######## position_tracker ########
Fig. 1: position_tracker, routing congestion
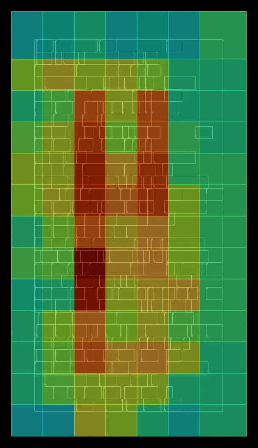

File: config.mk
export PLATFORM = sky130hd
export DESIGN_NAME = position_tracker
export DESIGN_NICKNAME = d
export VERILOG_FILES = /design/src/rtl/coord_pkg.sv /design/src/rtl/in_bounds.sv /design/src/rtl/position_tracker.sv
export SDC_FILE = /design/constraint.sdc
export NUM_CORES = 1
export LEC_CHECK = 0
export ABC_AREA = 0
export ABC_CLOCK_PERIOD_IN_PS = 2150
export CORE_ASPECT_RATIO = 2
export CORE_MARGIN = 5
export CORE_UTILIZATION = 45
export DETAILED_ROUTE_END_ITERATION = 8
export PLACE_DENSITY = 0.79
export RECOVER_POWER = 50
export SLEW_MARGIN = 20
export SYNTH_ARGS = -nofsm -noshare
export SYNTH_HDL_FRONTEND = slang
export SYNTH_HIERARCHICAL = 1
export SYNTH_SLANG_ARGS = --single-unit
File: constraint.sdc
create_clock -name clk -period 2.15 [get_ports clk]
set_input_delay 0.43 -clock clk [delete_from_list [all_inputs] [get_ports clk]]
set_output_delay 0.43 -clock clk [all_outputs]
set_load 0.05 [all_outputs]
File: src/rtl/coord_pkg.sv
// Shared coordinate width, grid/budget limits and tracker state encoding.
package coord_pkg;

    localparam int unsigned COORD_W   = 5;
    localparam int unsigned GRID_MAX  = 15;
    localparam int unsigned MAX_MOVES = 31;

    typedef enum logic [2:0] {
        StIdle,
        StRun,
        StSettle,
        StDone,
        StFail
    } state_e;

endpackage

File: src/rtl/in_bounds.sv
// Combinational grid check: ok when both coordinates are within 0..GRID_MAX.
module in_bounds #(
    parameter int unsigned GRID_MAX = coord_pkg::GRID_MAX
) (
    input  logic [coord_pkg::COORD_W-1:0] cx,
    input  logic [coord_pkg::COORD_W-1:0] cy,
    output logic                          ok
);
    import coord_pkg::*;

    // Borrow-wrapped values (e.g. 31 from 0-1) land above GRID_MAX and fail here.
    assign ok = (cx <= COORD_W'(GRID_MAX)) && (cy <= COORD_W'(GRID_MAX));

endmodule

File: src/rtl/position_tracker.sv
// Tracks a committed grid position under a move budget; accepts one move per RUN
// cycle, settles one cycle after each move, and flags target reached or budget spent.
module position_tracker #(
    parameter int unsigned GRID_MAX  = coord_pkg::GRID_MAX,
    parameter int unsigned MAX_MOVES = coord_pkg::MAX_MOVES
) (
    input  logic                          clk,
    input  logic                          reset,
    input  logic                          start,
    input  logic [coord_pkg::COORD_W-1:0] sx,
    input  logic [coord_pkg::COORD_W-1:0] sy,
    input  logic [coord_pkg::COORD_W-1:0] tx,
    input  logic [coord_pkg::COORD_W-1:0] ty,
    input  logic                          move_valid,
    input  logic [coord_pkg::COORD_W-1:0] fx,
    input  logic [coord_pkg::COORD_W-1:0] fy,
    output logic [coord_pkg::COORD_W-1:0] x,
    output logic [coord_pkg::COORD_W-1:0] y,
    output logic                          move_ready,
    output logic [coord_pkg::COORD_W-1:0] move_count,
    output logic                          oob,
    output logic                          reached,
    output logic                          exhausted
);
    import coord_pkg::*;

    state_e             state_q;
    logic               start_ok;
    logic               move_ok;
    logic               start_at_target;
    logic               move_at_target;
    logic [COORD_W-1:0] count_inc;
    logic               budget_hit;

    in_bounds #(
        .GRID_MAX(GRID_MAX)
    ) u_start_chk (
        .cx(sx),
        .cy(sy),
        .ok(start_ok)
    );

    in_bounds #(
        .GRID_MAX(GRID_MAX)
    ) u_move_chk (
        .cx(fx),
        .cy(fy),
        .ok(move_ok)
    );

    assign start_at_target = (sx == tx) && (sy == ty);
    assign move_at_target  = (fx == tx) && (fy == ty);
    assign count_inc       = move_count + COORD_W'(1);
    assign budget_hit      = (count_inc == COORD_W'(MAX_MOVES));

    always_ff @(posedge clk or posedge reset) begin
        if (reset) begin
            state_q    <= StIdle;
            x          <= '0;
            y          <= '0;
            move_count <= '0;
            move_ready <= 1'b0;
            oob        <= 1'b0;
            reached    <= 1'b0;
            exhausted  <= 1'b0;
        end else begin
            oob <= 1'b0;
            unique case (state_q)
                StIdle, StDone, StFail: begin
                    if (start) begin
                        move_count <= '0;
                        reached    <= 1'b0;
                        exhausted  <= 1'b0;
                        if (!start_ok) begin
                            // Illegal start: position untouched, not a budget failure.
                            state_q    <= StFail;
                            oob        <= 1'b1;
                            move_ready <= 1'b0;
                        end else begin
                            x <= sx;
                            y <= sy;
                            if (start_at_target) begin
                                state_q    <= StDone;
                                reached    <= 1'b1;
                                move_ready <= 1'b0;
                            end else begin
                                state_q    <= StRun;
                                move_ready <= 1'b1;
                            end
                        end
                    end
                end
                StRun: begin
                    if (move_valid) begin
                        move_count <= count_inc;
                        move_ready <= 1'b0;
                        if (move_ok) begin
                            x <= fx;
                            y <= fy;
                        end else begin
                            oob <= 1'b1;
                        end
                        // Reaching the target beats running out of budget on the same move.
                        if (move_ok && move_at_target) begin
                            state_q <= StDone;
                            reached <= 1'b1;
                        end else if (budget_hit) begin
                            state_q   <= StFail;
                            exhausted <= 1'b1;
                        end else begin
                            state_q <= StSettle;
                        end
                    end
                end
                StSettle: begin
                    state_q    <= StRun;
                    move_ready <= 1'b1;
                end
                default: begin
                    state_q    <= StIdle;
                    move_ready <= 1'b0;
                end
            endcase
        end
    end

endmodule

######## zorro_dma_master_arb_flat ########
--- config.mk ---
export PLATFORM = sky130hd
export DESIGN_NAME = zorro_dma_master_arb_flat
export DESIGN_NICKNAME = d
export VERILOG_FILES = /design/src/rtl/zorro_dma_master_arb_pkg.sv /design/src/rtl/zorro_dma_master_arb_if.sv /design/src/rtl/zorro_dma_master_arb_bus_sync.sv /design/src/rtl/zorro_dma_master_arb.sv /design/src/flat_wrapper.sv
export SDC_FILE = /design/constraint.sdc
export NUM_CORES = 1
export LEC_CHECK = 0
export ABC_CLOCK_PERIOD_IN_PS = 2300
export CORE_MARGIN = 3
export CORE_UTILIZATION = 45
export DETAILED_ROUTE_END_ITERATION = 16
export PLACE_DENSITY = 0.76
export SLEW_MARGIN = 20
export SYNTH_ARGS = -nofsm -noshare
export SYNTH_HDL_FRONTEND = slang
export SYNTH_SLANG_ARGS = --single-unit
export TNS_END_PERCENT = 20
--- constraint.sdc ---
create_clock -name C7M -period 2.3 [get_ports C7M]
set_input_delay 0.46 -clock C7M [delete_from_list [all_inputs] [get_ports C7M]]
set_output_delay 0.46 -clock C7M [all_outputs]
set_load 0.005 [all_outputs]
--- src/rtl/zorro_dma_master_arb_pkg.sv ---
// Zorro II DMA bus-master sequencer: shared state encoding,
// output bundle and default timing constants.
package zorro_dma_master_arb_pkg;

  typedef enum logic [2:0] {
    IDLE,
    REQUEST,
    WAIT_GRANT,
    WAIT_BUS,
    OWN,
    RELEASE,
    HOLDOFF
  } arb_state_e;

  localparam int SYNC_STAGES_DEF   = 2;
  localparam int TENURE_MAX_DEF    = 64;
  localparam int GRANT_TIMEOUT_DEF = 255;
  localparam int REREQ_GAP_DEF     = 4;
  localparam int CNT_W_DEF         = 8;

  typedef struct packed {
    logic brn;
    logic bgackn;
    logic bgack_oe;
    logic ownn;
    logic dma_gnt;
    logic grant_to;
  } arb_out_t;

  localparam arb_out_t OUT_IDLE = '{
    brn: 1'b1, bgackn: 1'b1, bgack_oe: 1'b0,
    ownn: 1'b1, dma_gnt: 1'b0, grant_to: 1'b0
  };

  localparam arb_out_t OUT_REQ = '{
    brn: 1'b0, bgackn: 1'b1, bgack_oe: 1'b0,
    ownn: 1'b1, dma_gnt: 1'b0, grant_to: 1'b0
  };

  localparam arb_out_t OUT_OWN = '{
    brn: 1'b1, bgackn: 1'b0, bgack_oe: 1'b1,
    ownn: 1'b0, dma_gnt: 1'b0, grant_to: 1'b0
  };

  // BGACK actively driven high for one cycle before tri-stating
  localparam arb_out_t OUT_REL = '{
    brn: 1'b1, bgackn: 1'b1, bgack_oe: 1'b1,
    ownn: 1'b1, dma_gnt: 1'b0, grant_to: 1'b0
  };

endpackage

--- src/rtl/zorro_dma_master_arb_if.sv ---
// Slot-side bus and DMA-engine handshake signals of the
// Zorro II bus-master sequencer.
interface zorro_dma_master_arb_if;
  logic DMA_REQ;
  logic DMA_CYC;
  logic BGn;
  logic ASn;
  logic DTACKn;
  logic BGACKn_IN;
  logic BRn;
  logic BGACKn;
  logic BGACK_OE;
  logic OWNn;
  logic DMA_GNT;
  logic GRANT_TO;

  modport master (
    input  DMA_REQ, DMA_CYC, BGn, ASn,
    input  DTACKn, BGACKn_IN,
    output BRn, BGACKn, BGACK_OE, OWNn,
    output DMA_GNT, GRANT_TO
  );

  modport slave (
    output DMA_REQ, DMA_CYC, BGn, ASn,
    output DTACKn, BGACKn_IN,
    input  BRn, BGACKn, BGACK_OE, OWNn,
    input  DMA_GNT, GRANT_TO
  );
endinterface

--- src/rtl/zorro_dma_master_arb_bus_sync.sv ---
// N-stage synchroniser for async bus strobes; resets to 1
// so the bus looks idle until real samples arrive.
module bus_sync #(
  parameter int N = 2
) (
  input  logic clk,
  input  logic rst,
  input  logic d,
  output logic q
);

  logic [N-1:0] ff;

  always_ff @(posedge clk or posedge rst) begin
    if (rst) ff <= '1;
    else     ff <= {ff[N-2:0], d};
  end

  assign q = ff[N-1];

endmodule

--- src/rtl/zorro_dma_master_arb.sv ---
// Zorro II card-side bus-mastership sequencer: BR/BG/BGACK
// handshake, tenure limit and grant timeout.
module zorro_dma_master_arb
  import zorro_dma_master_arb_pkg::*;
#(
  parameter int SYNC_STAGES   = SYNC_STAGES_DEF,
  parameter int TENURE_MAX    = TENURE_MAX_DEF,
  parameter int GRANT_TIMEOUT = GRANT_TIMEOUT_DEF,
  parameter int REREQ_GAP     = REREQ_GAP_DEF,
  parameter int CNT_W         = CNT_W_DEF
) (
  input logic C7M,
  input logic RESET,
  zorro_dma_master_arb_if.master bus
);

  localparam logic [CNT_W-1:0] TMAX = CNT_W'(TENURE_MAX);
  localparam logic [CNT_W-1:0] GT_LAST = CNT_W'(GRANT_TIMEOUT - 1);
  localparam logic [CNT_W-1:0] GAP_LAST = CNT_W'(REREQ_GAP - 1);

  arb_state_e       state, state_nx;
  logic [CNT_W-1:0] cnt, cnt_nx;
  arb_out_t         out_q, out_nx;
  logic             bgn_s, asn_s, dtackn_s, bgackn_s;
  logic             expired, bus_free;

  bus_sync #(.N(SYNC_STAGES)) u_sync_bg (
    .clk(C7M), .rst(RESET), .d(bus.BGn), .q(bgn_s)
  );
  bus_sync #(.N(SYNC_STAGES)) u_sync_as (
    .clk(C7M), .rst(RESET), .d(bus.ASn), .q(asn_s)
  );
  bus_sync #(.N(SYNC_STAGES)) u_sync_dtack (
    .clk(C7M), .rst(RESET), .d(bus.DTACKn), .q(dtackn_s)
  );
  bus_sync #(.N(SYNC_STAGES)) u_sync_bgack (
    .clk(C7M), .rst(RESET), .d(bus.BGACKn_IN), .q(bgackn_s)
  );

  assign expired  = (TENURE_MAX != 0) && (cnt >= TMAX);
  assign bus_free = asn_s && dtackn_s && bgackn_s;

  always_ff @(posedge C7M or posedge RESET) begin
    if (RESET) begin
      state <= IDLE;
      cnt   <= '0;
      out_q <= OUT_IDLE;
    end else begin
      state <= state_nx;
      cnt   <= cnt_nx;
      out_q <= out_nx;
    end
  end

  always_comb begin
    state_nx        = state;
    cnt_nx          = cnt;
    out_nx          = out_q;
    out_nx.grant_to = 1'b0;
    unique case (state)
      IDLE: begin
        cnt_nx = '0;
        if (bus.DMA_REQ) begin
          state_nx = REQUEST;
          out_nx   = OUT_REQ;
        end
      end
      REQUEST: state_nx = WAIT_GRANT;
      WAIT_GRANT: begin
        cnt_nx = cnt + 1'b1;
        // grant outranks a timeout landing in the same cycle
        if (!bgn_s) begin
          state_nx = WAIT_BUS;
        end else if (cnt == GT_LAST) begin
          state_nx        = HOLDOFF;
          cnt_nx          = '0;
          out_nx          = OUT_IDLE;
          out_nx.grant_to = 1'b1;
        end else if (!bus.DMA_REQ) begin
          state_nx = HOLDOFF;
          cnt_nx   = '0;
          out_nx   = OUT_IDLE;
        end
      end
      WAIT_BUS: begin
        if (bgn_s) begin
          state_nx = WAIT_GRANT;
        end else if (bus_free) begin
          state_nx = OWN;
          cnt_nx   = '0;
          out_nx   = OUT_OWN;
        end
      end
      OWN: begin
        if (TENURE_MAX != 0 && cnt < TMAX) cnt_nx = cnt + 1'b1;
        out_nx.dma_gnt = bus.DMA_REQ && !expired;
        // an in-flight engine cycle always completes first
        if ((!bus.DMA_REQ || expired) && !bus.DMA_CYC) begin
          state_nx = RELEASE;
          out_nx   = OUT_REL;
        end
      end
      RELEASE: begin
        state_nx = HOLDOFF;
        cnt_nx   = '0;
        out_nx   = OUT_IDLE;
      end
      HOLDOFF: begin
        cnt_nx = cnt + 1'b1;
        if (REREQ_GAP <= 1 || cnt == GAP_LAST) begin
          state_nx = IDLE;
          cnt_nx   = '0;
        end
      end
      default: begin
        state_nx = IDLE;
        cnt_nx   = '0;
        out_nx   = OUT_IDLE;
      end
    endcase
  end

  assign bus.BRn      = out_q.brn;
  assign bus.BGACKn   = out_q.bgackn;
  assign bus.BGACK_OE = out_q.bgack_oe;
  assign bus.OWNn     = out_q.ownn;
  assign bus.DMA_GNT  = out_q.dma_gnt;
  assign bus.GRANT_TO = out_q.grant_to;

endmodule
--- src/flat_wrapper.sv ---
// flat-port wrapper written by rule: the top's interface ports become plain ports
module zorro_dma_master_arb_flat import zorro_dma_master_arb_pkg::*;
#(
  parameter int SYNC_STAGES   = SYNC_STAGES_DEF,
  parameter int TENURE_MAX    = TENURE_MAX_DEF,
  parameter int GRANT_TIMEOUT = GRANT_TIMEOUT_DEF,
  parameter int REREQ_GAP     = REREQ_GAP_DEF,
  parameter int CNT_W         = CNT_W_DEF
)
  (C7M, RESET, bus_DMA_REQ, bus_DMA_CYC, bus_BGn, bus_ASn, bus_DTACKn, bus_BGACKn_IN, bus_BRn, bus_BGACKn, bus_BGACK_OE, bus_OWNn, bus_DMA_GNT, bus_GRANT_TO);
  zorro_dma_master_arb_if bus_i ();
  input logic C7M;
  input logic RESET;
  input wire logic [$bits(bus_i.DMA_REQ)-1:0] bus_DMA_REQ;
  input wire logic [$bits(bus_i.DMA_CYC)-1:0] bus_DMA_CYC;
  input wire logic [$bits(bus_i.BGn)-1:0] bus_BGn;
  input wire logic [$bits(bus_i.ASn)-1:0] bus_ASn;
  input wire logic [$bits(bus_i.DTACKn)-1:0] bus_DTACKn;
  input wire logic [$bits(bus_i.BGACKn_IN)-1:0] bus_BGACKn_IN;
  output wire logic [$bits(bus_i.BRn)-1:0] bus_BRn;
  output wire logic [$bits(bus_i.BGACKn)-1:0] bus_BGACKn;
  output wire logic [$bits(bus_i.BGACK_OE)-1:0] bus_BGACK_OE;
  output wire logic [$bits(bus_i.OWNn)-1:0] bus_OWNn;
  output wire logic [$bits(bus_i.DMA_GNT)-1:0] bus_DMA_GNT;
  output wire logic [$bits(bus_i.GRANT_TO)-1:0] bus_GRANT_TO;
  assign bus_i.DMA_REQ = bus_DMA_REQ;
  assign bus_i.DMA_CYC = bus_DMA_CYC;
  assign bus_i.BGn = bus_BGn;
  assign bus_i.ASn = bus_ASn;
  assign bus_i.DTACKn = bus_DTACKn;
  assign bus_i.BGACKn_IN = bus_BGACKn_IN;
  assign bus_BRn = bus_i.BRn;
  assign bus_BGACKn = bus_i.BGACKn;
  assign bus_BGACK_OE = bus_i.BGACK_OE;
  assign bus_OWNn = bus_i.OWNn;
  assign bus_DMA_GNT = bus_i.DMA_GNT;
  assign bus_GRANT_TO = bus_i.GRANT_TO;
  zorro_dma_master_arb #(.SYNC_STAGES(SYNC_STAGES), .TENURE_MAX(TENURE_MAX), .GRANT_TIMEOUT(GRANT_TIMEOUT), .REREQ_GAP(REREQ_GAP), .CNT_W(CNT_W)) u_core (.C7M(C7M), .RESET(RESET), .bus(bus_i));
endmodule
######## pipelined_controller ########
[src/rtl/pipelined_controller_pkg.sv]
// Shared encodings for the decode-stage controller: opcodes, funcs, ALU ops,
// PC-select codes, the control bundle struct and the mult/div FSM states.
package pipelined_controller_pkg;

    localparam logic [5:0] OP_RTYPE = 6'h00;
    localparam logic [5:0] OP_BGEZ  = 6'h01;
    localparam logic [5:0] OP_J     = 6'h02;
    localparam logic [5:0] OP_JAL   = 6'h03;
    localparam logic [5:0] OP_BEQ   = 6'h04;
    localparam logic [5:0] OP_BNE   = 6'h05;
    localparam logic [5:0] OP_BGTZ  = 6'h07;
    localparam logic [5:0] OP_ADDI  = 6'h08;
    localparam logic [5:0] OP_ADDIU = 6'h09;
    localparam logic [5:0] OP_SLTI  = 6'h0A;
    localparam logic [5:0] OP_ANDI  = 6'h0C;
    localparam logic [5:0] OP_ORI   = 6'h0D;
    localparam logic [5:0] OP_LUI   = 6'h0F;
    localparam logic [5:0] OP_LW    = 6'h23;
    localparam logic [5:0] OP_SW    = 6'h2B;

    localparam logic [5:0] FN_SLL   = 6'h00;
    localparam logic [5:0] FN_SRL   = 6'h02;
    localparam logic [5:0] FN_SRA   = 6'h03;
    localparam logic [5:0] FN_JR    = 6'h08;
    localparam logic [5:0] FN_MFHI  = 6'h10;
    localparam logic [5:0] FN_MFLO  = 6'h12;
    localparam logic [5:0] FN_MULT  = 6'h18;
    localparam logic [5:0] FN_MULTU = 6'h19;
    localparam logic [5:0] FN_DIV   = 6'h1A;
    localparam logic [5:0] FN_DIVU  = 6'h1B;
    localparam logic [5:0] FN_ADD   = 6'h20;
    localparam logic [5:0] FN_ADDU  = 6'h21;
    localparam logic [5:0] FN_SUB   = 6'h22;
    localparam logic [5:0] FN_SUBU  = 6'h23;
    localparam logic [5:0] FN_AND   = 6'h24;
    localparam logic [5:0] FN_OR    = 6'h25;
    localparam logic [5:0] FN_NOR   = 6'h27;
    localparam logic [5:0] FN_SLT   = 6'h2A;

    // MULT..DIVU are consecutive so the func low bits select among them.
    localparam logic [3:0] ALU_NOP   = 4'd0;
    localparam logic [3:0] ALU_ADD   = 4'd1;
    localparam logic [3:0] ALU_SUB   = 4'd2;
    localparam logic [3:0] ALU_AND   = 4'd3;
    localparam logic [3:0] ALU_OR    = 4'd4;
    localparam logic [3:0] ALU_NOR   = 4'd5;
    localparam logic [3:0] ALU_SLT   = 4'd6;
    localparam logic [3:0] ALU_LUI   = 4'd7;
    localparam logic [3:0] ALU_SHIFT = 4'd8;
    localparam logic [3:0] ALU_MFHI  = 4'd9;
    localparam logic [3:0] ALU_MFLO  = 4'd10;
    localparam logic [3:0] ALU_MULT  = 4'd11;
    localparam logic [3:0] ALU_MULTU = 4'd12;
    localparam logic [3:0] ALU_DIV   = 4'd13;
    localparam logic [3:0] ALU_DIVU  = 4'd14;

    localparam logic [1:0] SH_NONE = 2'b00;
    localparam logic [1:0] SH_SLL  = 2'b01;
    localparam logic [1:0] SH_SRL  = 2'b10;
    localparam logic [1:0] SH_SRA  = 2'b11;

    localparam logic [1:0] PC_SEQ  = 2'b00;
    localparam logic [1:0] PC_JUMP = 2'b10;
    localparam logic [1:0] PC_JR   = 2'b11;

    typedef struct packed {
        logic [3:0] aluop;
        logic       alusrc;
        logic       regdst;
        logic       regwrite;
        logic       writemem;
        logic       readmem;
        logic       memtoreg;
        logic       signextend;
        logic       branch;
        logic [1:0] shift;
        logic [1:0] pc_source;
        logic       hilo_write;
        logic       illegal;
    } ctrl_t;

    localparam ctrl_t CTRL_BUBBLE = '0;

    typedef enum logic {
        ST_IDLE = 1'b0,
        ST_BUSY = 1'b1
    } md_state_t;

endpackage

[src/rtl/control_decode.sv]
// Combinational opcode/func decode into the control bundle, plus the
// mult/div and HI/LO-reader classification used by the interlock.
module control_decode
    import pipelined_controller_pkg::*;
(
    input  logic [5:0] opcode,
    input  logic [5:0] func,
    output ctrl_t      ctrl,
    output logic       is_muldiv,
    output logic       uses_hilo
);

    logic legal;

    always_comb begin
        ctrl      = CTRL_BUBBLE;
        is_muldiv = 1'b0;
        uses_hilo = 1'b0;
        legal     = 1'b1;
        case (opcode)
            OP_RTYPE: begin
                ctrl.regdst   = 1'b1;
                ctrl.regwrite = 1'b1;
                case (func)
                    FN_ADD, FN_ADDU: ctrl.aluop = ALU_ADD;
                    FN_SUB, FN_SUBU: ctrl.aluop = ALU_SUB;
                    FN_AND:          ctrl.aluop = ALU_AND;
                    FN_OR:           ctrl.aluop = ALU_OR;
                    FN_NOR:          ctrl.aluop = ALU_NOR;
                    FN_SLT:          ctrl.aluop = ALU_SLT;
                    FN_SLL: begin ctrl.aluop = ALU_SHIFT; ctrl.shift = SH_SLL; end
                    FN_SRL: begin ctrl.aluop = ALU_SHIFT; ctrl.shift = SH_SRL; end
                    FN_SRA: begin ctrl.aluop = ALU_SHIFT; ctrl.shift = SH_SRA; end
                    FN_JR: begin
                        ctrl.regdst    = 1'b0;
                        ctrl.regwrite  = 1'b0;
                        ctrl.pc_source = PC_JR;
                    end
                    FN_MFHI: begin ctrl.aluop = ALU_MFHI; uses_hilo = 1'b1; end
                    FN_MFLO: begin ctrl.aluop = ALU_MFLO; uses_hilo = 1'b1; end
                    FN_MULT, FN_MULTU, FN_DIV, FN_DIVU: begin
                        ctrl.regdst     = 1'b0;
                        ctrl.regwrite   = 1'b0;
                        ctrl.hilo_write = 1'b1;
                        ctrl.aluop      = ALU_MULT + {2'b00, func[1:0]};
                        is_muldiv       = 1'b1;
                    end
                    default: legal = 1'b0;
                endcase
            end
            OP_ADDI, OP_ADDIU: begin
                ctrl.aluop = ALU_ADD; ctrl.alusrc = 1'b1; ctrl.regwrite = 1'b1; ctrl.signextend = 1'b1;
            end
            OP_SLTI: begin
                ctrl.aluop = ALU_SLT; ctrl.alusrc = 1'b1; ctrl.regwrite = 1'b1; ctrl.signextend = 1'b1;
            end
            OP_ANDI: begin ctrl.aluop = ALU_AND; ctrl.alusrc = 1'b1; ctrl.regwrite = 1'b1; end
            OP_ORI:  begin ctrl.aluop = ALU_OR;  ctrl.alusrc = 1'b1; ctrl.regwrite = 1'b1; end
            OP_LUI:  begin ctrl.aluop = ALU_LUI; ctrl.alusrc = 1'b1; ctrl.regwrite = 1'b1; end
            OP_LW: begin
                ctrl.aluop      = ALU_ADD;
                ctrl.alusrc     = 1'b1;
                ctrl.regwrite   = 1'b1;
                ctrl.readmem    = 1'b1;
                ctrl.memtoreg   = 1'b1;
                ctrl.signextend = 1'b1;
            end
            OP_SW: begin
                ctrl.aluop = ALU_ADD; ctrl.alusrc = 1'b1; ctrl.writemem = 1'b1; ctrl.signextend = 1'b1;
            end
            OP_BEQ, OP_BNE, OP_BGTZ, OP_BGEZ: begin
                ctrl.aluop = ALU_SUB; ctrl.branch = 1'b1; ctrl.signextend = 1'b1;
            end
            OP_J:    ctrl.pc_source = PC_JUMP;
            OP_JAL:  begin ctrl.pc_source = PC_JUMP; ctrl.regwrite = 1'b1; end
            default: legal = 1'b0;
        endcase
        // Anything undefined becomes a flagged bubble with every write enable off.
        if (!legal) begin
            ctrl         = CTRL_BUBBLE;
            ctrl.illegal = 1'b1;
            is_muldiv    = 1'b0;
            uses_hilo    = 1'b0;
        end
    end

endmodule

[src/rtl/pipelined_controller.sv]
// Decode-stage controller: ID/EX control latch with flush/stall, plus the
// mult/div occupancy FSM and HI/LO interlock that drives stall_out.
module pipelined_controller
    import pipelined_controller_pkg::*;
#(
    parameter int ALUOP_W       = 4,
    parameter int MULDIV_CYCLES = 32,
    parameter int CNT_W         = 6
) (
    input  logic               clk,
    input  logic               rst_n,
    input  logic               instr_valid,
    input  logic [5:0]         opcode,
    input  logic [5:0]         func,
    input  logic               stall_in,
    input  logic               flush,
    output logic               ex_valid,
    output logic [ALUOP_W-1:0] aluop,
    output logic               alusrc,
    output logic               regdst,
    output logic               regwrite,
    output logic               writemem,
    output logic               readmem,
    output logic               memtoreg,
    output logic               signextend,
    output logic               branch,
    output logic [1:0]         shift,
    output logic [1:0]         pc_source,
    output logic               hilo_write,
    output logic               muldiv_start,
    output logic               muldiv_busy,
    output logic               stall_out,
    output logic               illegal
);

    ctrl_t            dec;
    logic             dec_muldiv;
    logic             dec_hilo;
    ctrl_t            ctrl_q, ctrl_d;
    logic             ex_valid_q, ex_valid_d;
    logic             start_q, start_d;
    md_state_t        state_q, state_d;
    logic [CNT_W-1:0] cnt_q, cnt_d;
    logic             launch;

    control_decode u_decode (
        .opcode    (opcode),
        .func      (func),
        .ctrl      (dec),
        .is_muldiv (dec_muldiv),
        .uses_hilo (dec_hilo)
    );

    assign stall_out = (state_q == ST_BUSY) && instr_valid && (dec_muldiv || dec_hilo);
    assign launch    = !flush && !stall_in && !stall_out && instr_valid && dec_muldiv;

    always_comb begin
        ctrl_d     = ctrl_q;
        ex_valid_d = ex_valid_q;
        start_d    = launch;
        if (flush) begin
            ctrl_d     = CTRL_BUBBLE;
            ex_valid_d = 1'b0;
        end else if (!(stall_in || stall_out)) begin
            ex_valid_d = instr_valid;
            ctrl_d     = instr_valid ? dec : CTRL_BUBBLE;
        end
    end

    // Counter runs MULDIV_CYCLES-1 down to 0, giving MULDIV_CYCLES busy cycles.
    always_comb begin
        state_d = state_q;
        cnt_d   = cnt_q;
        case (state_q)
            ST_IDLE: begin
                if (launch) begin
                    state_d = ST_BUSY;
                    cnt_d   = CNT_W'(MULDIV_CYCLES - 1);
                end
            end
            ST_BUSY: begin
                if (cnt_q == '0) begin
                    state_d = ST_IDLE;
                end else begin
                    cnt_d = cnt_q - 1'b1;
                end
            end
            default: state_d = ST_IDLE;
        endcase
    end

    always_ff @(posedge clk or negedge rst_n) begin
        if (!rst_n) begin
            ctrl_q     <= CTRL_BUBBLE;
            ex_valid_q <= 1'b0;
            start_q    <= 1'b0;
            state_q    <= ST_IDLE;
            cnt_q      <= '0;
        end else begin
            ctrl_q     <= ctrl_d;
            ex_valid_q <= ex_valid_d;
            start_q    <= start_d;
            state_q    <= state_d;
            cnt_q      <= cnt_d;
        end
    end

    assign ex_valid     = ex_valid_q;
    assign aluop        = ALUOP_W'(ctrl_q.aluop);
    assign alusrc       = ctrl_q.alusrc;
    assign regdst       = ctrl_q.regdst;
    assign regwrite     = ctrl_q.regwrite;
    assign writemem     = ctrl_q.writemem;
    assign readmem      = ctrl_q.readmem;
    assign memtoreg     = ctrl_q.memtoreg;
    assign signextend   = ctrl_q.signextend;
    assign branch       = ctrl_q.branch;
    assign shift        = ctrl_q.shift;
    assign pc_source    = ctrl_q.pc_source;
    assign hilo_write   = ctrl_q.hilo_write;
    assign illegal      = ctrl_q.illegal;
    assign muldiv_start = start_q;
    assign muldiv_busy  = (state_q == ST_BUSY);

endmodule

[config.mk]
export PLATFORM = sky130hd
export DESIGN_NAME = pipelined_controller
export DESIGN_NICKNAME = d
export VERILOG_FILES = /design/src/rtl/pipelined_controller_pkg.sv /design/src/rtl/control_decode.sv /design/src/rtl/pipelined_controller.sv
export SDC_FILE = /design/constraint.sdc
export NUM_CORES = 1
export LEC_CHECK = 0
export ABC_AREA = 1
export CORE_MARGIN = 2
export CORE_UTILIZATION = 51
export DETAILED_ROUTE_END_ITERATION = 7
export GPL_TIMING_DRIVEN = 0
export PLACE_DENSITY = 0.83
export SKIP_CTS_REPAIR_TIMING = 1
export SLEW_MARGIN = 20
export SYNTH_ARGS = -nofsm -noshare
export SYNTH_HDL_FRONTEND = slang
export SYNTH_SLANG_ARGS = --single-unit
[constraint.sdc]
create_clock -name clk -period 2.1 [get_ports clk]
set_clock_uncertainty 0.05 [all_clocks]
set_input_delay 0.42 -clock clk [delete_from_list [all_inputs] [get_ports clk]]
set_output_delay 0.42 -clock clk [all_outputs]
set_load 0.05 [all_outputs]
######## booth_datapath ########
==> config.mk <==
export PLATFORM = sky130hd
export DESIGN_NAME = booth_datapath
export DESIGN_NICKNAME = d
export VERILOG_FILES = /design/src/rtl/booth_pkg.sv /design/src/rtl/booth_addsub.sv /design/src/rtl/booth_datapath.sv
export SDC_FILE = /design/constraint.sdc
export NUM_CORES = 1
export LEC_CHECK = 0
export ABC_CLOCK_PERIOD_IN_PS = 3880
export CAP_MARGIN = 0
export CORE_MARGIN = 2
export CORE_UTILIZATION = 47
export DETAILED_ROUTE_END_ITERATION = 8
export PLACE_DENSITY_LB_ADDON = 0.15
export SYNTH_ARGS = -nofsm -noshare
export SYNTH_HDL_FRONTEND = slang
export SYNTH_SLANG_ARGS = --single-unit
==> constraint.sdc <==
create_clock -name clk -period 3.88 [get_ports clk]
set_input_delay 0.776 -clock clk [delete_from_list [all_inputs] [get_ports clk]]
set_output_delay 0.776 -clock clk [all_outputs]
set_load 0.02 [all_outputs]
==> src/rtl/booth_pkg.sv <==
// Shared encodings for the Booth multiplier control interface.
// Imported by both the controller and the datapath so the op codes cannot drift apart.
package booth_pkg;

    typedef enum logic [1:0] {
        A_HOLD     = 2'b00,
        A_CLEAR    = 2'b01,
        A_LOAD_SUM = 2'b10,
        A_ASHR     = 2'b11
    } a_op_e;

    typedef enum logic [1:0] {
        Q_HOLD  = 2'b00,
        Q_LOAD  = 2'b01,
        Q_SHR   = 2'b10,
        Q_CLEAR = 2'b11
    } q_op_e;

    localparam logic ADDSUB_ADD = 1'b0;
    localparam logic ADDSUB_SUB = 1'b1;

endpackage

==> src/rtl/booth_addsub.sv <==
// Combinational (WIDTH+1)-bit add/subtract of the Booth accumulator and multiplicand.
// Subtraction reuses the single adder via two's-complement inversion plus carry-in.
module booth_addsub
    import booth_pkg::*;
#(
    parameter int WIDTH = 4
) (
    input  logic [WIDTH:0] a,
    input  logic [WIDTH:0] m,
    input  logic           sub,
    output logic [WIDTH:0] result
);

    logic [WIDTH:0] m_eff;
    logic [WIDTH:0] carry_in;

    always_comb begin
        m_eff    = m ^ {(WIDTH + 1){sub == ADDSUB_SUB}};
        carry_in = {{WIDTH{1'b0}}, sub == ADDSUB_SUB};
        result   = a + m_eff + carry_in;
    end

endmodule

==> src/rtl/booth_datapath.sv <==
// Booth multiplier datapath: M/A/Q registers, Q-1 bit, add/subtract and coupled shift.
// Optional registered product output is enabled with `define BOOTH_PRODUCT_REG_EN.
module booth_datapath
    import booth_pkg::*;
#(
    parameter int WIDTH = 4
) (
    input  logic                 clk,
    input  logic                 reset,
    input  logic [WIDTH-1:0]     multiplicand,
    input  logic [WIDTH-1:0]     multiplier,
    input  logic                 mSignal,
    input  logic                 addSubSignal,
    input  logic [1:0]           aSignal,
    input  logic [1:0]           qSignal,
    input  logic                 finished,
    output logic [WIDTH-1:0]     qReg,
    output logic                 qNeg,
    output logic [WIDTH-1:0]     aReg,
    output logic [2*WIDTH-1:0]   product,
    output logic                 productValid
);

    // A and M carry one extra bit so that M = -2^(WIDTH-1) negates exactly.
    logic [WIDTH:0]   m_reg;
    logic [WIDTH:0]   a_reg;
    logic [WIDTH-1:0] q_reg;
    logic             q_neg;
    logic [WIDTH:0]   sum;
    a_op_e            a_op;
    q_op_e            q_op;

    assign a_op = a_op_e'(aSignal);
    assign q_op = q_op_e'(qSignal);

    booth_addsub #(.WIDTH(WIDTH)) u_addsub (
        .a      (a_reg),
        .m      (m_reg),
        .sub    (addSubSignal),
        .result (sum)
    );

    always_ff @(posedge clk or posedge reset) begin
        if (reset) begin
            m_reg <= '0;
        end else if (mSignal) begin
            m_reg <= {multiplicand[WIDTH-1], multiplicand};
        end
    end

    always_ff @(posedge clk or posedge reset) begin
        if (reset) begin
            a_reg <= '0;
        end else begin
            case (a_op)
                A_HOLD:     a_reg <= a_reg;
                A_CLEAR:    a_reg <= '0;
                A_LOAD_SUM: a_reg <= sum;
                A_ASHR:     a_reg <= {a_reg[WIDTH], a_reg[WIDTH:1]};
            endcase
        end
    end

    // SHR always takes the pre-edge A[0], whatever A is doing on the same edge.
    always_ff @(posedge clk or posedge reset) begin
        if (reset) begin
            q_reg <= '0;
            q_neg <= 1'b0;
        end else begin
            case (q_op)
                Q_HOLD: begin
                    q_reg <= q_reg;
                    q_neg <= q_neg;
                end
                Q_LOAD: begin
                    q_reg <= multiplier;
                    q_neg <= 1'b0;
                end
                Q_SHR: begin
                    q_reg <= {a_reg[0], q_reg[WIDTH-1:1]};
                    q_neg <= q_reg[0];
                end
                Q_CLEAR: begin
                    q_reg <= '0;
                    q_neg <= 1'b0;
                end
            endcase
        end
    end

    assign qReg = q_reg;
    assign qNeg = q_neg;
    assign aReg = a_reg[WIDTH-1:0];

    // productValid is a level qualifier with no ready/back-pressure: whenever it is
    // high, product holds the finished result and the consumer may sample it.
`ifdef BOOTH_PRODUCT_REG_EN
    logic                 finished_d;
    logic [2*WIDTH-1:0]   product_reg;
    logic                 valid_reg;
    logic                 finish_rise;

    assign finish_rise = finished && !finished_d;

    always_ff @(posedge clk or posedge reset) begin
        if (reset) begin
            finished_d  <= 1'b0;
            product_reg <= '0;
            valid_reg   <= 1'b0;
        end else begin
            finished_d <= finished;
            if (finish_rise) begin
                product_reg <= {a_reg[WIDTH-1:0], q_reg};
                valid_reg   <= 1'b1;
            end else if (q_op == Q_LOAD) begin
                valid_reg <= 1'b0;
            end
        end
    end

    assign product      = product_reg;
    assign productValid = valid_reg;
`else
    assign product      = {a_reg[WIDTH-1:0], q_reg};
    assign productValid = finished;
`endif

endmodule
Fig. 2: booth_datapath, close-up of the layout
Region (24, 0) to (49, 25) µm. Cells in grey, sequential cells in the stronger grey; small squares are vias.
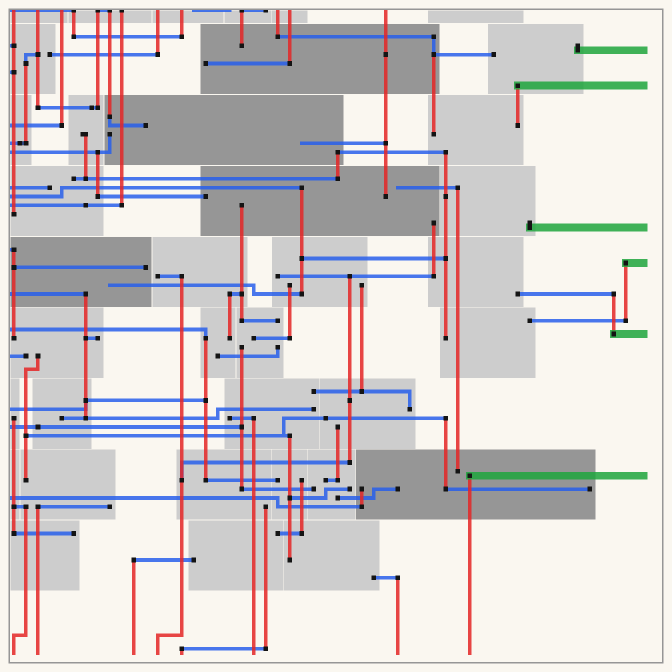
| colour | layer |
|---|---|
| red | met2 |
| blue | met1 |
| green | met3 |
sequential cells in the window: 5
cells with their middle in the window: 29
most frequent: clkdlybuf4s50_1 (12), dfrtp_1 (5), mux2i_1 (3)
netlist names of flops here include: `qReg` (3), `a_reg` (2)

Fig. 3: booth_datapath, routing congestion
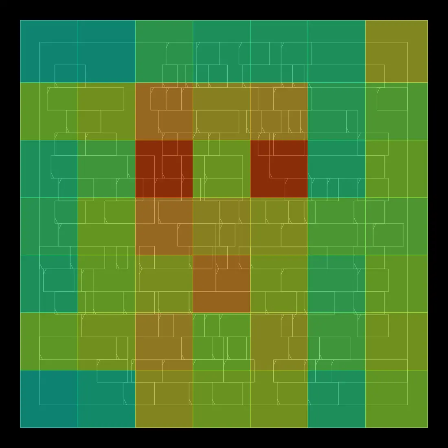
GRT met2 Usage: 27.2%
GRT Total Usage: 17.2%

==> impl_metrics.yaml, booth_datapath <==
# synthesis and place-and-route metrics
status:
  run_status: "complete, no violations"
global_routing:
  grt_use_met1_pct: 22.4
  top_usage_layer: "met2"
placed_design:
  port_buffers: 32
cts:
  clk_path_buf_depth: 2
  cts_tree: "built"
  cts_max_level: 1
  numCtsBuffers: 3
detailed_routing:
  highest_layer: "met4"
  final_antenna_net_count: 0
  routed_wl_mm: 1.78
pwr:
  p_switching_mw: 0.180
  peakVddDrop_mv: 0.201
  clock_power_mw: 0.114
  pwr-share-comb_pct: 40.2
floorplan:
  ios: 35
synth:
  ys_top_cells_by_area: "dfrtp_1 37%, buf_4 10%, ha_1 9.3%"
  synthAdderAreaFrac_pct: 11.4
  top_logic_kind: "buffers and inverters"
  top_cell_area_share_pct: 37.0
final_timing:
  hold_violations: 0
  timing.final.ws_setup_ns: 1.32
  slew_headroom_pct: 63.1
  post-route-period-util_pct: 65.9
critical_path:
  r2r_slack_ns: 1.91
  cp-endpoint: "a_reg[4]$_DFFE_PP0P_"
[booth_datapath: Yosys cell counts, drive strengths merged]
library cell / count
nor2: 2
dfrtp: 14
a32oi: 1
a21o: 1
inv: 8
nand2b: 1
and3: 1
a21oi: 5
a22oi: 1
nand3: 1
xor2: 4
buf: 13
a31oi: 1
or3b: 1
nor2b: 2
clkbuf: 2
nor3: 1
ha: 7
nand2: 9
o22ai: 1
mux2i: 6
a221oi: 2
mux2: 4
fa: 1
o21ai: 7
[booth_datapath: cell type report]
type	instances	share of cell area, %
timing repair buffer	32	26.0
multi-input combinational	59	37.4
inverter	8	2.44
clock buffer	4	2.95
tap	27	2.74
sequential	14	28.5
[booth_datapath: critical path: cells and delay by family]
| kind | cells | cell delay (ns) |
|---|---|---|
| simple gates | 4 | 0.69 |
| buf+inv | 1 | 0.52 |
| fa+ha+maj | 1 | 0.40 |
| mux | 1 | 0.34 |
[booth_datapath: per-stage QoR]
step	std cells	hold WS [ns]	util [%]	power, mW
after detailed placement	140	0.517	62.2	0.396
after global placement	140	0.512	62.2	0.391
after CTS	144	0.538	64.1	0.509
final	144	0.536	64.1	0.506
after global routing	144	0.555	64.1	0.540
after floorplan	96	0.501	-	0.338
Fig. 4: position_tracker, sequential cells coloured by netlist name
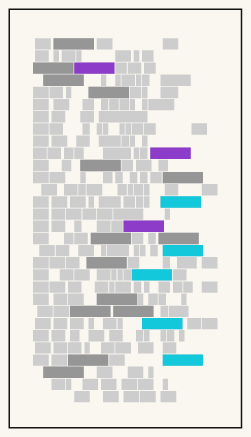
| colour | name in the netlist | sequential cells |
|---|---|---|
| cyan | `move_count` | 5 |
| purple | `state_q` | 3 |
not coloured: 14

Fig. 5: position_tracker, supply network
Bar = 20 µm. Pins as bars on the die edge. Tap cells in grey.
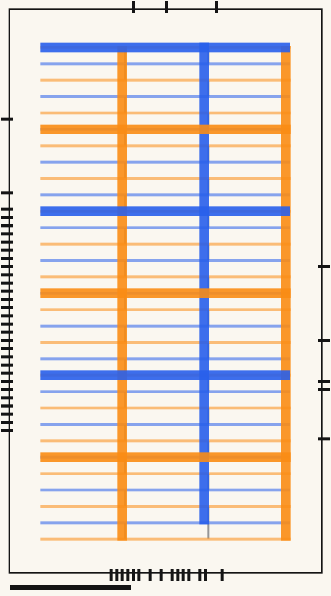
| colour | net |
|---|---|
| orange | VSS |
| blue | VDD |
signal pins: 53
met1 rails: 31
met4 straps: 3
met5 straps: 6

Notes on Fig. 1 above:
M1 GR Usage: 17.6%
GRT Total Usage: 18.1%
busiest layer in global routing: met2
wire per inst: 15.9 µm
met3 usage: 2.39%

==> impl_metrics.yaml, position_tracker <==
# synthesis and place-and-route metrics
critical_path:
  cpMaxStageDelayCell: "clkdlybuf4s50_1"
  worstPathCellList: "clkdlybuf4s50_1"
  crit_type: "reg2out"
  r2r_end: "move_count[4]$_DFFE_PP0P_"
  reg2reg_from: "state_q[1]$_DFFE_PP0P_"
pwr:
  power.internal_mw: 1.34
  p_switching_mw: 1.15
  switching_share_pct: 46.1
  powerDensity_nw_per_um2: 1150
  peakVddDrop_mv: 0.855
  maxPowerGroup: "combinational cells"
cts:
  clk-insertion-delay-late_ns: 0.26
  cts_tree: "built"
  cts_max_level: 1
  clk_pin_slew_ns: 0.08
synth:
  ys_top_cells_by_area: "dfrtp_1 35%, xnor2_1 11%, mux2i_1 6.4%"
layout:
  fin_nets: 259
  buf_share_pct: 26.2
  inverters: 5
  stdcell_count: 254
  comb_cells: 131
  layout_top_cell: "clkdlybuf4s50_1"
final_timing:
  slew_headroom_pct: 20.4
floorplan:
  fp_util_pct: 46.1
  die_h_um: 93.2
detailed_routing:
  highest_layer: "met4"
  num_vias: 1435
status:
  run_status: "complete, no violations"
global_routing:
  grt_overflow: 0
[position_tracker: state kept, by name, indices dropped and copies added (netlist names)]
signal and count:
exhausted 1, move_count 5, move_ready 1, oob 1, reached 1, state_q 3
x 5, y 5
[position_tracker: cells in the mapped netlist (2+ instances only)]
cell       count
nor2b_1        2
xor2_1         2
inv_1          5
a21oi_1        4
nor3b_4        2
xnor2_1       20
o21ai_2       10
o21ai_0       10
o21bai_1       2
buf_6          5
mux2i_1       10
nand2_1       24
dfrtp_1       22
nand4_1        5
a2bb2oi_1      2
o22ai_1        3
nor2_1         9
nor3_1         3
ha_1           2
nand3_1        3
[position_tracker: logic make-up (layout without fill, tap and decap cells)]
| family | after synthesis | count (layout) | synth area share (%) |
|---|---|---|---|
| AOI/OAI and AO/OA | 39 | 39 | 18.8 |
| and+or+nand+nor | 57 | 57 | 19.2 |
| DFF | 22 | 22 | 35.3 |
| buffers and inverters | 12 | 69 | 5.62 |
| muxes | 11 | 11 | 7.14 |
| xor gates and xnor gates | 22 | 22 | 12.4 |
| adders and majority gates | 2 | 2 | 1.60 |
[position_tracker: worst min-delay path, cell delays in order, from the launching register on]
cell     delay [ns]
dfrtp_1        0.35
nand2_1        0.06
o21ai_2        0.05
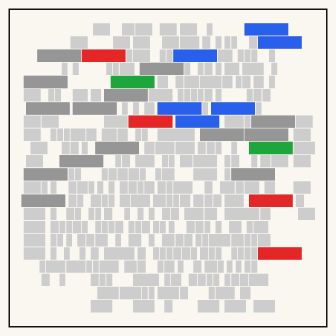
Fig. 6. Sequential cells coloured by netlist name (pipelined_controller).
| colour | name in the netlist | sequential cells |
|---|---|---|
| green | `pc_source` | 2 |
| blue | `cnt_q` | 6 |
| red | `aluop` | 4 |
not coloured: 14

==> impl_metrics.yaml, pipelined_controller <==
# synthesis and place-and-route metrics
floorplan:
  ios: 39
global_routing:
  grt_pass1_vias: 1554
  grtUsageTotal_pct: 20.4
synth:
  edf_count: 0
  ys_async_sr_fraction_pct: 100
  ys_ff: 26
  top_cell_area_share_pct: 34.1
  ys_top_cells_by_area: "dfrtp_1 34%, nand2_1 13%, nand3_1 9.4%"
  ff_type: "dfrtp_1"
  synth_chip_area_um2: 1910
placed_design:
  place_area_um2: 2330
  dp_hpwl_mm: 3.24
critical_path:
  crit_type: "reg2out"
  crit_path_start: "readmem$_DFFE_PN0P_"
layout:
  final_cell_area_um2: 2490
  fin_nets: 336
  clock_area_share_pct: 2.21
  ff_count: 26
  clkbuf_count: 4
  layout_top_cell: "nand2_1"
  sh_seq_area_pct: 26.1
pwr:
  power.internal_mw: 0.749
  clkPwrFrac_pct: 31.4
detailed_routing:
  dr.first_iter.drc_count: 180
  avgViaCountPerCell: 5.17
final_timing:
  fin_crit_ns: 2.04
  tightest_slew_ns: 0.573
status:
  run_status: "complete, no violations"
pipelined_controller: cells by family after synthesis:
| family | after synthesis | synth area share [%] |
|---|---|---|
| AND/OR/NAND/NOR | 174 | 45.3 |
| buffers and inverters | 40 | 9.70 |
| flip-flops | 26 | 34.1 |
| AND-OR/OR-AND | 17 | 6.29 |
| adder cells (fa/ha/maj) | 5 | 3.28 |
| XOR/XNOR | 3 | 1.38 |
pipelined_controller: routing by layer:
metal / track usage, % / routed length, µm
met5: 0 / 0
met1: 28.1 / 1960
met3: 3.60 / 228
met2: 33.8 / 2140
met4: 3.91 / 46
pipelined_controller: metrics by stage:
| step | util, % | setup slack, ns |
|---|---|---|
| after floorplan | - | 0.151 |
| after global placement | 64.4 | -0.970 |
| after detailed placement | 64.3 | -0.977 |
| after CTS | 65.8 | -0.984 |
| after global routing | 68.6 | -0.0212 |
| final | 68.6 | 0.0636 |
pipelined_controller: registers in the layout, summed over array words and instances, names as in the netlist, 2 cells and up:
signal and flops:
aluop 4, cnt_q 6, pc_source 2, shift 2
pipelined_controller: critical path: cells and delay by family, from the launching register on:
kind,cells,cell delay (ns)
buffers and inverters,2,0.91
flip-flops,1,0.39
Fig. 7: zorro_dma_master_arb_flat, sequential cells coloured by netlist name
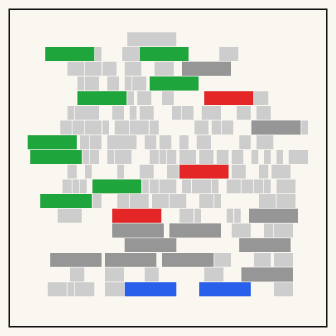
| colour | name in the netlist | sequential cells |
|---|---|---|
| green | `u_core.cnt` | 8 |
| red | `u_core.state` | 3 |
| blue | `u_core.u_sync_dtack.ff` | 2 |
not coloured: 11

Fig. 8: zorro_dma_master_arb_flat, supply network
Bar = 20 µm. Pins as bars on the die edge. Tap cells in grey.
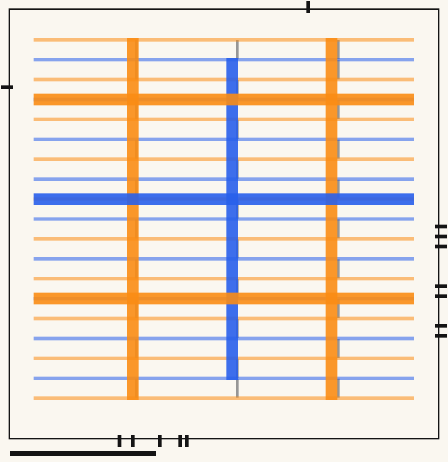
| colour | net |
|---|---|
| blue | VDD |
| orange | VSS |
met1 rails: 19
tap cells: 30
met4 straps: 3
met5 straps: 3
rows: 18

==> impl_metrics.yaml, zorro_dma_master_arb_flat <==
# synthesis and place-and-route metrics
status:
  run_status: "complete, no violations"
global_routing:
  grtUsageTotal_pct: 17.1
  grt_overflow: 0
detailed_routing:
  met3_length_um: 102
  dr.first_iter.drc_count: 26
layout:
  comb_area_um2: 579
  sh_seq_area_pct: 42.4
  drive_gt1_share_pct: 15.2
  utilization_pct: 57.0
synth:
  ys_top_cells_by_area: "dfrtp_1 28%, dfstp_2 21%, nand2_1 3.6%"
  fp_nets: 134
  post-synth-top-count-cell: "dfrtp_1"
critical_path:
  critPathBufInv: 1
  cp-endpoint: "u_core.cnt[4]$_DFFE_PP0P_"
placed_design:
  placed_cells: 164
-- zorro_dma_master_arb_flat: what timing repair did --
item                                    in CTS  in global routing
gates resized                                0                  3
setup buffers                                0                  0
endpoints found under the setup margin       0                  5
-- zorro_dma_master_arb_flat: power breakdown --
| group | total (mW) | internal, mW | switching, mW | leakage (nW) |
|---|---|---|---|---|
| clock | 0.261 | 0.133 | 0.128 | 0.0261 |
| combinational | 0.674 | 0.324 | 0.351 | 0.299 |
| sequential | 0.626 | 0.516 | 0.110 | 0.289 |
| total | 1.56 | 0.972 | 0.589 | 0.614 |
-- zorro_dma_master_arb_flat: state kept, by name, indices dropped and copies added, names as in the netlist --
| signal | cells |
|---|---|
| u_core.cnt | 8 |
| u_core.state | 3 |
| u_core.u_sync_as.ff | 2 |
| u_core.u_sync_bg.ff | 2 |
| u_core.u_sync_bgack.ff | 2 |
| u_core.u_sync_dtack.ff | 2 |
| u_core.bus.BGACK_OE | 1 |
| u_core.bus.BGACKn | 1 |
| u_core.bus.BRn | 1 |
| u_core.bus.DMA_GNT | 1 |
| u_core.bus.GRANT_TO | 1 |

######## ex_mem_stage ########
Fig. 9: ex_mem_stage, signal wires on met4
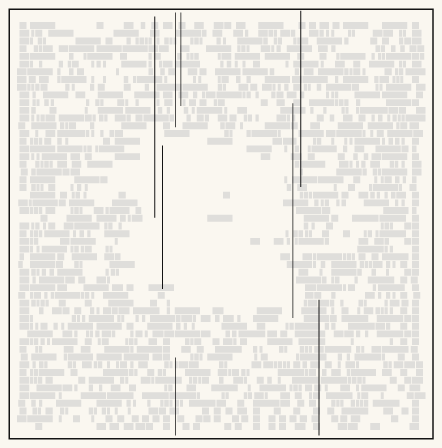

===== src/rtl/ex_mem_stage.sv =====
// rtl/ex_mem_stage.sv - EX/MEM pipeline register and data-memory access controller.
// Optional EX_MEM_STALL_CNT_EN adds stall_cnt/access_cnt performance counters.
module ex_mem_stage #(
  parameter int WORD_W = 32,
  parameter int RSEL_W = 5,
  parameter int WMUX_W = 2
) (
  input  logic              CLK,
  input  logic              nRST,
  input  logic              pipe3_en,
  input  logic              flush3,
  input  logic [WORD_W-1:0] npc_i3,
  input  logic [WORD_W-1:0] alu_out_i3,
  input  logic [WORD_W-1:0] rdat2_i3,
  input  logic [WORD_W-1:0] LUI_i3,
  input  logic [RSEL_W-1:0] wsel_i3,
  input  logic              wen_i3,
  input  logic [WMUX_W-1:0] W_mux_i3,
  input  logic              d_ren_i3,
  input  logic              d_wen_i3,
  input  logic              halt_i3,
  input  logic              dhit,
  input  logic [WORD_W-1:0] dmemload,
  output logic              dmemREN,
  output logic              dmemWEN,
  output logic [WORD_W-1:0] dmemaddr,
  output logic [WORD_W-1:0] dmemstore,
  output logic [WORD_W-1:0] npc_o3,
  output logic [WORD_W-1:0] alu_out_o3,
  output logic [WORD_W-1:0] LUI_o3,
  output logic [WORD_W-1:0] dmemload_o3,
  output logic [RSEL_W-1:0] wsel_o3,
  output logic              wen_o3,
  output logic [WMUX_W-1:0] W_mux_o3,
  output logic              halt_o3,
  output logic              mem_busy
`ifdef EX_MEM_STALL_CNT_EN
  ,
  output logic [31:0]       stall_cnt,
  output logic [31:0]       access_cnt
`endif
);

  typedef enum logic {IDLE, ACCESS} state_t;

  state_t              state_q, state_d;
  logic [WORD_W-1:0]   npc_q, alu_q, rdat2_q, lui_q, dload_q;
  logic [RSEL_W-1:0]   wsel_q;
  logic [WMUX_W-1:0]   wmux_q;
  logic                wen_q, dren_q, dwen_q, halt_q;

  logic accept, bubble, start_mem, done;

  assign mem_busy  = (state_q == ACCESS) & ~dhit;
  assign accept    = pipe3_en & ~mem_busy;
  // Once halted, every later instruction is squashed so halt stays sticky.
  assign bubble    = flush3 | halt_q;
  assign start_mem = accept & ~bubble & (d_ren_i3 | d_wen_i3);
  assign done      = (state_q == ACCESS) & dhit;

  always_comb begin
    state_d = state_q;
    case (state_q)
      IDLE:    if (start_mem) state_d = ACCESS;
      ACCESS:  if (dhit)      state_d = start_mem ? ACCESS : IDLE;
      default: state_d = IDLE;
    endcase
  end

  always_ff @(posedge CLK or negedge nRST) begin
    if (!nRST) begin
      state_q <= IDLE;
      npc_q   <= '0;
      alu_q   <= '0;
      rdat2_q <= '0;
      lui_q   <= '0;
      dload_q <= '0;
      wsel_q  <= '0;
      wmux_q  <= '0;
      wen_q   <= 1'b0;
      dren_q  <= 1'b0;
      dwen_q  <= 1'b0;
      halt_q  <= 1'b0;
    end else begin
      state_q <= state_d;
      // Load data is captured before the register may be overwritten on the same edge.
      if (done && dren_q) dload_q <= dmemload;
      if (accept) begin
        if (bubble) begin
          npc_q   <= '0;
          alu_q   <= '0;
          rdat2_q <= '0;
          lui_q   <= '0;
          wsel_q  <= '0;
          wmux_q  <= '0;
          wen_q   <= 1'b0;
          dren_q  <= 1'b0;
          dwen_q  <= 1'b0;
          halt_q  <= halt_q;
        end else begin
          npc_q   <= npc_i3;
          alu_q   <= alu_out_i3;
          rdat2_q <= rdat2_i3;
          lui_q   <= LUI_i3;
          wsel_q  <= wsel_i3;
          wmux_q  <= W_mux_i3;
          wen_q   <= wen_i3;
          dren_q  <= d_ren_i3;
          dwen_q  <= d_wen_i3;
          halt_q  <= halt_i3;
        end
      end
    end
  end

  assign dmemREN     = (state_q == ACCESS) & dren_q;
  assign dmemWEN     = (state_q == ACCESS) & dwen_q & ~dren_q;
  assign dmemaddr    = alu_q;
  assign dmemstore   = rdat2_q;
  assign npc_o3      = npc_q;
  assign alu_out_o3  = alu_q;
  assign LUI_o3      = lui_q;
  assign dmemload_o3 = dload_q;
  assign wsel_o3     = wsel_q;
  assign wen_o3      = wen_q;
  assign W_mux_o3    = wmux_q;
  assign halt_o3     = halt_q;

`ifdef EX_MEM_STALL_CNT_EN
  logic [31:0] stall_q, access_q;

  always_ff @(posedge CLK or negedge nRST) begin
    if (!nRST) begin
      stall_q  <= '0;
      access_q <= '0;
    end else begin
      if (mem_busy && stall_q != 32'hFFFF_FFFF) stall_q <= stall_q + 32'd1;
      if (done) access_q <= access_q + 32'd1;
    end
  end

  assign stall_cnt  = stall_q;
  assign access_cnt = access_q;
`endif

endmodule

===== config.mk =====
export PLATFORM = sky130hd
export DESIGN_NAME = ex_mem_stage
export DESIGN_NICKNAME = d
export VERILOG_FILES = /design/src/rtl/ex_mem_stage.sv
export SDC_FILE = /design/constraint.sdc
export NUM_CORES = 1
export LEC_CHECK = 0
export ABC_AREA = 1
export CAP_MARGIN = 30
export CORE_AREA = 2 2 147 149
export DETAILED_ROUTE_END_ITERATION = 12
export DIE_AREA = 0 0 149 151
export GPL_TIMING_DRIVEN = 0
export PLACE_DENSITY = 0.71
export SLEW_MARGIN = 20
export SYNTH_ARGS = -nofsm -noshare
export SYNTH_HDL_FRONTEND = slang
export SYNTH_SLANG_ARGS = --single-unit

===== constraint.sdc =====
create_clock -name CLK -period 1.55 [get_ports CLK]
set_input_delay 0.31 -clock CLK [delete_from_list [all_inputs] [get_ports CLK]]
set_output_delay 0.31 -clock CLK [all_outputs]
set_load 0.1 [all_outputs]

######## i2s_tx ########
## src/rtl/i2s_pkg.sv

```systemverilog
// i2s_pkg: shared framing constants and slot helpers for the I2S transmitter.
package i2s_pkg;

    localparam int unsigned SLOT_W            = 32;
    localparam int unsigned FRAME_BITS        = 64;
    localparam int unsigned IDX_W             = 6;
    localparam int unsigned FRAME_LOAD_IDX    = 0;
    localparam int unsigned SLOT_BOUNDARY_IDX = 32;

    typedef enum logic {
        SLOT_LEFT  = 1'b0,
        SLOT_RIGHT = 1'b1
    } slot_e;

    // Place a zero-extended sample in a slot so that slot index 0 sits at the MSB.
    function automatic logic [SLOT_W-1:0] slot_image(input logic [SLOT_W-1:0] sample,
                                                     input int unsigned        shift);
        return sample << shift;
    endfunction

endpackage

```

## src/rtl/i2s_clk_gen.sv

```systemverilog
// i2s_clk_gen: divides clk down to bit_clk and flags the cycles before each bit_clk edge.
module i2s_clk_gen #(
    parameter int unsigned BCLK_DIV = 4
) (
    input  logic clk,
    input  logic reset,
    output logic bit_clk,
    output logic fall_tick,
    output logic rise_tick
);

    localparam int unsigned DIV_W = (BCLK_DIV > 2) ? $clog2(BCLK_DIV) : 1;
    localparam int unsigned HALF  = BCLK_DIV / 2;

    logic [DIV_W-1:0] div_cnt;
    logic [DIV_W-1:0] div_cnt_nxt;

    always_comb begin
        div_cnt_nxt = div_cnt + DIV_W'(1);
        if (div_cnt == DIV_W'(BCLK_DIV - 1)) begin
            div_cnt_nxt = '0;
        end
    end

    // Ticks mark the cycle at whose end bit_clk falls (div_cnt wraps) or rises.
    always_ff @(posedge clk) begin
        if (reset) begin
            div_cnt   <= '0;
            bit_clk   <= 1'b0;
            fall_tick <= 1'b0;
            rise_tick <= 1'b0;
        end else begin
            div_cnt   <= div_cnt_nxt;
            bit_clk   <= (div_cnt_nxt >= DIV_W'(HALF));
            fall_tick <= (div_cnt_nxt == DIV_W'(BCLK_DIV - 1));
            rise_tick <= (div_cnt_nxt == DIV_W'(HALF - 1));
        end
    end

endmodule

```

## src/rtl/i2s_tx.sv

```systemverilog
// i2s_tx: stereo PCM serializer with a one-pair holding register and underrun flag.
// Build option: define I2S_TX_LJ_FORMAT_EN for left-justified framing (MSB at slot index 0).
module i2s_tx
    import i2s_pkg::*;
#(
    parameter int unsigned SAMPLE_W = 16,
    parameter int unsigned BCLK_DIV = 4
) (
    input  logic                clk,
    input  logic                reset,
    input  logic [SAMPLE_W-1:0] sample_l,
    input  logic [SAMPLE_W-1:0] sample_r,
    input  logic                sample_valid,
    output logic                sample_ready,
    output logic                bit_clk,
    output logic                frame_clk,
    output logic                sdata,
    output logic                underrun
);

`ifdef I2S_TX_LJ_FORMAT_EN
    localparam int unsigned IMG_SHIFT = SLOT_W - SAMPLE_W;
`else
    localparam int unsigned IMG_SHIFT = SLOT_W - 1 - SAMPLE_W;
`endif

    logic fall_tick;
    logic unused_rise_tick;

    logic [IDX_W-1:0]    bit_idx;
    logic [IDX_W-1:0]    bit_idx_nxt;
    logic [IDX_W-1:0]    bit_idx_inc;
    logic [SAMPLE_W-1:0] hold_l;
    logic [SAMPLE_W-1:0] hold_r;
    logic [SAMPLE_W-1:0] hold_l_nxt;
    logic [SAMPLE_W-1:0] hold_r_nxt;
    logic [SAMPLE_W-1:0] last_l;
    logic [SAMPLE_W-1:0] last_r;
    logic [SAMPLE_W-1:0] last_l_nxt;
    logic [SAMPLE_W-1:0] last_r_nxt;
    logic [SAMPLE_W-1:0] src_l;
    logic [SAMPLE_W-1:0] src_r;
    logic [SLOT_W-1:0]   sh_l;
    logic [SLOT_W-1:0]   sh_r;
    logic [SLOT_W-1:0]   sh_l_nxt;
    logic [SLOT_W-1:0]   sh_r_nxt;
    logic                hold_full;
    logic                hold_full_nxt;
    logic                accept;
    logic                frame_load;
    logic                slot_switch;
    logic                frame_clk_nxt;
    logic                sdata_nxt;
    logic                underrun_nxt;

    i2s_clk_gen #(
        .BCLK_DIV (BCLK_DIV)
    ) u_clk_gen (
        .clk       (clk),
        .reset     (reset),
        .bit_clk   (bit_clk),
        .fall_tick (fall_tick),
        .rise_tick (unused_rise_tick)
    );

    assign hold_full   = !sample_ready;
    assign accept      = sample_valid && sample_ready;
    assign bit_idx_inc = bit_idx + IDX_W'(1);
    assign frame_load  = fall_tick && (bit_idx_inc == IDX_W'(FRAME_LOAD_IDX));
    assign slot_switch = fall_tick && (bit_idx_inc == IDX_W'(SLOT_BOUNDARY_IDX));

    // An empty holding register at frame load repeats the previously played pair.
    assign src_l = hold_full ? hold_l : last_l;
    assign src_r = hold_full ? hold_r : last_r;

    always_comb begin
        bit_idx_nxt   = bit_idx;
        hold_l_nxt    = hold_l;
        hold_r_nxt    = hold_r;
        hold_full_nxt = hold_full;
        last_l_nxt    = last_l;
        last_r_nxt    = last_r;
        sh_l_nxt      = sh_l;
        sh_r_nxt      = sh_r;
        frame_clk_nxt = frame_clk;
        sdata_nxt     = sdata;
        underrun_nxt  = 1'b0;

        if (frame_load) begin
            hold_full_nxt = 1'b0;
        end
        // Accept is only possible while empty, so it never collides with a full-register load.
        if (accept) begin
            hold_l_nxt    = sample_l;
            hold_r_nxt    = sample_r;
            hold_full_nxt = 1'b1;
        end

        if (fall_tick) begin
            bit_idx_nxt = bit_idx_inc;
            if (frame_load) begin
                sh_l_nxt      = slot_image(SLOT_W'(src_l), IMG_SHIFT);
                sh_r_nxt      = slot_image(SLOT_W'(src_r), IMG_SHIFT);
                last_l_nxt    = src_l;
                last_r_nxt    = src_r;
                sdata_nxt     = sh_l_nxt[SLOT_W-1];
                frame_clk_nxt = SLOT_LEFT;
                underrun_nxt  = !hold_full;
            end else if (slot_switch) begin
                sdata_nxt     = sh_r[SLOT_W-1];
                frame_clk_nxt = SLOT_RIGHT;
            end else if (!bit_idx[IDX_W-1]) begin
                sdata_nxt = sh_l[SLOT_W-2];
                sh_l_nxt  = sh_l << 1;
            end else begin
                sdata_nxt = sh_r[SLOT_W-2];
                sh_r_nxt  = sh_r << 1;
            end
        end
    end

    always_ff @(posedge clk) begin
        if (reset) begin
            bit_idx      <= '0;
            hold_l       <= '0;
            hold_r       <= '0;
            last_l       <= '0;
            last_r       <= '0;
            sh_l         <= '0;
            sh_r         <= '0;
            sample_ready <= 1'b1;
            frame_clk    <= 1'b0;
            sdata        <= 1'b0;
            underrun     <= 1'b0;
        end else begin
            bit_idx      <= bit_idx_nxt;
            hold_l       <= hold_l_nxt;
            hold_r       <= hold_r_nxt;
            last_l       <= last_l_nxt;
            last_r       <= last_r_nxt;
            sh_l         <= sh_l_nxt;
            sh_r         <= sh_r_nxt;
            sample_ready <= !hold_full_nxt;
            frame_clk    <= frame_clk_nxt;
            sdata        <= sdata_nxt;
            underrun     <= underrun_nxt;
        end
    end

endmodule

```

## config.mk

```make
export PLATFORM = sky130hd
export DESIGN_NAME = i2s_tx
export DESIGN_NICKNAME = d
export VERILOG_FILES = /design/src/rtl/i2s_pkg.sv /design/src/rtl/i2s_clk_gen.sv /design/src/rtl/i2s_tx.sv
export SDC_FILE = /design/constraint.sdc
export NUM_CORES = 1
export LEC_CHECK = 0
export ABC_AREA = 1
export ABC_CLOCK_PERIOD_IN_PS = 2000
export CORE_ASPECT_RATIO = 1.5
export CORE_MARGIN = 3
export CORE_UTILIZATION = 50
export CTS_CLUSTER_SIZE = 10
export DETAILED_ROUTE_END_ITERATION = 10
export PLACE_DENSITY = 0.7
export SYNTH_ARGS = -nofsm -noshare
export SYNTH_HDL_FRONTEND = slang
export SYNTH_SLANG_ARGS = --single-unit
```

## constraint.sdc

```tcl
create_clock -name clk -period 2 [get_ports clk]
set_input_delay 0.5 -clock clk [delete_from_list [all_inputs] [get_ports clk]]
set_output_delay 0.5 -clock clk [all_outputs]
set_load 0.01 [all_outputs]
```

Fig. 10: i2s_tx, supply network
Bar = 20 µm. Pins as bars on the die edge. Tap cells in grey.
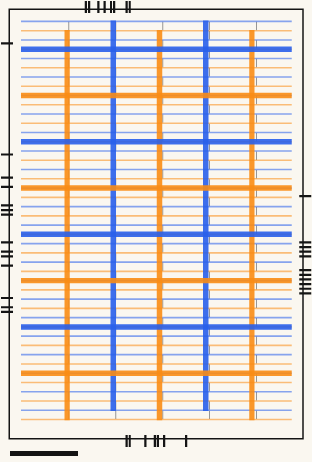
| colour | net |
|---|---|
| orange | VSS |
| blue | VDD |
signal pins: 40
tap cells: 112
met1 rails: 44
rows: 43

==> impl_metrics.yaml, i2s_tx <==
# synthesis and place-and-route metrics
global_routing:
  grtUsageTotal_pct: 19.6
  grt_overflow: 0
  grt_util_met2_pct: 35.8
final_timing:
  totalNegativeSetupSlack_ns: 0
  fin_crit_ns: 1.87
  fin_skew_ns: 0.00505
synth:
  yosysTopAreaCell: "dfxtp_1"
  post-synth-top-count-cell: "nand2_1"
  ys_sh_mux_pct: 0
  netlist_instances: 705
  fp_nets: 744
status:
  run_status: "complete, no violations"
detailed_routing:
  avgViaCountPerCell: 4.91
  routed_wl_mm: 10.0
floorplan:
  die_h_um: 126
  core_um2: 9310
critical_path:
  worstPathCellList: "clkdlybuf4s50_1"
  cpPeakStageDelay_ns: 0.58
layout:
  most-common-layout-cells: "226 x nand2_1, 109 x dfxtp_1, 94 x nor2_1"
  fin_nets: 774
  fillers: 852
flow_run:
  cap_violations: 0
cts:
  postCtsSetupBuffers: 0
  cts_sinks: 110
  clk_path_buf_depth: 2
  cts_hold_buf: 0
[i2s_tx: area by class of cell]
type                       instances  area, µm²  area share, %
clock buffer                      13        260           4.59
clock inverter                     3       90.1           1.59
inverter                          79        297           5.23
multi-input combinational        475       2090           36.8
sequential                       110       2200           38.8
tap                              112        140           2.47
timing repair buffer              60        593           10.5
[i2s_tx: power breakdown]
part	total, mW	leakage (nW)	switching (mW)	internal [mW]
clock	2.05	0.170	0.754	1.29
sequential	2.33	0.896	0.0484	2.29
combinational	0.451	1.49	0.257	0.193
[i2s_tx: per-stage QoR]
step | hold slack [ns] | instance area (µm²) | util, % | worst slack [ns] | power [mW]
after global routing | 0.467 | 5670 | 61.0 | 0.0148 | 5.01
after detailed placement | 0.442 | 5280 | 56.8 | 0.0739 | 2.83
after CTS | 0.452 | 5630 | 60.5 | 0.0253 | 4.87
final | 0.447 | 5670 | 61.0 | 0.127 | 4.83
after global placement | 0.433 | 5280 | 56.8 | 0.127 | 2.82
after floorplan | 0.424 | 4780 | - | 0.310 | 2.66
Fig. 11: ex_mem_stage, wiring by layer
Only two layers are drawn.
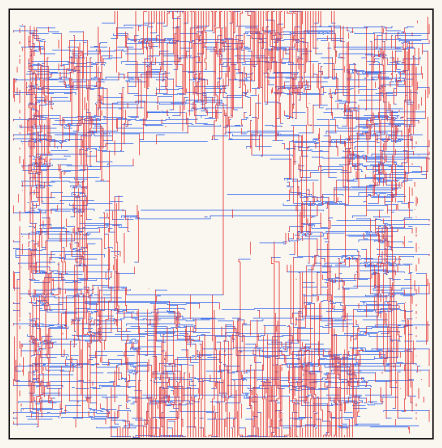
| colour | layer | wire length |
|---|---|---|
| blue | met1 | 9620 µm |
| red | met2 | 12000 µm |

Fig. 12: ex_mem_stage, routing congestion
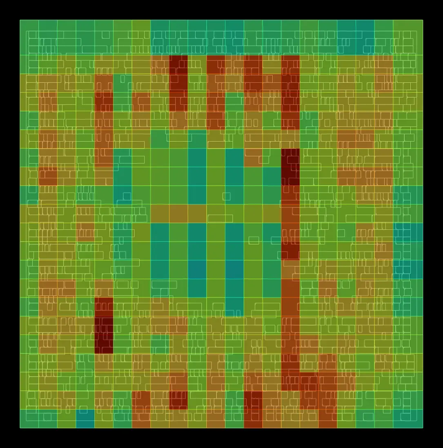
final core occ: 55.2%
GRT Total Usage: 21.1%
busiest layer in global routing: met2
M1 GR Usage: 25.6%

## Picture notes: Fig. 9
main direction: vertical
longest straight run: 75.5 µm

==> impl_metrics.yaml, ex_mem_stage <==
# synthesis and place-and-route metrics
layout:
  drive_gt1_share_pct: 29.9
  fillers: 2013
  comb_share_pct: 19.2
  fin_nets: 1369
  buffers_excl_clock: 474
  clkbuf_count: 19
detailed_routing:
  routed_wl_mm: 24.1
floorplan:
  core_um2: 20800
  ios: 380
cts:
  cts_sinks: 172
  clk-insertion-delay-late_ns: 0.43
  numCtsBuffers: 17
  cts_hold_buf: 1
  clk_path_buf_depth: 2
final_timing:
  slew_headroom_pct: 61.3
  hold_violations: 0
  setup_viol: 2
  timing.final.ws_setup_ns: -0.0251
status:
  failed_checks: "setup timing"
  run_status: "complete, but fails checks"
flow_run:
  log.warning_count: 29
min_path:
  min_from: "dhit"
synth:
  netlist_instances: 787
  ys_async_sr_fraction_pct: 100
  syn_avg_cell_area_um2: 9.03
critical_path:
  reg2reg_from: "halt_o3$_DFFE_PN0P_"
  crit_required_ns: 1.24
  cp-endpoint: "dmemREN"
  start_kind: "flip-flop"
  cp.depth: 3
placed_design:
  place_ws_ns: -0.838
  globalplace.congestion: 0.817
ex_mem_stage: tightest hold or removal path: stages:
cell	delay (ns)
buf_4	0.13
nand3_1	0.08
nand2_1	0.06
ex_mem_stage: cell families after synthesis:
family,count (synthesis),synth area share [%]
AOI/OAI and AO/OA,138,9.72
buffers and inverters,93,8.45
DFF,172,60.6
and+or+nand+nor,384,21.2
ex_mem_stage: per-stage QoR:
stage / TNS, ns / instance area, µm² / utilization (%) / hold WS, ns / instances
floorplan: -0.00286 / 7150 / - / 0.0144 / 787
global placement: -1326.01 / 11300 / 54.2 / 0.453 / 1440
detailed placement: -80.62 / 11300 / 54.4 / 0.346 / 1442
CTS: -0.181 / 11200 / 53.6 / 0.187 / 1473
global route: -0.177 / 11500 / 55.2 / 0.215 / 1483
finish: -0.0311 / 11500 / 55.2 / 0.201 / 1483
ex_mem_stage: power by group:
| group | switching (mW) | total, mW | leakage, nW | internal, mW |
|---|---|---|---|---|
| Sequential | 0.00314 | 4.49 | 2.34 | 4.49 |
| Combinational | 0.358 | 0.815 | 2.87 | 0.458 |
| Clock | 2.01 | 4.30 | 0.282 | 2.30 |

==> screenshots <==
Close-up of the layout.
shot_01.png
Region (99, 25) to (124, 50) µm. Cells in grey, sequential cells in the stronger grey; small squares are vias.
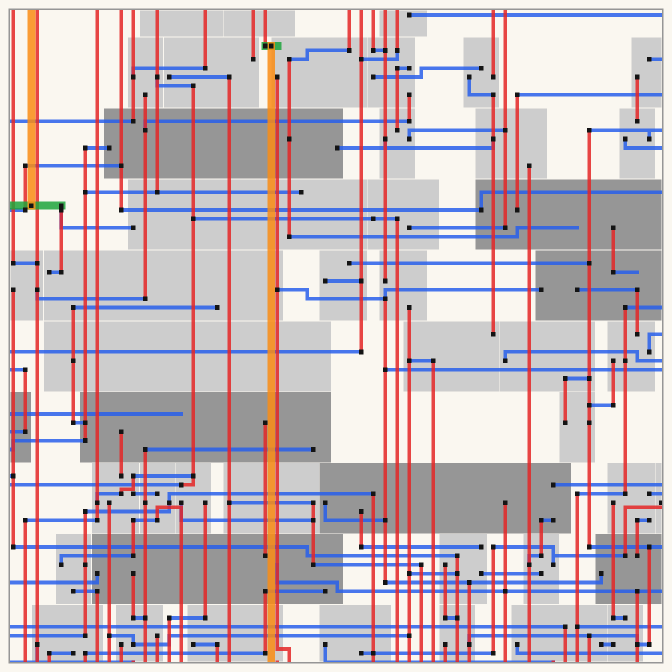
shot_02.png
Region (52, 19) to (77, 44) µm. Cells in grey, sequential cells in the stronger grey; small squares are vias.
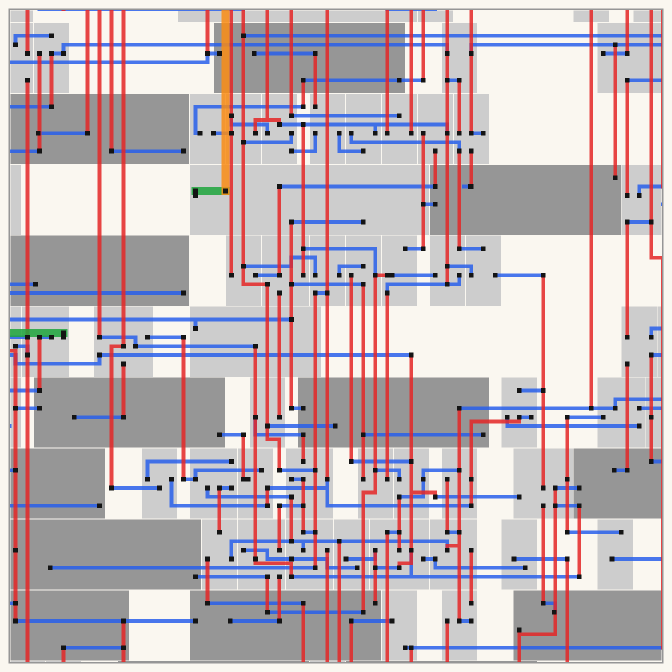
i2s_tx is shot_02.png.
ex_mem_stage is shot_01.png.

Key to shot_02.png:
| colour | layer |
|---|---|
| red | met2 |
| blue | met1 |
| orange | met4 |
| green | met3 |
netlist names of flops here include: `sh_r` (4), `last_r` (3)
sequential cells in the window: 10
cells with their middle in the window: 55
most frequent: nand2_1 (16), dfxtp_1 (10)


######## mem_access_unit_flat ########
Fig. 13: mem_access_unit_flat, close-up of the layout
Region (106, 27) to (131, 52) µm. Cells in grey, sequential cells in the stronger grey; small squares are vias.
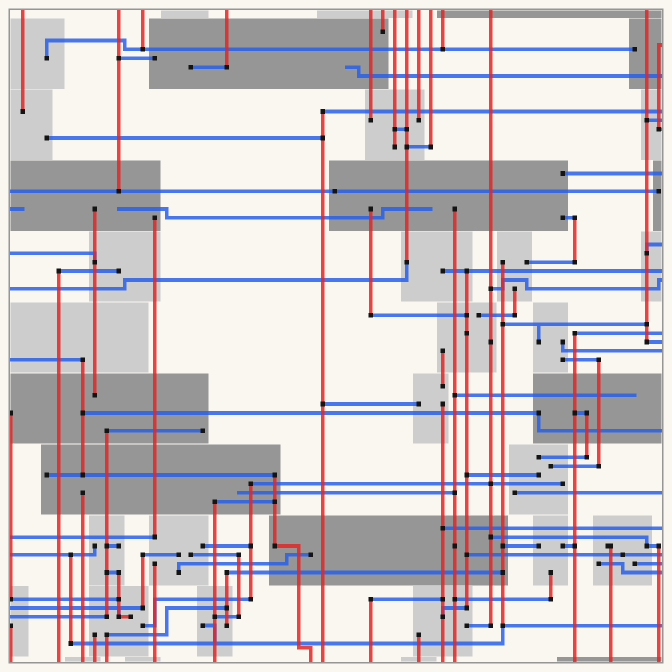

### config.mk
export PLATFORM = sky130hd
export DESIGN_NAME = mem_access_unit_flat
export DESIGN_NICKNAME = d
export VERILOG_FILES = /design/src/rtl/cpu_pkg.sv /design/src/rtl/mem_access_unit_if.sv /design/src/rtl/mem_timeout_counter.sv /design/src/rtl/mem_access_unit.sv /design/src/flat_wrapper.sv
export SDC_FILE = /design/constraint.sdc
export NUM_CORES = 1
export LEC_CHECK = 0
export CAP_MARGIN = 20
export CELL_PAD_IN_SITES_DETAIL_PLACEMENT = 1
export CELL_PAD_IN_SITES_GLOBAL_PLACEMENT = 1
export CORE_MARGIN = 4
export CORE_UTILIZATION = 32
export CTS_BUF_LIST = sky130_fd_sc_hd__clkbuf_16
export DETAILED_ROUTE_END_ITERATION = 16
export GPL_TIMING_DRIVEN = 0
export PLACE_DENSITY = 0.73
export SLEW_MARGIN = 10
export SYNTH_ARGS = -nofsm -noshare
export SYNTH_HDL_FRONTEND = slang
export SYNTH_HIERARCHICAL = 1
export SYNTH_SLANG_ARGS = --single-unit
### constraint.sdc
create_clock -name clk_i -period 1.7 [get_ports clk_i]
set_input_delay 0.34 -clock clk_i [delete_from_list [all_inputs] [get_ports clk_i]]
set_output_delay 0.34 -clock clk_i [all_outputs]
set_load 0.005 [all_outputs]
### src/rtl/cpu_pkg.sv
// Shared pipeline definitions for the memory stage: FSM encoding, poison data
// and the MEM/WB register layout with its reset and bubble values.
package cpu_pkg;

   localparam logic [1:0] ST_IDLE_C   = 2'd0;
   localparam logic [1:0] ST_ACCESS_C = 2'd1;
   localparam logic [1:0] ST_DONE_C   = 2'd2;

   localparam logic [31:0] POISON_DATA_C = 32'hDEADBEEF;

   localparam logic BUBBLE_REGWRITE_C = 1'b0;
   localparam logic BUBBLE_MEMTOREG_C = 1'b0;

   typedef struct packed {
      logic        memtoreg;
      logic        regwrite;
      logic [31:0] rdata;
      logic [31:0] result;
      logic [4:0]  rd;
   } memwb_t;

   localparam memwb_t MEMWB_RESET_C = '{1'b0, 1'b0, 32'd0, 32'd0, 5'd0};

   function automatic logic word_aligned(input logic [1:0] lsb);
      return (lsb == 2'b00);
   endfunction

   // A bubble keeps the data fields but must never write the register file.
   function automatic memwb_t memwb_bubble(input memwb_t cur);
      memwb_t nxt;
      nxt          = cur;
      nxt.regwrite = BUBBLE_REGWRITE_C;
      nxt.memtoreg = BUBBLE_MEMTOREG_C;
      return nxt;
   endfunction

endpackage

### src/rtl/mem_access_unit_if.sv
// Data-memory port between the memory stage (master) and the data memory (slave).
interface mem_access_unit_if;
   logic        mem_req_o;
   logic        mem_we_o;
   logic [31:0] mem_addr_o;
   logic [31:0] mem_wdata_o;
   logic        mem_ack_i;
   logic [31:0] mem_rdata_i;

   modport master (
      output mem_req_o, mem_we_o, mem_addr_o, mem_wdata_o,
      input  mem_ack_i, mem_rdata_i
   );

   modport slave (
      input  mem_req_o, mem_we_o, mem_addr_o, mem_wdata_o,
      output mem_ack_i, mem_rdata_i
   );
endinterface

### src/rtl/mem_timeout_counter.sv
// Ack-wait counter: counts enabled cycles after a clear and flags the
// TERMINAL-th cycle; it saturates there until cleared.
module mem_timeout_counter #(
   parameter int unsigned TERMINAL = 255
) (
   input  logic clk_i,
   input  logic rst_n_i,
   input  logic clr_i,
   input  logic en_i,
   output logic tc_o
);

   localparam logic [7:0] LAST_C = 8'(TERMINAL - 1);

   logic [7:0] count_r;

   assign tc_o = (count_r == LAST_C);

   // Wait-cycle count, cleared outside an access
   always_ff @(posedge clk_i or negedge rst_n_i) begin
      if (!rst_n_i) begin
         count_r <= 8'd0;
      end else if (clr_i) begin
         count_r <= 8'd0;
      end else if (en_i && !tc_o) begin
         count_r <= count_r + 8'd1;
      end else begin
         count_r <= count_r;
      end
   end

endmodule

### src/rtl/mem_access_unit.sv
// Memory stage: issues one data-memory request per aligned load/store, freezes the
// pipeline until ack or timeout, and drives the MEM/WB register.
module mem_access_unit #(
   parameter int unsigned TIMEOUT_CYCLES = 255
) (
   input  logic              clk_i,
   input  logic              rst_n_i,
   input  logic              memtoreg_i,
   input  logic              regwrite_i,
   input  logic              memwrite_i,
   input  logic [31:0]       addr_i,
   input  logic [31:0]       wdata_i,
   input  logic [4:0]        RD_i,
   mem_access_unit_if.master mem,
   output logic              stall_o,
   output logic              memtoreg_o,
   output logic              regwrite_o,
   output logic [31:0]       rdata_o,
   output logic [31:0]       result_o,
   output logic [4:0]        RD_o,
   output logic              misalign_o,
   output logic              timeout_o
);
   import cpu_pkg::*;

   logic [1:0]  state_r;
   logic [1:0]  state_nxt_s;
   logic        access_s;
   logic        start_s;
   logic        misalign_s;
   logic        ack_s;
   logic        expire_s;
   logic        tc_s;
   logic        in_access_s;
   logic [31:0] rbuf_r;
   logic        timeout_r;
   logic        misalign_r;
   memwb_t      memwb_r;

   assign access_s    = memtoreg_i | memwrite_i;
   assign in_access_s = (state_r == ST_ACCESS_C);
   assign start_s     = (state_r == ST_IDLE_C) && access_s && word_aligned(addr_i[1:0]);
   assign misalign_s  = (state_r == ST_IDLE_C) && access_s && !word_aligned(addr_i[1:0]);
   assign ack_s       = in_access_s && mem.mem_ack_i;
   assign expire_s    = in_access_s && !mem.mem_ack_i && tc_s;
   // Reset gates the stall so the pipeline is never frozen while held in reset.
   assign stall_o     = rst_n_i && (start_s || in_access_s);

   mem_timeout_counter #(
      .TERMINAL (TIMEOUT_CYCLES)
   ) u_wait_cnt (
      .clk_i   (clk_i),
      .rst_n_i (rst_n_i),
      .clr_i   (!in_access_s),
      .en_i    (in_access_s),
      .tc_o    (tc_s)
   );

   // Next-state decode
   always_comb begin
      state_nxt_s = state_r;
      case (state_r)
         ST_IDLE_C: begin
            if (start_s) state_nxt_s = ST_ACCESS_C;
            else         state_nxt_s = ST_IDLE_C;
         end
         ST_ACCESS_C: begin
            if (ack_s || expire_s) state_nxt_s = ST_DONE_C;
            else                   state_nxt_s = ST_ACCESS_C;
         end
         ST_DONE_C: state_nxt_s = ST_IDLE_C;
         default:   state_nxt_s = ST_IDLE_C;
      endcase
   end

   // FSM state, memory-port registers, read buffer and status flags
   always_ff @(posedge clk_i or negedge rst_n_i) begin
      if (!rst_n_i) begin
         state_r         <= ST_IDLE_C;
         mem.mem_req_o   <= 1'b0;
         mem.mem_we_o    <= 1'b0;
         mem.mem_addr_o  <= 32'd0;
         mem.mem_wdata_o <= 32'd0;
         rbuf_r          <= 32'd0;
         timeout_r       <= 1'b0;
         misalign_r      <= 1'b0;
      end else begin
         state_r    <= state_nxt_s;
         misalign_r <= misalign_s;
         if (start_s) begin
            mem.mem_req_o   <= 1'b1;
            mem.mem_we_o    <= memwrite_i;
            mem.mem_addr_o  <= addr_i;
            mem.mem_wdata_o <= wdata_i;
         end else if (ack_s || expire_s) begin
            mem.mem_req_o <= 1'b0;
            mem.mem_we_o  <= 1'b0;
         end else begin
            mem.mem_req_o <= mem.mem_req_o;
            mem.mem_we_o  <= mem.mem_we_o;
         end
         if (ack_s) begin
            rbuf_r <= mem.mem_rdata_i;
         end else if (expire_s) begin
            rbuf_r    <= POISON_DATA_C;
            timeout_r <= 1'b1;
         end else begin
            rbuf_r <= rbuf_r;
         end
      end
   end

   // MEM/WB register: bubble while stalled, otherwise take the EX/MEM instruction
   always_ff @(posedge clk_i or negedge rst_n_i) begin
      if (!rst_n_i) begin
         memwb_r <= MEMWB_RESET_C;
      end else if (stall_o) begin
         memwb_r <= memwb_bubble(memwb_r);
      end else begin
         memwb_r.memtoreg <= memtoreg_i;
         memwb_r.regwrite <= regwrite_i && !misalign_s;
         memwb_r.result   <= addr_i;
         memwb_r.rd       <= RD_i;
         if (state_r == ST_DONE_C) memwb_r.rdata <= rbuf_r;
         else                      memwb_r.rdata <= memwb_r.rdata;
      end
   end

   assign memtoreg_o = memwb_r.memtoreg;
   assign regwrite_o = memwb_r.regwrite;
   assign rdata_o    = memwb_r.rdata;
   assign result_o   = memwb_r.result;
   assign RD_o       = memwb_r.rd;
   assign misalign_o = misalign_r;
   assign timeout_o  = timeout_r;

endmodule

### src/flat_wrapper.sv
// flat-port wrapper written by rule: the top's interface ports become plain ports
module mem_access_unit_flat import cpu_pkg::*;
#(
   parameter int unsigned TIMEOUT_CYCLES = 255
)
  (clk_i, rst_n_i, memtoreg_i, regwrite_i, memwrite_i, addr_i, wdata_i, RD_i, stall_o, memtoreg_o, regwrite_o, rdata_o, result_o, RD_o, misalign_o, timeout_o, mem_mem_req_o, mem_mem_we_o, mem_mem_addr_o, mem_mem_wdata_o, mem_mem_ack_i, mem_mem_rdata_i);
  mem_access_unit_if mem_i ();
  input  logic clk_i;
  input  logic rst_n_i;
  input  logic memtoreg_i;
  input  logic regwrite_i;
  input  logic memwrite_i;
  input  logic [31:0] addr_i;
  input  logic [31:0] wdata_i;
  input  logic [4:0] RD_i;
  output logic stall_o;
  output logic memtoreg_o;
  output logic regwrite_o;
  output logic [31:0] rdata_o;
  output logic [31:0] result_o;
  output logic [4:0] RD_o;
  output logic misalign_o;
  output logic timeout_o;
  output wire logic [$bits(mem_i.mem_req_o)-1:0] mem_mem_req_o;
  output wire logic [$bits(mem_i.mem_we_o)-1:0] mem_mem_we_o;
  output wire logic [$bits(mem_i.mem_addr_o)-1:0] mem_mem_addr_o;
  output wire logic [$bits(mem_i.mem_wdata_o)-1:0] mem_mem_wdata_o;
  input wire logic [$bits(mem_i.mem_ack_i)-1:0] mem_mem_ack_i;
  input wire logic [$bits(mem_i.mem_rdata_i)-1:0] mem_mem_rdata_i;
  assign mem_mem_req_o = mem_i.mem_req_o;
  assign mem_mem_we_o = mem_i.mem_we_o;
  assign mem_mem_addr_o = mem_i.mem_addr_o;
  assign mem_mem_wdata_o = mem_i.mem_wdata_o;
  assign mem_i.mem_ack_i = mem_mem_ack_i;
  assign mem_i.mem_rdata_i = mem_mem_rdata_i;
  mem_access_unit #(.TIMEOUT_CYCLES(TIMEOUT_CYCLES)) u_core (.clk_i(clk_i), .rst_n_i(rst_n_i), .memtoreg_i(memtoreg_i), .regwrite_i(regwrite_i), .memwrite_i(memwrite_i), .addr_i(addr_i), .wdata_i(wdata_i), .RD_i(RD_i), .mem(mem_i), .stall_o(stall_o), .memtoreg_o(memtoreg_o), .regwrite_o(regwrite_o), .rdata_o(rdata_o), .result_o(result_o), .RD_o(RD_o), .misalign_o(misalign_o), .timeout_o(timeout_o));
endmodule
######## time_keeper ########
## src/rtl/clock_pkg.sv

```systemverilog
// Shared timekeeping definitions: FSM state encoding, BCD field limits and
// the BCD increment-with-wrap helper used by the time and set logic.
package clock_pkg;

  typedef enum logic [1:0] {
    ST_RUN   = 2'd0,
    ST_SET_H = 2'd1,
    ST_SET_M = 2'd2
  } state_t;

  localparam logic [7:0] SEC_MAX  = 8'h59;
  localparam logic [7:0] MIN_MAX  = 8'h59;
  localparam logic [7:0] HOUR_MAX = 8'h23;

  function automatic logic [7:0] bcd_inc(input logic [7:0] val, input logic [7:0] max);
    if (val == max) return 8'h00;
    if (val[3:0] == 4'd9) return {val[7:4] + 4'd1, 4'd0};
    return {val[7:4], val[3:0] + 4'd1};
  endfunction

endpackage

```

## src/rtl/button_debounce.sv

```systemverilog
// Push-button conditioner: two-flop synchronizer, stability counter and
// rising-edge detect producing a single-cycle press pulse per accepted press.
module button_debounce #(
  parameter int DEBOUNCE_CYCLES = 1024
) (
  input  logic clock,
  input  logic reset,
  input  logic raw_in,
  output logic level_out,
  output logic press_pulse
);

  localparam int CNT_W = $clog2(DEBOUNCE_CYCLES + 1);
  localparam logic [CNT_W-1:0] CNT_LAST = CNT_W'(DEBOUNCE_CYCLES - 1);

  logic             sync_p0;
  logic             sync_p1;
  logic [CNT_W-1:0] stable_cnt;

  always_ff @(posedge clock or negedge reset) begin
    if (!reset) begin
      sync_p0 <= 1'b0;
      sync_p1 <= 1'b0;
    end else begin
      sync_p0 <= raw_in;
      sync_p1 <= sync_p0;
    end
  end

  // Count consecutive samples disagreeing with the accepted level; the press
  // pulse is raised on the same edge a new high level is accepted.
  always_ff @(posedge clock or negedge reset) begin
    if (!reset) begin
      stable_cnt  <= '0;
      level_out   <= 1'b0;
      press_pulse <= 1'b0;
    end else begin
      press_pulse <= 1'b0;
      if (sync_p1 == level_out) begin
        stable_cnt <= '0;
      end else if (stable_cnt == CNT_LAST) begin
        stable_cnt  <= '0;
        level_out   <= sync_p1;
        press_pulse <= sync_p1;
      end else begin
        stable_cnt <= stable_cnt + CNT_W'(1);
      end
    end
  end

endmodule

```

## src/rtl/time_keeper.sv

```systemverilog
// 24-hour BCD clock with 1 s prescaler, mode/increment buttons for setting
// hours and minutes, and a blink flag for the field being edited.
module time_keeper
  import clock_pkg::*;
#(
  parameter int TICK_DIV        = 65536,
  parameter int DEBOUNCE_CYCLES = 1024
) (
  input  logic       clock,
  input  logic       reset,
  input  logic       run_en,
  input  logic       btn_mode,
  input  logic       btn_inc,
  output logic [7:0] hour_bcd,
  output logic [7:0] min_bcd,
  output logic [7:0] sec_bcd,
  output logic       sec_tick,
  output logic [1:0] set_field,
  output logic       blink
);

  localparam int PRE_W = (TICK_DIV > 1) ? $clog2(TICK_DIV) : 1;
  localparam logic [PRE_W-1:0] PRE_LAST = PRE_W'(TICK_DIV - 1);

  logic [PRE_W-1:0] presc;
  logic             tick;
  logic             blink_phase;
  logic             mode_press;
  logic             inc_press;
  logic             mode_level;
  logic             inc_level;
  logic             unused_levels;
  logic             clear_sec;
  state_t           state;
  state_t           state_nxt;

  button_debounce #(.DEBOUNCE_CYCLES(DEBOUNCE_CYCLES)) u_mode_btn (
    .clock      (clock),
    .reset      (reset),
    .raw_in     (btn_mode),
    .level_out  (mode_level),
    .press_pulse(mode_press)
  );

  button_debounce #(.DEBOUNCE_CYCLES(DEBOUNCE_CYCLES)) u_inc_btn (
    .clock      (clock),
    .reset      (reset),
    .raw_in     (btn_inc),
    .level_out  (inc_level),
    .press_pulse(inc_press)
  );

  assign unused_levels = mode_level ^ inc_level;

  assign tick = run_en && (presc == PRE_LAST);

  always_ff @(posedge clock or negedge reset) begin
    if (!reset) state <= ST_RUN;
    else        state <= state_nxt;
  end

  // Mode press always advances the state; leaving SET_M restarts the second.
  always_comb begin
    state_nxt = state;
    clear_sec = 1'b0;
    case (state)
      ST_RUN:   if (mode_press) state_nxt = ST_SET_H;
      ST_SET_H: if (mode_press) state_nxt = ST_SET_M;
      ST_SET_M: if (mode_press) begin
        state_nxt = ST_RUN;
        clear_sec = 1'b1;
      end
      default:  state_nxt = ST_RUN;
    endcase
  end

  always_ff @(posedge clock or negedge reset) begin
    if (!reset)         presc <= '0;
    else if (clear_sec) presc <= '0;
    else if (run_en)    presc <= tick ? '0 : presc + PRE_W'(1);
  end

  // Mode press takes priority over a coincident increment press.
  always_ff @(posedge clock or negedge reset) begin
    if (!reset) begin
      hour_bcd    <= 8'h00;
      min_bcd     <= 8'h00;
      sec_bcd     <= 8'h00;
      sec_tick    <= 1'b0;
      blink_phase <= 1'b0;
    end else begin
      sec_tick <= tick && (state == ST_RUN);
      if (tick) blink_phase <= ~blink_phase;
      case (state)
        ST_RUN: if (tick) begin
          sec_bcd <= bcd_inc(sec_bcd, SEC_MAX);
          if (sec_bcd == SEC_MAX) begin
            min_bcd <= bcd_inc(min_bcd, MIN_MAX);
            if (min_bcd == MIN_MAX) hour_bcd <= bcd_inc(hour_bcd, HOUR_MAX);
          end
        end
        ST_SET_H: if (inc_press && !mode_press) hour_bcd <= bcd_inc(hour_bcd, HOUR_MAX);
        ST_SET_M: begin
          if (clear_sec)      sec_bcd <= 8'h00;
          else if (inc_press) min_bcd <= bcd_inc(min_bcd, MIN_MAX);
        end
        default: ;
      endcase
    end
  end

  assign set_field = state;
  assign blink     = (state == ST_RUN) | blink_phase;

endmodule

```

## config.mk

```make
export PLATFORM = sky130hd
export DESIGN_NAME = time_keeper
export DESIGN_NICKNAME = d
export VERILOG_FILES = /design/src/rtl/clock_pkg.sv /design/src/rtl/button_debounce.sv /design/src/rtl/time_keeper.sv
export SDC_FILE = /design/constraint.sdc
export NUM_CORES = 1
export LEC_CHECK = 0
export CORE_UTILIZATION = 57
export DETAILED_ROUTE_END_ITERATION = 16
export PLACE_DENSITY = 0.83
export SETUP_SLACK_MARGIN = 0.1
export SYNTH_ARGS = -nofsm -noshare
export SYNTH_HDL_FRONTEND = slang
export SYNTH_SLANG_ARGS = --single-unit
```

## constraint.sdc

```tcl
create_clock -name clock -period 2.3 [get_ports clock]
set_input_delay 0.46 -clock clock [delete_from_list [all_inputs] [get_ports clock]]
set_output_delay 0.46 -clock clock [all_outputs]
set_load 0.01 [all_outputs]
```

######## ram_arbiter_flat ########
===== src/rtl/ram_arbiter_pkg.sv =====
// Shared types and default sizing for the RAM arbiter and the core/RAM instances around it.
package ram_arbiter_pkg;

  typedef enum logic [1:0] {
    IDLE,
    ISSUE,
    RESP
  } state_t;

  localparam int unsigned N_CORES_DEF = 4;
  localparam int unsigned WIDTH_DEF   = 12;
  localparam int unsigned DEPTH_DEF   = 8;

endpackage


===== src/rtl/ram_arbiter_if.sv =====
// Core-side request/ack bus of the RAM arbiter; per-core fields are packed side by side.
interface ram_arbiter_if
  import ram_arbiter_pkg::*;
#(
  parameter int unsigned N_CORES    = N_CORES_DEF,
  parameter int unsigned WIDTH      = WIDTH_DEF,
  parameter int unsigned ADDR_WIDTH = $clog2(DEPTH_DEF)
);
  logic [N_CORES-1:0]            req;
  logic [N_CORES-1:0]            wrEn;
  logic [N_CORES*ADDR_WIDTH-1:0] address;
  logic [N_CORES*WIDTH-1:0]      dataIn;
  logic [N_CORES-1:0]            ack;
  logic [WIDTH-1:0]              rdData;

  modport master (output req, wrEn, address, dataIn, input ack, rdData);
  modport slave  (input req, wrEn, address, dataIn, output ack, rdData);
endinterface


===== src/rtl/ram_arbiter_rr.sv =====
// Combinational round-robin picker: first eligible index after last_grant, wrapping modulo N_CORES.
module rr_arbiter #(
  parameter int unsigned N_CORES = 4
) (
  input  logic [N_CORES-1:0]         eligible,
  input  logic [$clog2(N_CORES)-1:0] last_grant,
  output logic                       grant_valid,
  output logic [$clog2(N_CORES)-1:0] grant
);
  localparam int unsigned IDX_W = $clog2(N_CORES);

  // One spare bit so last_grant + offset never overflows before the wrap.
  logic [IDX_W:0] idx;

  always_comb begin
    grant_valid = 1'b0;
    grant       = '0;
    idx         = '0;
    for (int unsigned off = 1; off <= N_CORES; off++) begin
      idx = {1'b0, last_grant} + (IDX_W+1)'(off);
      if (idx >= (IDX_W+1)'(N_CORES)) begin
        idx = idx - (IDX_W+1)'(N_CORES);
      end
      if (!grant_valid && eligible[idx[IDX_W-1:0]]) begin
        grant_valid = 1'b1;
        grant       = idx[IDX_W-1:0];
      end
    end
  end
endmodule


===== src/rtl/ram_arbiter.sv =====
// Shares one single-port RAM between N_CORES requesters: round-robin grant, one access per
// IDLE -> ISSUE -> RESP pass, registered RAM command and a one-cycle ack with the return data.
module ram_arbiter
  import ram_arbiter_pkg::*;
#(
  parameter int unsigned N_CORES    = N_CORES_DEF,
  parameter int unsigned WIDTH      = WIDTH_DEF,
  parameter int unsigned DEPTH      = DEPTH_DEF,
  parameter int unsigned ADDR_WIDTH = $clog2(DEPTH)
) (
  input  logic                  clk,
  input  logic                  rst,
  ram_arbiter_if.slave          cores,
  output logic                  busy,
  output logic                  mem_wrEn,
  output logic [ADDR_WIDTH-1:0] mem_address,
  output logic [WIDTH-1:0]      mem_dataIn,
  input  logic [WIDTH-1:0]      mem_dataOut
);
  localparam int unsigned IDX_W = $clog2(N_CORES);

  state_t             state, stateNext;
  logic [IDX_W-1:0]   winner, winnerNext;
  logic [IDX_W-1:0]   lastGrant, lastGrantNext;
  logic [IDX_W-1:0]   grant;
  logic               grantValid;
  logic               isWrite, isWriteNext;
  logic [N_CORES-1:0] ack, ackNext, eligible;
  logic [WIDTH-1:0]   rdData, rdDataNext;
  logic               wrEnNext;
  logic [ADDR_WIDTH-1:0] addressNext;
  logic [WIDTH-1:0]   dataInNext;

  // The core being acked still holds req this cycle; masking it stops an immediate re-grant.
  assign eligible = cores.req & ~ack;

  rr_arbiter #(.N_CORES(N_CORES)) u_rr (
    .eligible    (eligible),
    .last_grant  (lastGrant),
    .grant_valid (grantValid),
    .grant       (grant)
  );

  always_comb begin
    stateNext     = state;
    winnerNext    = winner;
    lastGrantNext = lastGrant;
    isWriteNext   = isWrite;
    ackNext       = '0;
    rdDataNext    = rdData;
    wrEnNext      = 1'b0;
    addressNext   = mem_address;
    dataInNext    = mem_dataIn;
    case (state)
      IDLE: begin
        if (grantValid) begin
          winnerNext    = grant;
          lastGrantNext = grant;
          isWriteNext   = cores.wrEn[grant];
          wrEnNext      = cores.wrEn[grant];
          addressNext   = cores.address[32'(grant)*ADDR_WIDTH +: ADDR_WIDTH];
          dataInNext    = cores.dataIn[32'(grant)*WIDTH +: WIDTH];
          stateNext     = ISSUE;
        end
      end
      ISSUE: stateNext = RESP;
      RESP: begin
        // Writes return the written word so every ack carries meaningful data.
        rdDataNext      = isWrite ? mem_dataIn : mem_dataOut;
        ackNext[winner] = 1'b1;
        stateNext       = IDLE;
      end
      default: stateNext = IDLE;
    endcase
  end

  always_ff @(posedge clk) begin
    if (rst) begin
      state       <= IDLE;
      winner      <= '0;
      lastGrant   <= IDX_W'(N_CORES - 1);
      isWrite     <= 1'b0;
      ack         <= '0;
      rdData      <= '0;
      mem_wrEn    <= 1'b0;
      mem_address <= '0;
      mem_dataIn  <= '0;
    end else begin
      state       <= stateNext;
      winner      <= winnerNext;
      lastGrant   <= lastGrantNext;
      isWrite     <= isWriteNext;
      ack         <= ackNext;
      rdData      <= rdDataNext;
      mem_wrEn    <= wrEnNext;
      mem_address <= addressNext;
      mem_dataIn  <= dataInNext;
    end
  end

  assign busy         = (state != IDLE);
  assign cores.ack    = ack;
  assign cores.rdData = rdData;
endmodule


===== src/flat_wrapper.sv =====
// flat-port wrapper written by rule: the top's interface ports become plain ports
module ram_arbiter_flat import ram_arbiter_pkg::*;
#(
  parameter int unsigned N_CORES    = N_CORES_DEF,
  parameter int unsigned WIDTH      = WIDTH_DEF,
  parameter int unsigned DEPTH      = DEPTH_DEF,
  parameter int unsigned ADDR_WIDTH = $clog2(DEPTH)
)
  (clk, rst, busy, mem_wrEn, mem_address, mem_dataIn, mem_dataOut, cores_req, cores_wrEn, cores_address, cores_dataIn, cores_ack, cores_rdData);
  ram_arbiter_if #(.N_CORES(N_CORES), .WIDTH(WIDTH), .ADDR_WIDTH(ADDR_WIDTH)) cores_i ();
  input  logic clk;
  input  logic rst;
  output logic busy;
  output logic mem_wrEn;
  output logic [ADDR_WIDTH-1:0] mem_address;
  output logic [WIDTH-1:0] mem_dataIn;
  input  logic [WIDTH-1:0] mem_dataOut;
  input wire logic [$bits(cores_i.req)-1:0] cores_req;
  input wire logic [$bits(cores_i.wrEn)-1:0] cores_wrEn;
  input wire logic [$bits(cores_i.address)-1:0] cores_address;
  input wire logic [$bits(cores_i.dataIn)-1:0] cores_dataIn;
  output wire logic [$bits(cores_i.ack)-1:0] cores_ack;
  output wire logic [$bits(cores_i.rdData)-1:0] cores_rdData;
  assign cores_i.req = cores_req;
  assign cores_i.wrEn = cores_wrEn;
  assign cores_i.address = cores_address;
  assign cores_i.dataIn = cores_dataIn;
  assign cores_ack = cores_i.ack;
  assign cores_rdData = cores_i.rdData;
  ram_arbiter #(.N_CORES(N_CORES), .WIDTH(WIDTH), .DEPTH(DEPTH), .ADDR_WIDTH(ADDR_WIDTH)) u_core (.clk(clk), .rst(rst), .cores(cores_i), .busy(busy), .mem_wrEn(mem_wrEn), .mem_address(mem_address), .mem_dataIn(mem_dataIn), .mem_dataOut(mem_dataOut));
endmodule

===== config.mk =====
export PLATFORM = sky130hd
export DESIGN_NAME = ram_arbiter_flat
export DESIGN_NICKNAME = d
export VERILOG_FILES = /design/src/rtl/ram_arbiter_pkg.sv /design/src/rtl/ram_arbiter_if.sv /design/src/rtl/ram_arbiter_rr.sv /design/src/rtl/ram_arbiter.sv /design/src/flat_wrapper.sv
export SDC_FILE = /design/constraint.sdc
export NUM_CORES = 1
export LEC_CHECK = 0
export CORE_UTILIZATION = 38
export CTS_CLUSTER_DIAMETER = 150
export DETAILED_ROUTE_END_ITERATION = 10
export GPL_TIMING_DRIVEN = 0
export HOLD_SLACK_MARGIN = 0.15
export PLACE_DENSITY_LB_ADDON = 0.25
export SLEW_MARGIN = 5
export SYNTH_ARGS = -nofsm -noshare
export SYNTH_HDL_FRONTEND = slang
export SYNTH_HIERARCHICAL = 1
export SYNTH_SLANG_ARGS = --single-unit

===== constraint.sdc =====
create_clock -name clk -period 2.1 [get_ports clk]
set_input_delay 0.21 -clock clk [delete_from_list [all_inputs] [get_ports clk]]
set_output_delay 0.21 -clock clk [all_outputs]
set_load 0.005 [all_outputs]

######## ask_frame_tx ########
--- config.mk ---
export PLATFORM = sky130hd
export DESIGN_NAME = ask_frame_tx
export DESIGN_NICKNAME = d
export VERILOG_FILES = /design/src/rtl/ask_pkg.sv /design/src/rtl/ask_symbol_timer.sv /design/src/rtl/ask_frame_tx.sv
export SDC_FILE = /design/constraint.sdc
export NUM_CORES = 1
export LEC_CHECK = 0
export ABC_AREA = 0
export CAP_MARGIN = 20
export CORE_MARGIN = 8
export CORE_UTILIZATION = 59
export DETAILED_ROUTE_END_ITERATION = 10
export PLACE_DENSITY = 0.85
export SYNTH_ARGS = -nofsm -noshare
export SYNTH_HDL_FRONTEND = slang
export SYNTH_SLANG_ARGS = --single-unit
--- constraint.sdc ---
create_clock -name clk -period 3.7 [get_ports clk]
set_input_delay 0.925 -clock clk [delete_from_list [all_inputs] [get_ports clk]]
set_output_delay 0.925 -clock clk [all_outputs]
set_load 0.005 [all_outputs]
--- src/rtl/ask_pkg.sv ---
// ASK link shared definitions: frame state encoding and default framing constants.
// Used by both the transmitter (ask_frame_tx) and the on-chip receiver.
package ask_pkg;

  // Frame progress of the transmitter
  typedef enum logic [1:0] {
    ST_IDLE     = 2'd0,
    ST_PREAMBLE = 2'd1,
    ST_SYNC     = 2'd2,
    ST_DATA     = 2'd3
  } ask_state_e;

  localparam int unsigned ASK_PREAMBLE_WIDTH = 8;
  localparam int unsigned ASK_SYNCWORD_WIDTH = 8;
  localparam int unsigned ASK_DATA_WIDTH     = 8;
  localparam int unsigned ASK_PRESCALER      = 4;

  // 10101010 at prescaler 4 yields the receiver's F0F0F0F0 sample template
  localparam logic [ASK_PREAMBLE_WIDTH-1:0] ASK_PREAMBLE = 8'b1010_1010;
  localparam logic [ASK_SYNCWORD_WIDTH-1:0] ASK_SYNCWORD = 8'b1110_0101;

endpackage

--- src/rtl/ask_symbol_timer.sv ---
// Symbol prescaler: counts 0..PRESCALER-1 while enabled and flags the last
// clk cycle of each symbol. restart forces the count back to the start of a symbol.
module ask_symbol_timer #(
  parameter int unsigned PRESCALER = 4
) (
  input  logic clk,
  input  logic reset,
  input  logic enable,
  input  logic restart,
  output logic strobe_c
);

  localparam int unsigned CNT_WIDTH = (PRESCALER > 1) ? $clog2(PRESCALER) : 1;
  localparam logic [CNT_WIDTH-1:0] CNT_LAST = CNT_WIDTH'(PRESCALER - 1);

  logic [CNT_WIDTH-1:0] cnt_q;

  // Prescale counter, parked at zero while idle
  always_ff @(posedge clk) begin
    if (reset || restart || !enable) begin
      cnt_q <= '0;
    end else if (cnt_q == CNT_LAST) begin
      cnt_q <= '0;
    end else begin
      cnt_q <= cnt_q + CNT_WIDTH'(1);
    end
  end

  assign strobe_c = enable & (cnt_q == CNT_LAST);

endmodule

--- src/rtl/ask_frame_tx.sv ---
// ASK frame transmitter: serialises {PREAMBLE, SYNCWORD, data} MSB first,
// each symbol held SYMBCLK_PRESCALER clk cycles, with a one-cycle sent pulse.
// Optional build macro ASK_TX_QUEUE_EN adds a one-entry pending request so
// frames can run back to back without the idle cycle.
module ask_frame_tx
  import ask_pkg::*;
#(
  parameter int unsigned                   PREAMBLE_WIDTH    = ASK_PREAMBLE_WIDTH,
  parameter logic [PREAMBLE_WIDTH-1:0]     PREAMBLE          = PREAMBLE_WIDTH'(ASK_PREAMBLE),
  parameter int unsigned                   SYNCWORD_WIDTH    = ASK_SYNCWORD_WIDTH,
  parameter logic [SYNCWORD_WIDTH-1:0]     SYNCWORD          = SYNCWORD_WIDTH'(ASK_SYNCWORD),
  parameter int unsigned                   DATA_WIDTH        = ASK_DATA_WIDTH,
  parameter int unsigned                   SYMBCLK_PRESCALER = ASK_PRESCALER
) (
  input  logic                  clk,
  input  logic                  reset,
  input  logic [DATA_WIDTH-1:0] data,
  input  logic                  send,
  output logic                  ready,
  output logic                  busy,
  output logic                  dataout,
  output logic                  sent
);

  localparam int unsigned FRAME_WIDTH   = PREAMBLE_WIDTH + SYNCWORD_WIDTH + DATA_WIDTH;
  localparam int unsigned BIT_CNT_WIDTH = $clog2(FRAME_WIDTH + 1);

  localparam logic [BIT_CNT_WIDTH-1:0] CNT_SYNC  = BIT_CNT_WIDTH'(PREAMBLE_WIDTH);
  localparam logic [BIT_CNT_WIDTH-1:0] CNT_DATA  = BIT_CNT_WIDTH'(PREAMBLE_WIDTH + SYNCWORD_WIDTH);
  localparam logic [BIT_CNT_WIDTH-1:0] CNT_FRAME = BIT_CNT_WIDTH'(FRAME_WIDTH);

  ask_state_e               state_q, state_d;
  logic [FRAME_WIDTH-1:0]   shreg_q, shreg_d;
  logic [BIT_CNT_WIDTH-1:0] bit_cnt_q, bit_cnt_d;
  logic [BIT_CNT_WIDTH-1:0] bit_cnt_inc_c;
  logic                     busy_q, busy_d;
  logic                     ready_q, ready_d;
  logic                     dataout_q, dataout_d;
  logic                     sent_q, sent_d;
  logic                     accept_c;
  logic                     load_c;
  logic [DATA_WIDTH-1:0]    load_data_c;
  logic                     strobe_c;

`ifdef ASK_TX_QUEUE_EN
  logic                     pending_q, pending_d;
  logic [DATA_WIDTH-1:0]    pending_data_q, pending_data_d;
`endif

  // Symbol boundary generator; restarted whenever a new frame is loaded
  ask_symbol_timer #(
    .PRESCALER (SYMBCLK_PRESCALER)
  ) u_symbol_timer (
    .clk      (clk),
    .reset    (reset),
    .enable   (busy_q),
    .restart  (load_c),
    .strobe_c (strobe_c)
  );

  // Next-state, shift register, counters and output levels
  always_comb begin
    state_d       = state_q;
    shreg_d       = shreg_q;
    bit_cnt_d     = bit_cnt_q;
    busy_d        = busy_q;
    dataout_d     = dataout_q;
    sent_d        = 1'b0;
    accept_c      = send & ready_q;
    load_c        = 1'b0;
    load_data_c   = data;
    bit_cnt_inc_c = bit_cnt_q + BIT_CNT_WIDTH'(1);
`ifdef ASK_TX_QUEUE_EN
    pending_d      = pending_q;
    pending_data_d = pending_data_q;
`endif

    case (state_q)
      ST_IDLE: begin
        if (accept_c) begin
          load_c = 1'b1;
        end
      end
      default: begin
`ifdef ASK_TX_QUEUE_EN
        if (accept_c) begin
          pending_d      = 1'b1;
          pending_data_d = data;
        end
`endif
        if (strobe_c) begin
          shreg_d   = shreg_q << 1;
          dataout_d = shreg_q[FRAME_WIDTH-2];
          bit_cnt_d = bit_cnt_inc_c;
          if (bit_cnt_inc_c == CNT_FRAME) begin
            sent_d    = 1'b1;
            state_d   = ST_IDLE;
            busy_d    = 1'b0;
            dataout_d = 1'b0;
            bit_cnt_d = '0;
`ifdef ASK_TX_QUEUE_EN
            // Chain straight into the queued (or just-arrived) request
            if (pending_q) begin
              load_c      = 1'b1;
              load_data_c = pending_data_q;
              pending_d   = 1'b0;
            end else if (accept_c) begin
              load_c    = 1'b1;
              pending_d = 1'b0;
            end
`endif
          end else if (bit_cnt_inc_c == CNT_SYNC) begin
            state_d = ST_SYNC;
          end else if (bit_cnt_inc_c == CNT_DATA) begin
            state_d = ST_DATA;
          end
        end
      end
    endcase

    // Frame load overrides the end-of-frame idle values
    if (load_c) begin
      shreg_d   = {PREAMBLE, SYNCWORD, load_data_c};
      dataout_d = PREAMBLE[PREAMBLE_WIDTH-1];
      bit_cnt_d = '0;
      state_d   = ST_PREAMBLE;
      busy_d    = 1'b1;
    end

`ifdef ASK_TX_QUEUE_EN
    ready_d = ~pending_d;
`else
    ready_d = ~busy_d;
`endif
  end

  // State and output registers
  always_ff @(posedge clk) begin
    if (reset) begin
      state_q   <= ST_IDLE;
      shreg_q   <= '0;
      bit_cnt_q <= '0;
      busy_q    <= 1'b0;
      ready_q   <= 1'b1;
      dataout_q <= 1'b0;
      sent_q    <= 1'b0;
    end else begin
      state_q   <= state_d;
      shreg_q   <= shreg_d;
      bit_cnt_q <= bit_cnt_d;
      busy_q    <= busy_d;
      ready_q   <= ready_d;
      dataout_q <= dataout_d;
      sent_q    <= sent_d;
    end
  end

`ifdef ASK_TX_QUEUE_EN
  // One-entry pending request
  always_ff @(posedge clk) begin
    if (reset) begin
      pending_q      <= 1'b0;
      pending_data_q <= '0;
    end else begin
      pending_q      <= pending_d;
      pending_data_q <= pending_data_d;
    end
  end
`endif

  assign ready   = ready_q;
  assign busy    = busy_q;
  assign dataout = dataout_q;
  assign sent    = sent_q;

endmodule


==> notes/layouts.md <==
Pictures saved along the way, in no particular order.

Routing congestion.
panel A
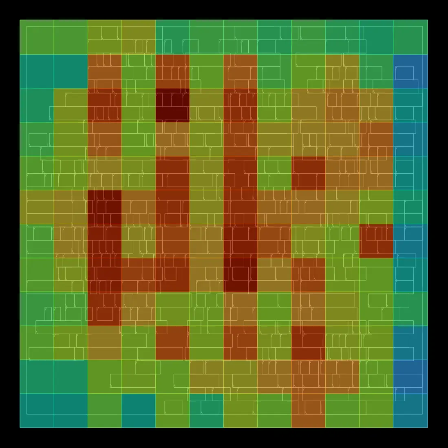
panel B
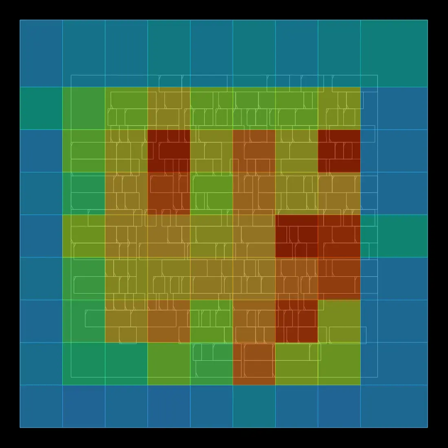
panel C
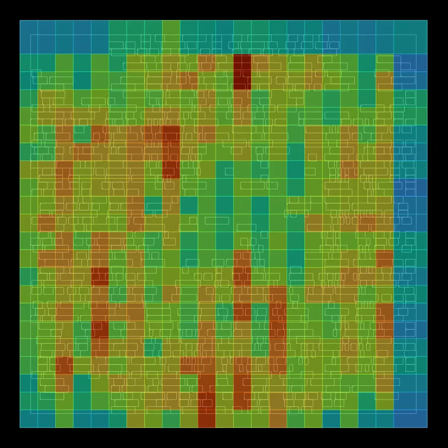
panel D
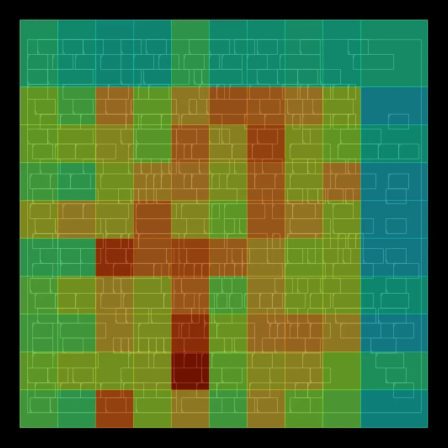
For ram_arbiter_flat, see panel D.
For ask_frame_tx, see panel B.
For time_keeper, see panel A.
For mem_access_unit_flat, see panel C.
The one with the most wire per cell is panel C.

Fig. 14: time_keeper, signal wires on met4
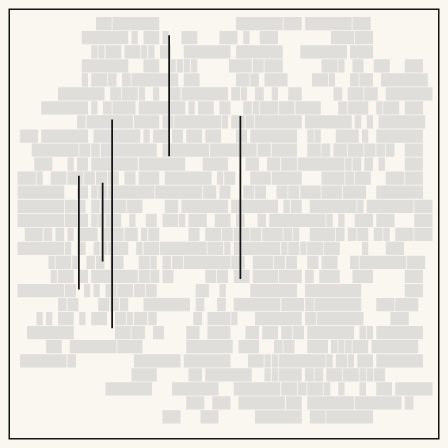
share of all routed wire: 1.8%
main direction: vertical
wire length on this layer: 131 µm

==> impl_metrics.yaml, time_keeper <==
# synthesis and place-and-route metrics
status:
  run_status: "complete, no violations"
synth:
  ff_type: "dfrtp_1"
  simple_gate_area_share_pct: 23.8
  synth_chip_area_um2: 3730
  fp_nets: 385
  post-synth-top-count-cell: "dfrtp_1"
detailed_routing:
  drcViolationCount: 0
  num_vias: 2866
  final_antenna_net_count: 0
global_routing:
  grtUsageTotal_pct: 23.7
final_timing:
  totalNegativeSetupSlack_ns: 0
  max_freq_mhz: 482
layout:
  antennaDiodeCount: 0
  stdcell_count: 493
placed_design:
  placed_cells: 477
floorplan:
  die_h_um: 82.9
pwr:
  p_switching_mw: 0.659
cts:
  clk-insertion-delay-late_ns: 0.35
critical_path:
  r2r_end: "presc[9]$_DFFE_PN0P_"
## time_keeper: critical path, cell delays in order (launching register included)
cell,delay [ns]
dfrtp_1,0.41
nor2_4,0.18
or2_2,0.14
clkdlybuf4s50_1,0.53
## time_keeper: routing by layer
| layer | wire [µm] | GRT usage, % | up-vias | share of wire [%] |
|---|---|---|---|---|
| met5 | 0 | 0 | - | 0 |
| li1 | - | - | 1381 | - |
| met4 | 131 | 8.62 | 0 | 1.8 |
| met2 | 3620 | 40.8 | 71 | 49 |
| met1 | 3250 | 29.4 | 1400 | 44 |
| met3 | 334 | 5.07 | 14 | 4.6 |
## time_keeper: placed cells by master, fill, tap and decap left out, types with 4 or more instances in the layout
cell	instances
inv_1	9
clkdlybuf4s50_1	31
o21ai_0	11
a21oi_1	10
dfrtp_1	74
clkbuf_8	9
a31oi_1	8
nor2_1	43
ha_1	15
buf_4	8
nand2b_1	5
nand3_1	25
nand2_1	32
o31ai_1	5
mux2_2	10
nand4_1	8
nor2b_1	4
xnor2_1	15
and4_1	4
xor2_1	17
and3_1	15
and3b_1	5
Fig. 15: ask_frame_tx, wiring by layer
Only two layers are drawn.
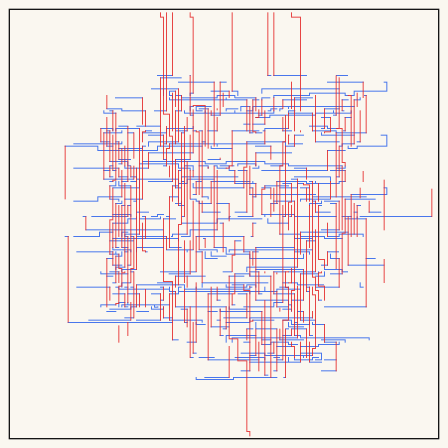
| colour | layer | wire length |
|---|---|---|
| blue | met1 | 1370 µm |
| red | met2 | 1450 µm |

Fig. 16: ask_frame_tx, sequential cells coloured by netlist name
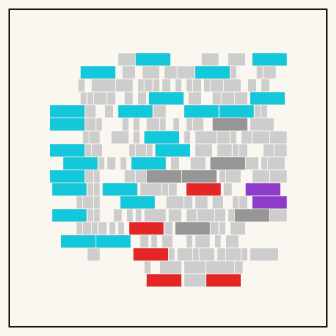
| colour | name in the netlist | sequential cells |
|---|---|---|
| purple | `state_q` | 2 |
| cyan | `shreg_q` | 23 |
| red | `bit_cnt_q` | 5 |
not coloured: 6

==> impl_metrics.yaml, ask_frame_tx <==
# synthesis and place-and-route metrics
status:
  run_status: "complete, no violations"
layout:
  most-common-layout-cells: "44 x nand2_1, 36 x dfxtp_1, 17 x a21oi_1"
  final_cell_area_um2: 1690
  drive_gt1_share_pct: 8.74
  utilization_pct: 69.4
  antennaDiodeCount: 0
detailed_routing:
  met3_length_um: 154
global_routing:
  grt_max_degree: 31
  top_usage_layer: "met2"
  antenna_found_initial: 0
final_timing:
  tightest_slew_ns: 1.03
  fin_skew_ns: 0.00617
  holdWs_ns: 0.444
synth:
  ys_async_sr_fraction_pct: 0
  synth_area_um2: 1480
pwr:
  pwr-share-seq_pct: 58.2
  clock_power_mw: 0.234
  clkPwrFrac_pct: 32.6
  switching_share_pct: 23.9
min_path:
  holdCritPathClass: "reg2reg"
cts:
  clock_tree.root_cell: "clkbuf_4"
  cts_sinks: 36
critical_path:
  r2r_slack_ns: 1.51
  r2r_cells: 6
  cp-end-kind: "flip-flop"
placed_design:
  placed_cells: 206
-- ask_frame_tx: cell families (layout without fill, tap and decap cells) --
family          count (synthesis)  in the layout  synth area share (%)
simple gates                   76             76                  25.3
compound gates                 42             42                  18.1
flops                          36             36                  48.7
buf+inv                        10             23                  3.05
fa+ha+maj                       3              3                  2.54
xor+xnor                        3              3                  2.28
-- ask_frame_tx: worst reg2reg max path, stage by stage, from the launching register on --
cell	delay, ns
dfxtp_1	0.36
ha_1	0.19
o21a_1	0.19
and2_1	0.83
nor2_1	0.29
nand2_1	0.15
a21oi_1	0.07
-- ask_frame_tx: flip-flops by register name (all words and copies together) (netlist names) --
| name | cells |
|---|---|
| dataout | 1 |
| shreg_q | 23 |
| ready | 1 |
| state_q | 2 |
| busy | 1 |
| u_symbol_timer.cnt_q | 2 |
| bit_cnt_q | 5 |
| sent | 1 |
-- ask_frame_tx: layout make-up --
class / count / area, µm²
timing repair buffer: 15 / 148
clock buffer: 7 / 65.1
sequential: 36 / 721
multi-input combinational: 124 / 713
fill: 201 / 744
tap: 30 / 37.5
inverter: 1 / 3.75
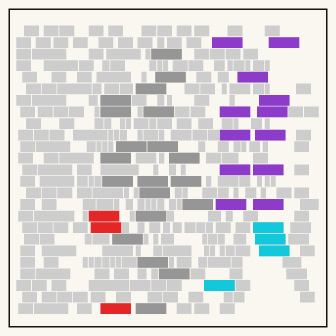
Fig. 17. Sequential cells coloured by netlist name (ram_arbiter_flat).
| colour | name in the netlist | sequential cells |
|---|---|---|
| cyan | `u_core/cores.ack` | 4 |
| purple | `u_core/cores.rdData` | 12 |
| red | `u_core/mem_address` | 3 |
not coloured: 20

==> impl_metrics.yaml, ram_arbiter_flat <==
# synthesis and place-and-route metrics
pwr:
  p_switching_mw: 0.602
  peakVddDrop_mv: 0.295
  clock_power_mw: 0.477
  pwr-share-seq_pct: 40.6
  switching_share_pct: 27.8
  power.internal_mw: 1.56
synth:
  yosys_warnings: 6
  top_cell_area_share_pct: 39.3
  ys_sh_mux_pct: 26.0
  ff_type: "dfxtp_1"
  fp_nets: 276
  top_logic_kind: "multiplexers"
  synth_seq_share_pct: 39.3
  top_cells_by_count: "39 x dfxtp_1, 39 x nand2_1, 22 x a21oi_1"
detailed_routing:
  num_vias: 1894
  drcViolationCount: 0
final_timing:
  holdWs_ns: 0.358
  hold_violations: 0
  max_freq_mhz: 492
  totalNegativeSetupSlack_ns: 0
cts:
  cts_sinks: 39
  numCtsBuffers: 5
layout:
  fin_nets: 401
  clock_area_share_pct: 2.40
  comb_cells: 138
  layout_top_cell: "clkdlybuf4s50_1"
  utilization_pct: 69.3
  sh_seq_area_pct: 23.1
  stdcell_count: 387
  inverters: 1
  most-common-layout-cells: "111 x clkdlybuf4s50_1, 39 x dfxtp_1, 35 x nand2_1"
floorplan:
  ios: 115
  rows: 25
  fp_util_pct: 40.7
placed_design:
  placed_cells: 374
global_routing:
  grt_overflow: 0
  antenna_found_initial: 0
critical_path:
  start_kind: "flip-flop"
  crit_type: "reg2reg"
  cp-endpoint: "u_core/mem_dataIn[2]$_SDFFE_PP0P_"
  crit_required_ns: 2.26
status:
  run_status: "complete, no violations"
## ram_arbiter_flat: repair_timing
item / CTS / global route
pin swaps: 0 / 4
setup buffers: 2 / 2
hold buffers: 0 / 0
cloned: 0 / 1
setup endpoints to repair: 17 / 17
resized: 4 / 18
## ram_arbiter_flat: worst max-delay path, cell delays in order (launching register included)
cell,delay (ns)
dfxtp_1,0.37
nor2b_4,0.06
and2b_2,0.23
a21oi_2,0.04
o221ai_2,0.23
buf_6,0.18
clkbuf_16,0.15
mux4_2,0.50
nand2_2,0.08
a21oi_2,0.05
## ram_arbiter_flat: flip-flops by register name, indices dropped and copies added (netlist names), 2 cells and up
name and cells:
u_core/cores.rdData 12, u_core/winner 2, u_core/cores.ack 4, u_core/mem_address 3, u_core/lastGrant 2, u_core/state 2, u_core/mem_dataIn 12
## ram_arbiter_flat: metal layers
layer | routed length [µm] | vias up | share of wire [%] | global-route usage (%)
met2 | 2740 | 82 | 50 | 33.5
met4 | 106 | 0 | 2.0 | 9.43
met3 | 339 | 9 | 6.2 | 3.66
met5 | 0 | - | 0 | 0
met1 | 2250 | 860 | 41 | 23.7
li1 | - | 943 | - | -
Fig. 18: mem_access_unit_flat, supply network
Bar = 50 µm. Pins as bars on the die edge. Tap cells in grey.
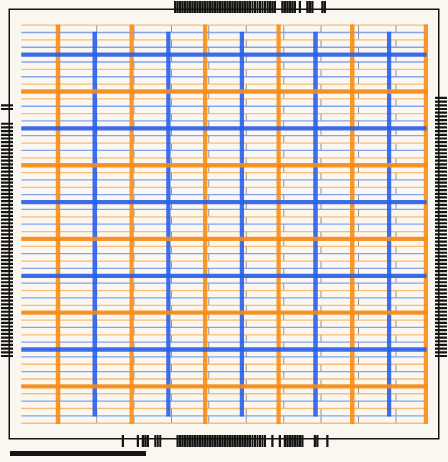
| colour | net |
|---|---|
| blue | VDD |
| orange | VSS |
rows: 54
met1 rails: 55
met4 straps: 11
tap cells: 280
met5 straps: 10

Fig. 19: mem_access_unit_flat, wiring by layer
Only two layers are drawn.
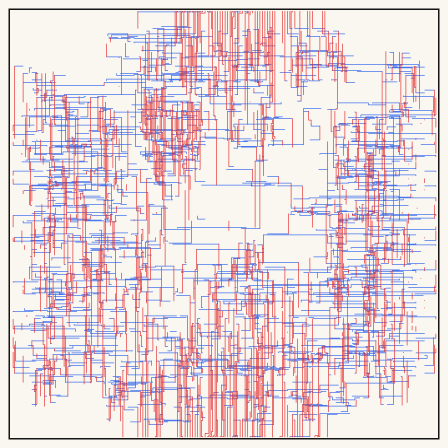
| colour | layer | wire length |
|---|---|---|
| blue | met1 | 8780 µm |
| red | met2 | 11100 µm |

## Picture notes: Fig. 13
| colour | layer |
|---|---|
| red | met2 |
| blue | met1 |
cells with their middle in the window: 25
most frequent: dfrtp_1 (7), o22ai_1 (7), nand2_1 (6)
netlist names of flops here include: `u_core/result_o` (5)
sequential cells in the window: 7

==> impl_metrics.yaml, mem_access_unit_flat <==
# synthesis and place-and-route metrics
status:
  run_status: "complete, but fails checks"
  failed_checks: "hold timing, setup timing"
critical_path:
  crit_required_ns: 1.36
  r2r_slack_ns: 0.07
  r2r_cells: 7
  worstPathCellList: "nor2b_1 > buf_2 > buf_8 > and2_4 > buf_6"
final_timing:
  hold_violations: 111
  timing.final.ws_setup_ns: -0.0278
  tightest_slew_ns: 0.484
  setup_viol: 1
  rsz0062_at_grt: "true"
  holdWs_ns: -0.215
synth:
  top_cell_area_share_pct: 63.0
global_routing:
  grt_overflow: 0
layout:
  comb_share_pct: 22.6
  clkbuf_count: 17
cts:
  numCtsBuffers: 17
mem_access_unit_flat: placed cells by master (no fill, tap or decap), types with 3 or more instances in the layout:
cell and n:
mux2_4 31, clkbuf_2 4, inv_1 6, buf_4 30
a211oi_1 3, inv_8 3, inv_6 4, dlymetal6s2s_1 34
nor2_4 3, clkdlybuf4s50_1 206, buf_2 8, a22o_1 8
nand3_1 3, and2_1 3, o22ai_1 35, o22a_1 24
buf_12 4, nor2_1 7, nand2_1 72, dlygate4sd2_1 4
mux2_2 66, nor2b_1 5, dfrtp_1 179, clkinv_4 4
buf_6 4, clkbuf_16 18
mem_access_unit_flat: metal layers:
metal | global-route usage [%] | vias up | part of all wire (%)
met1 | 20.8 | 2676 | 40
met2 | 29.6 | 180 | 51
met3 | 5.88 | 19 | 7.8
met5 | 0 | - | 0
li1 | - | 2441 | -
met4 | 4.30 | 0 | 0.99
mem_access_unit_flat: worst register-to-register path, stage by stage (launching register included):
cell and delay, ns:
dfrtp_1 0.44, ha_2 0.23, nand3_2 0.13, nor2_4 0.06
o21ai_4 0.18, inv_4 0.10, buf_6 0.16, o31ai_2 0.23


## Gallery

Routing congestion.
(a)
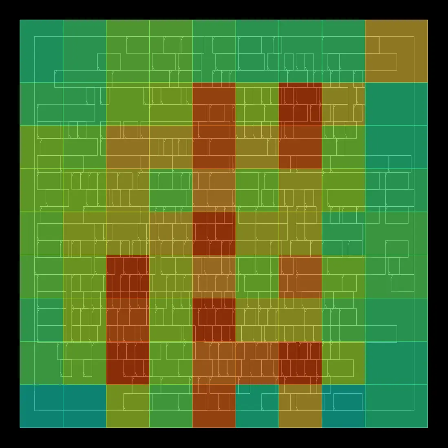
(b)
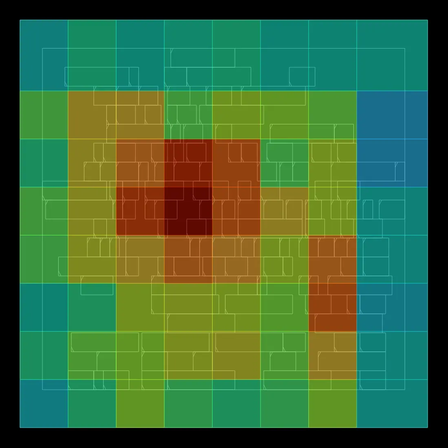
(c)
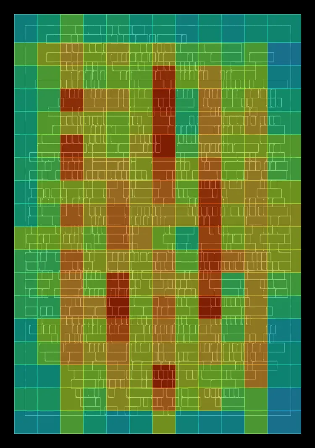
| picture | from |
|---|---|
| (a) | pipelined_controller |
| (b) | zorro_dma_master_arb_flat |
| (c) | i2s_tx |
Of these, most wire per cell: (b)


==> notes/layouts.md <==
Pictures saved along the way, in no particular order.

Wiring by layer.
Only two layers are drawn.
image #1
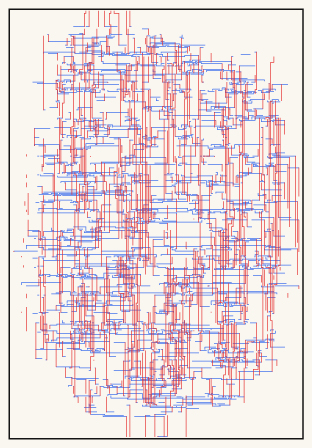
image #2
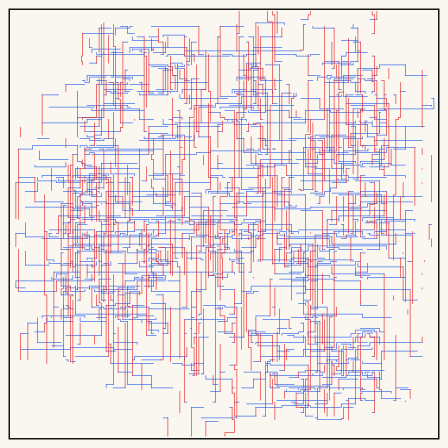
image #3
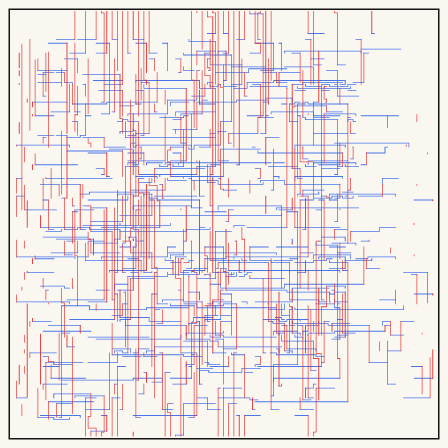
image #4
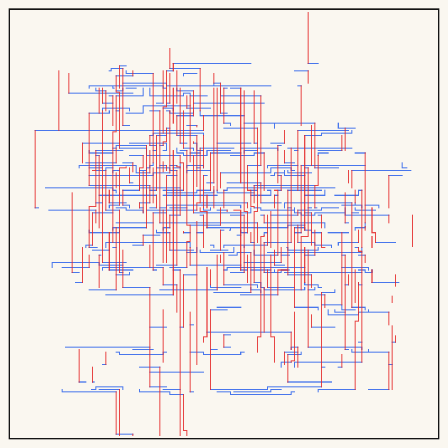
image #5
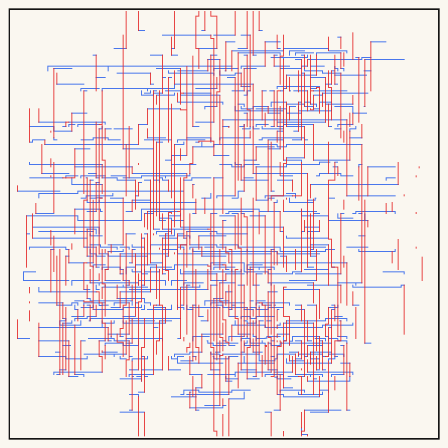
image #6
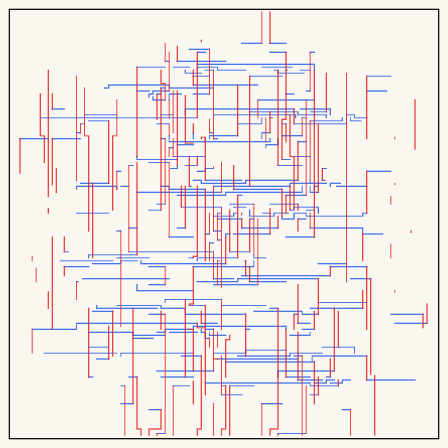
- booth_datapath = image #6
- i2s_tx = image #1
- time_keeper = image #2
- pipelined_controller = image #5
- zorro_dma_master_arb_flat = image #4
- ram_arbiter_flat = image #3

Key to image #4:
| colour | layer | wire length |
|---|---|---|
| red | met2 | 1260 µm |
| blue | met1 | 1190 µm |

Power is estimated from default activity; no workload was simulated.
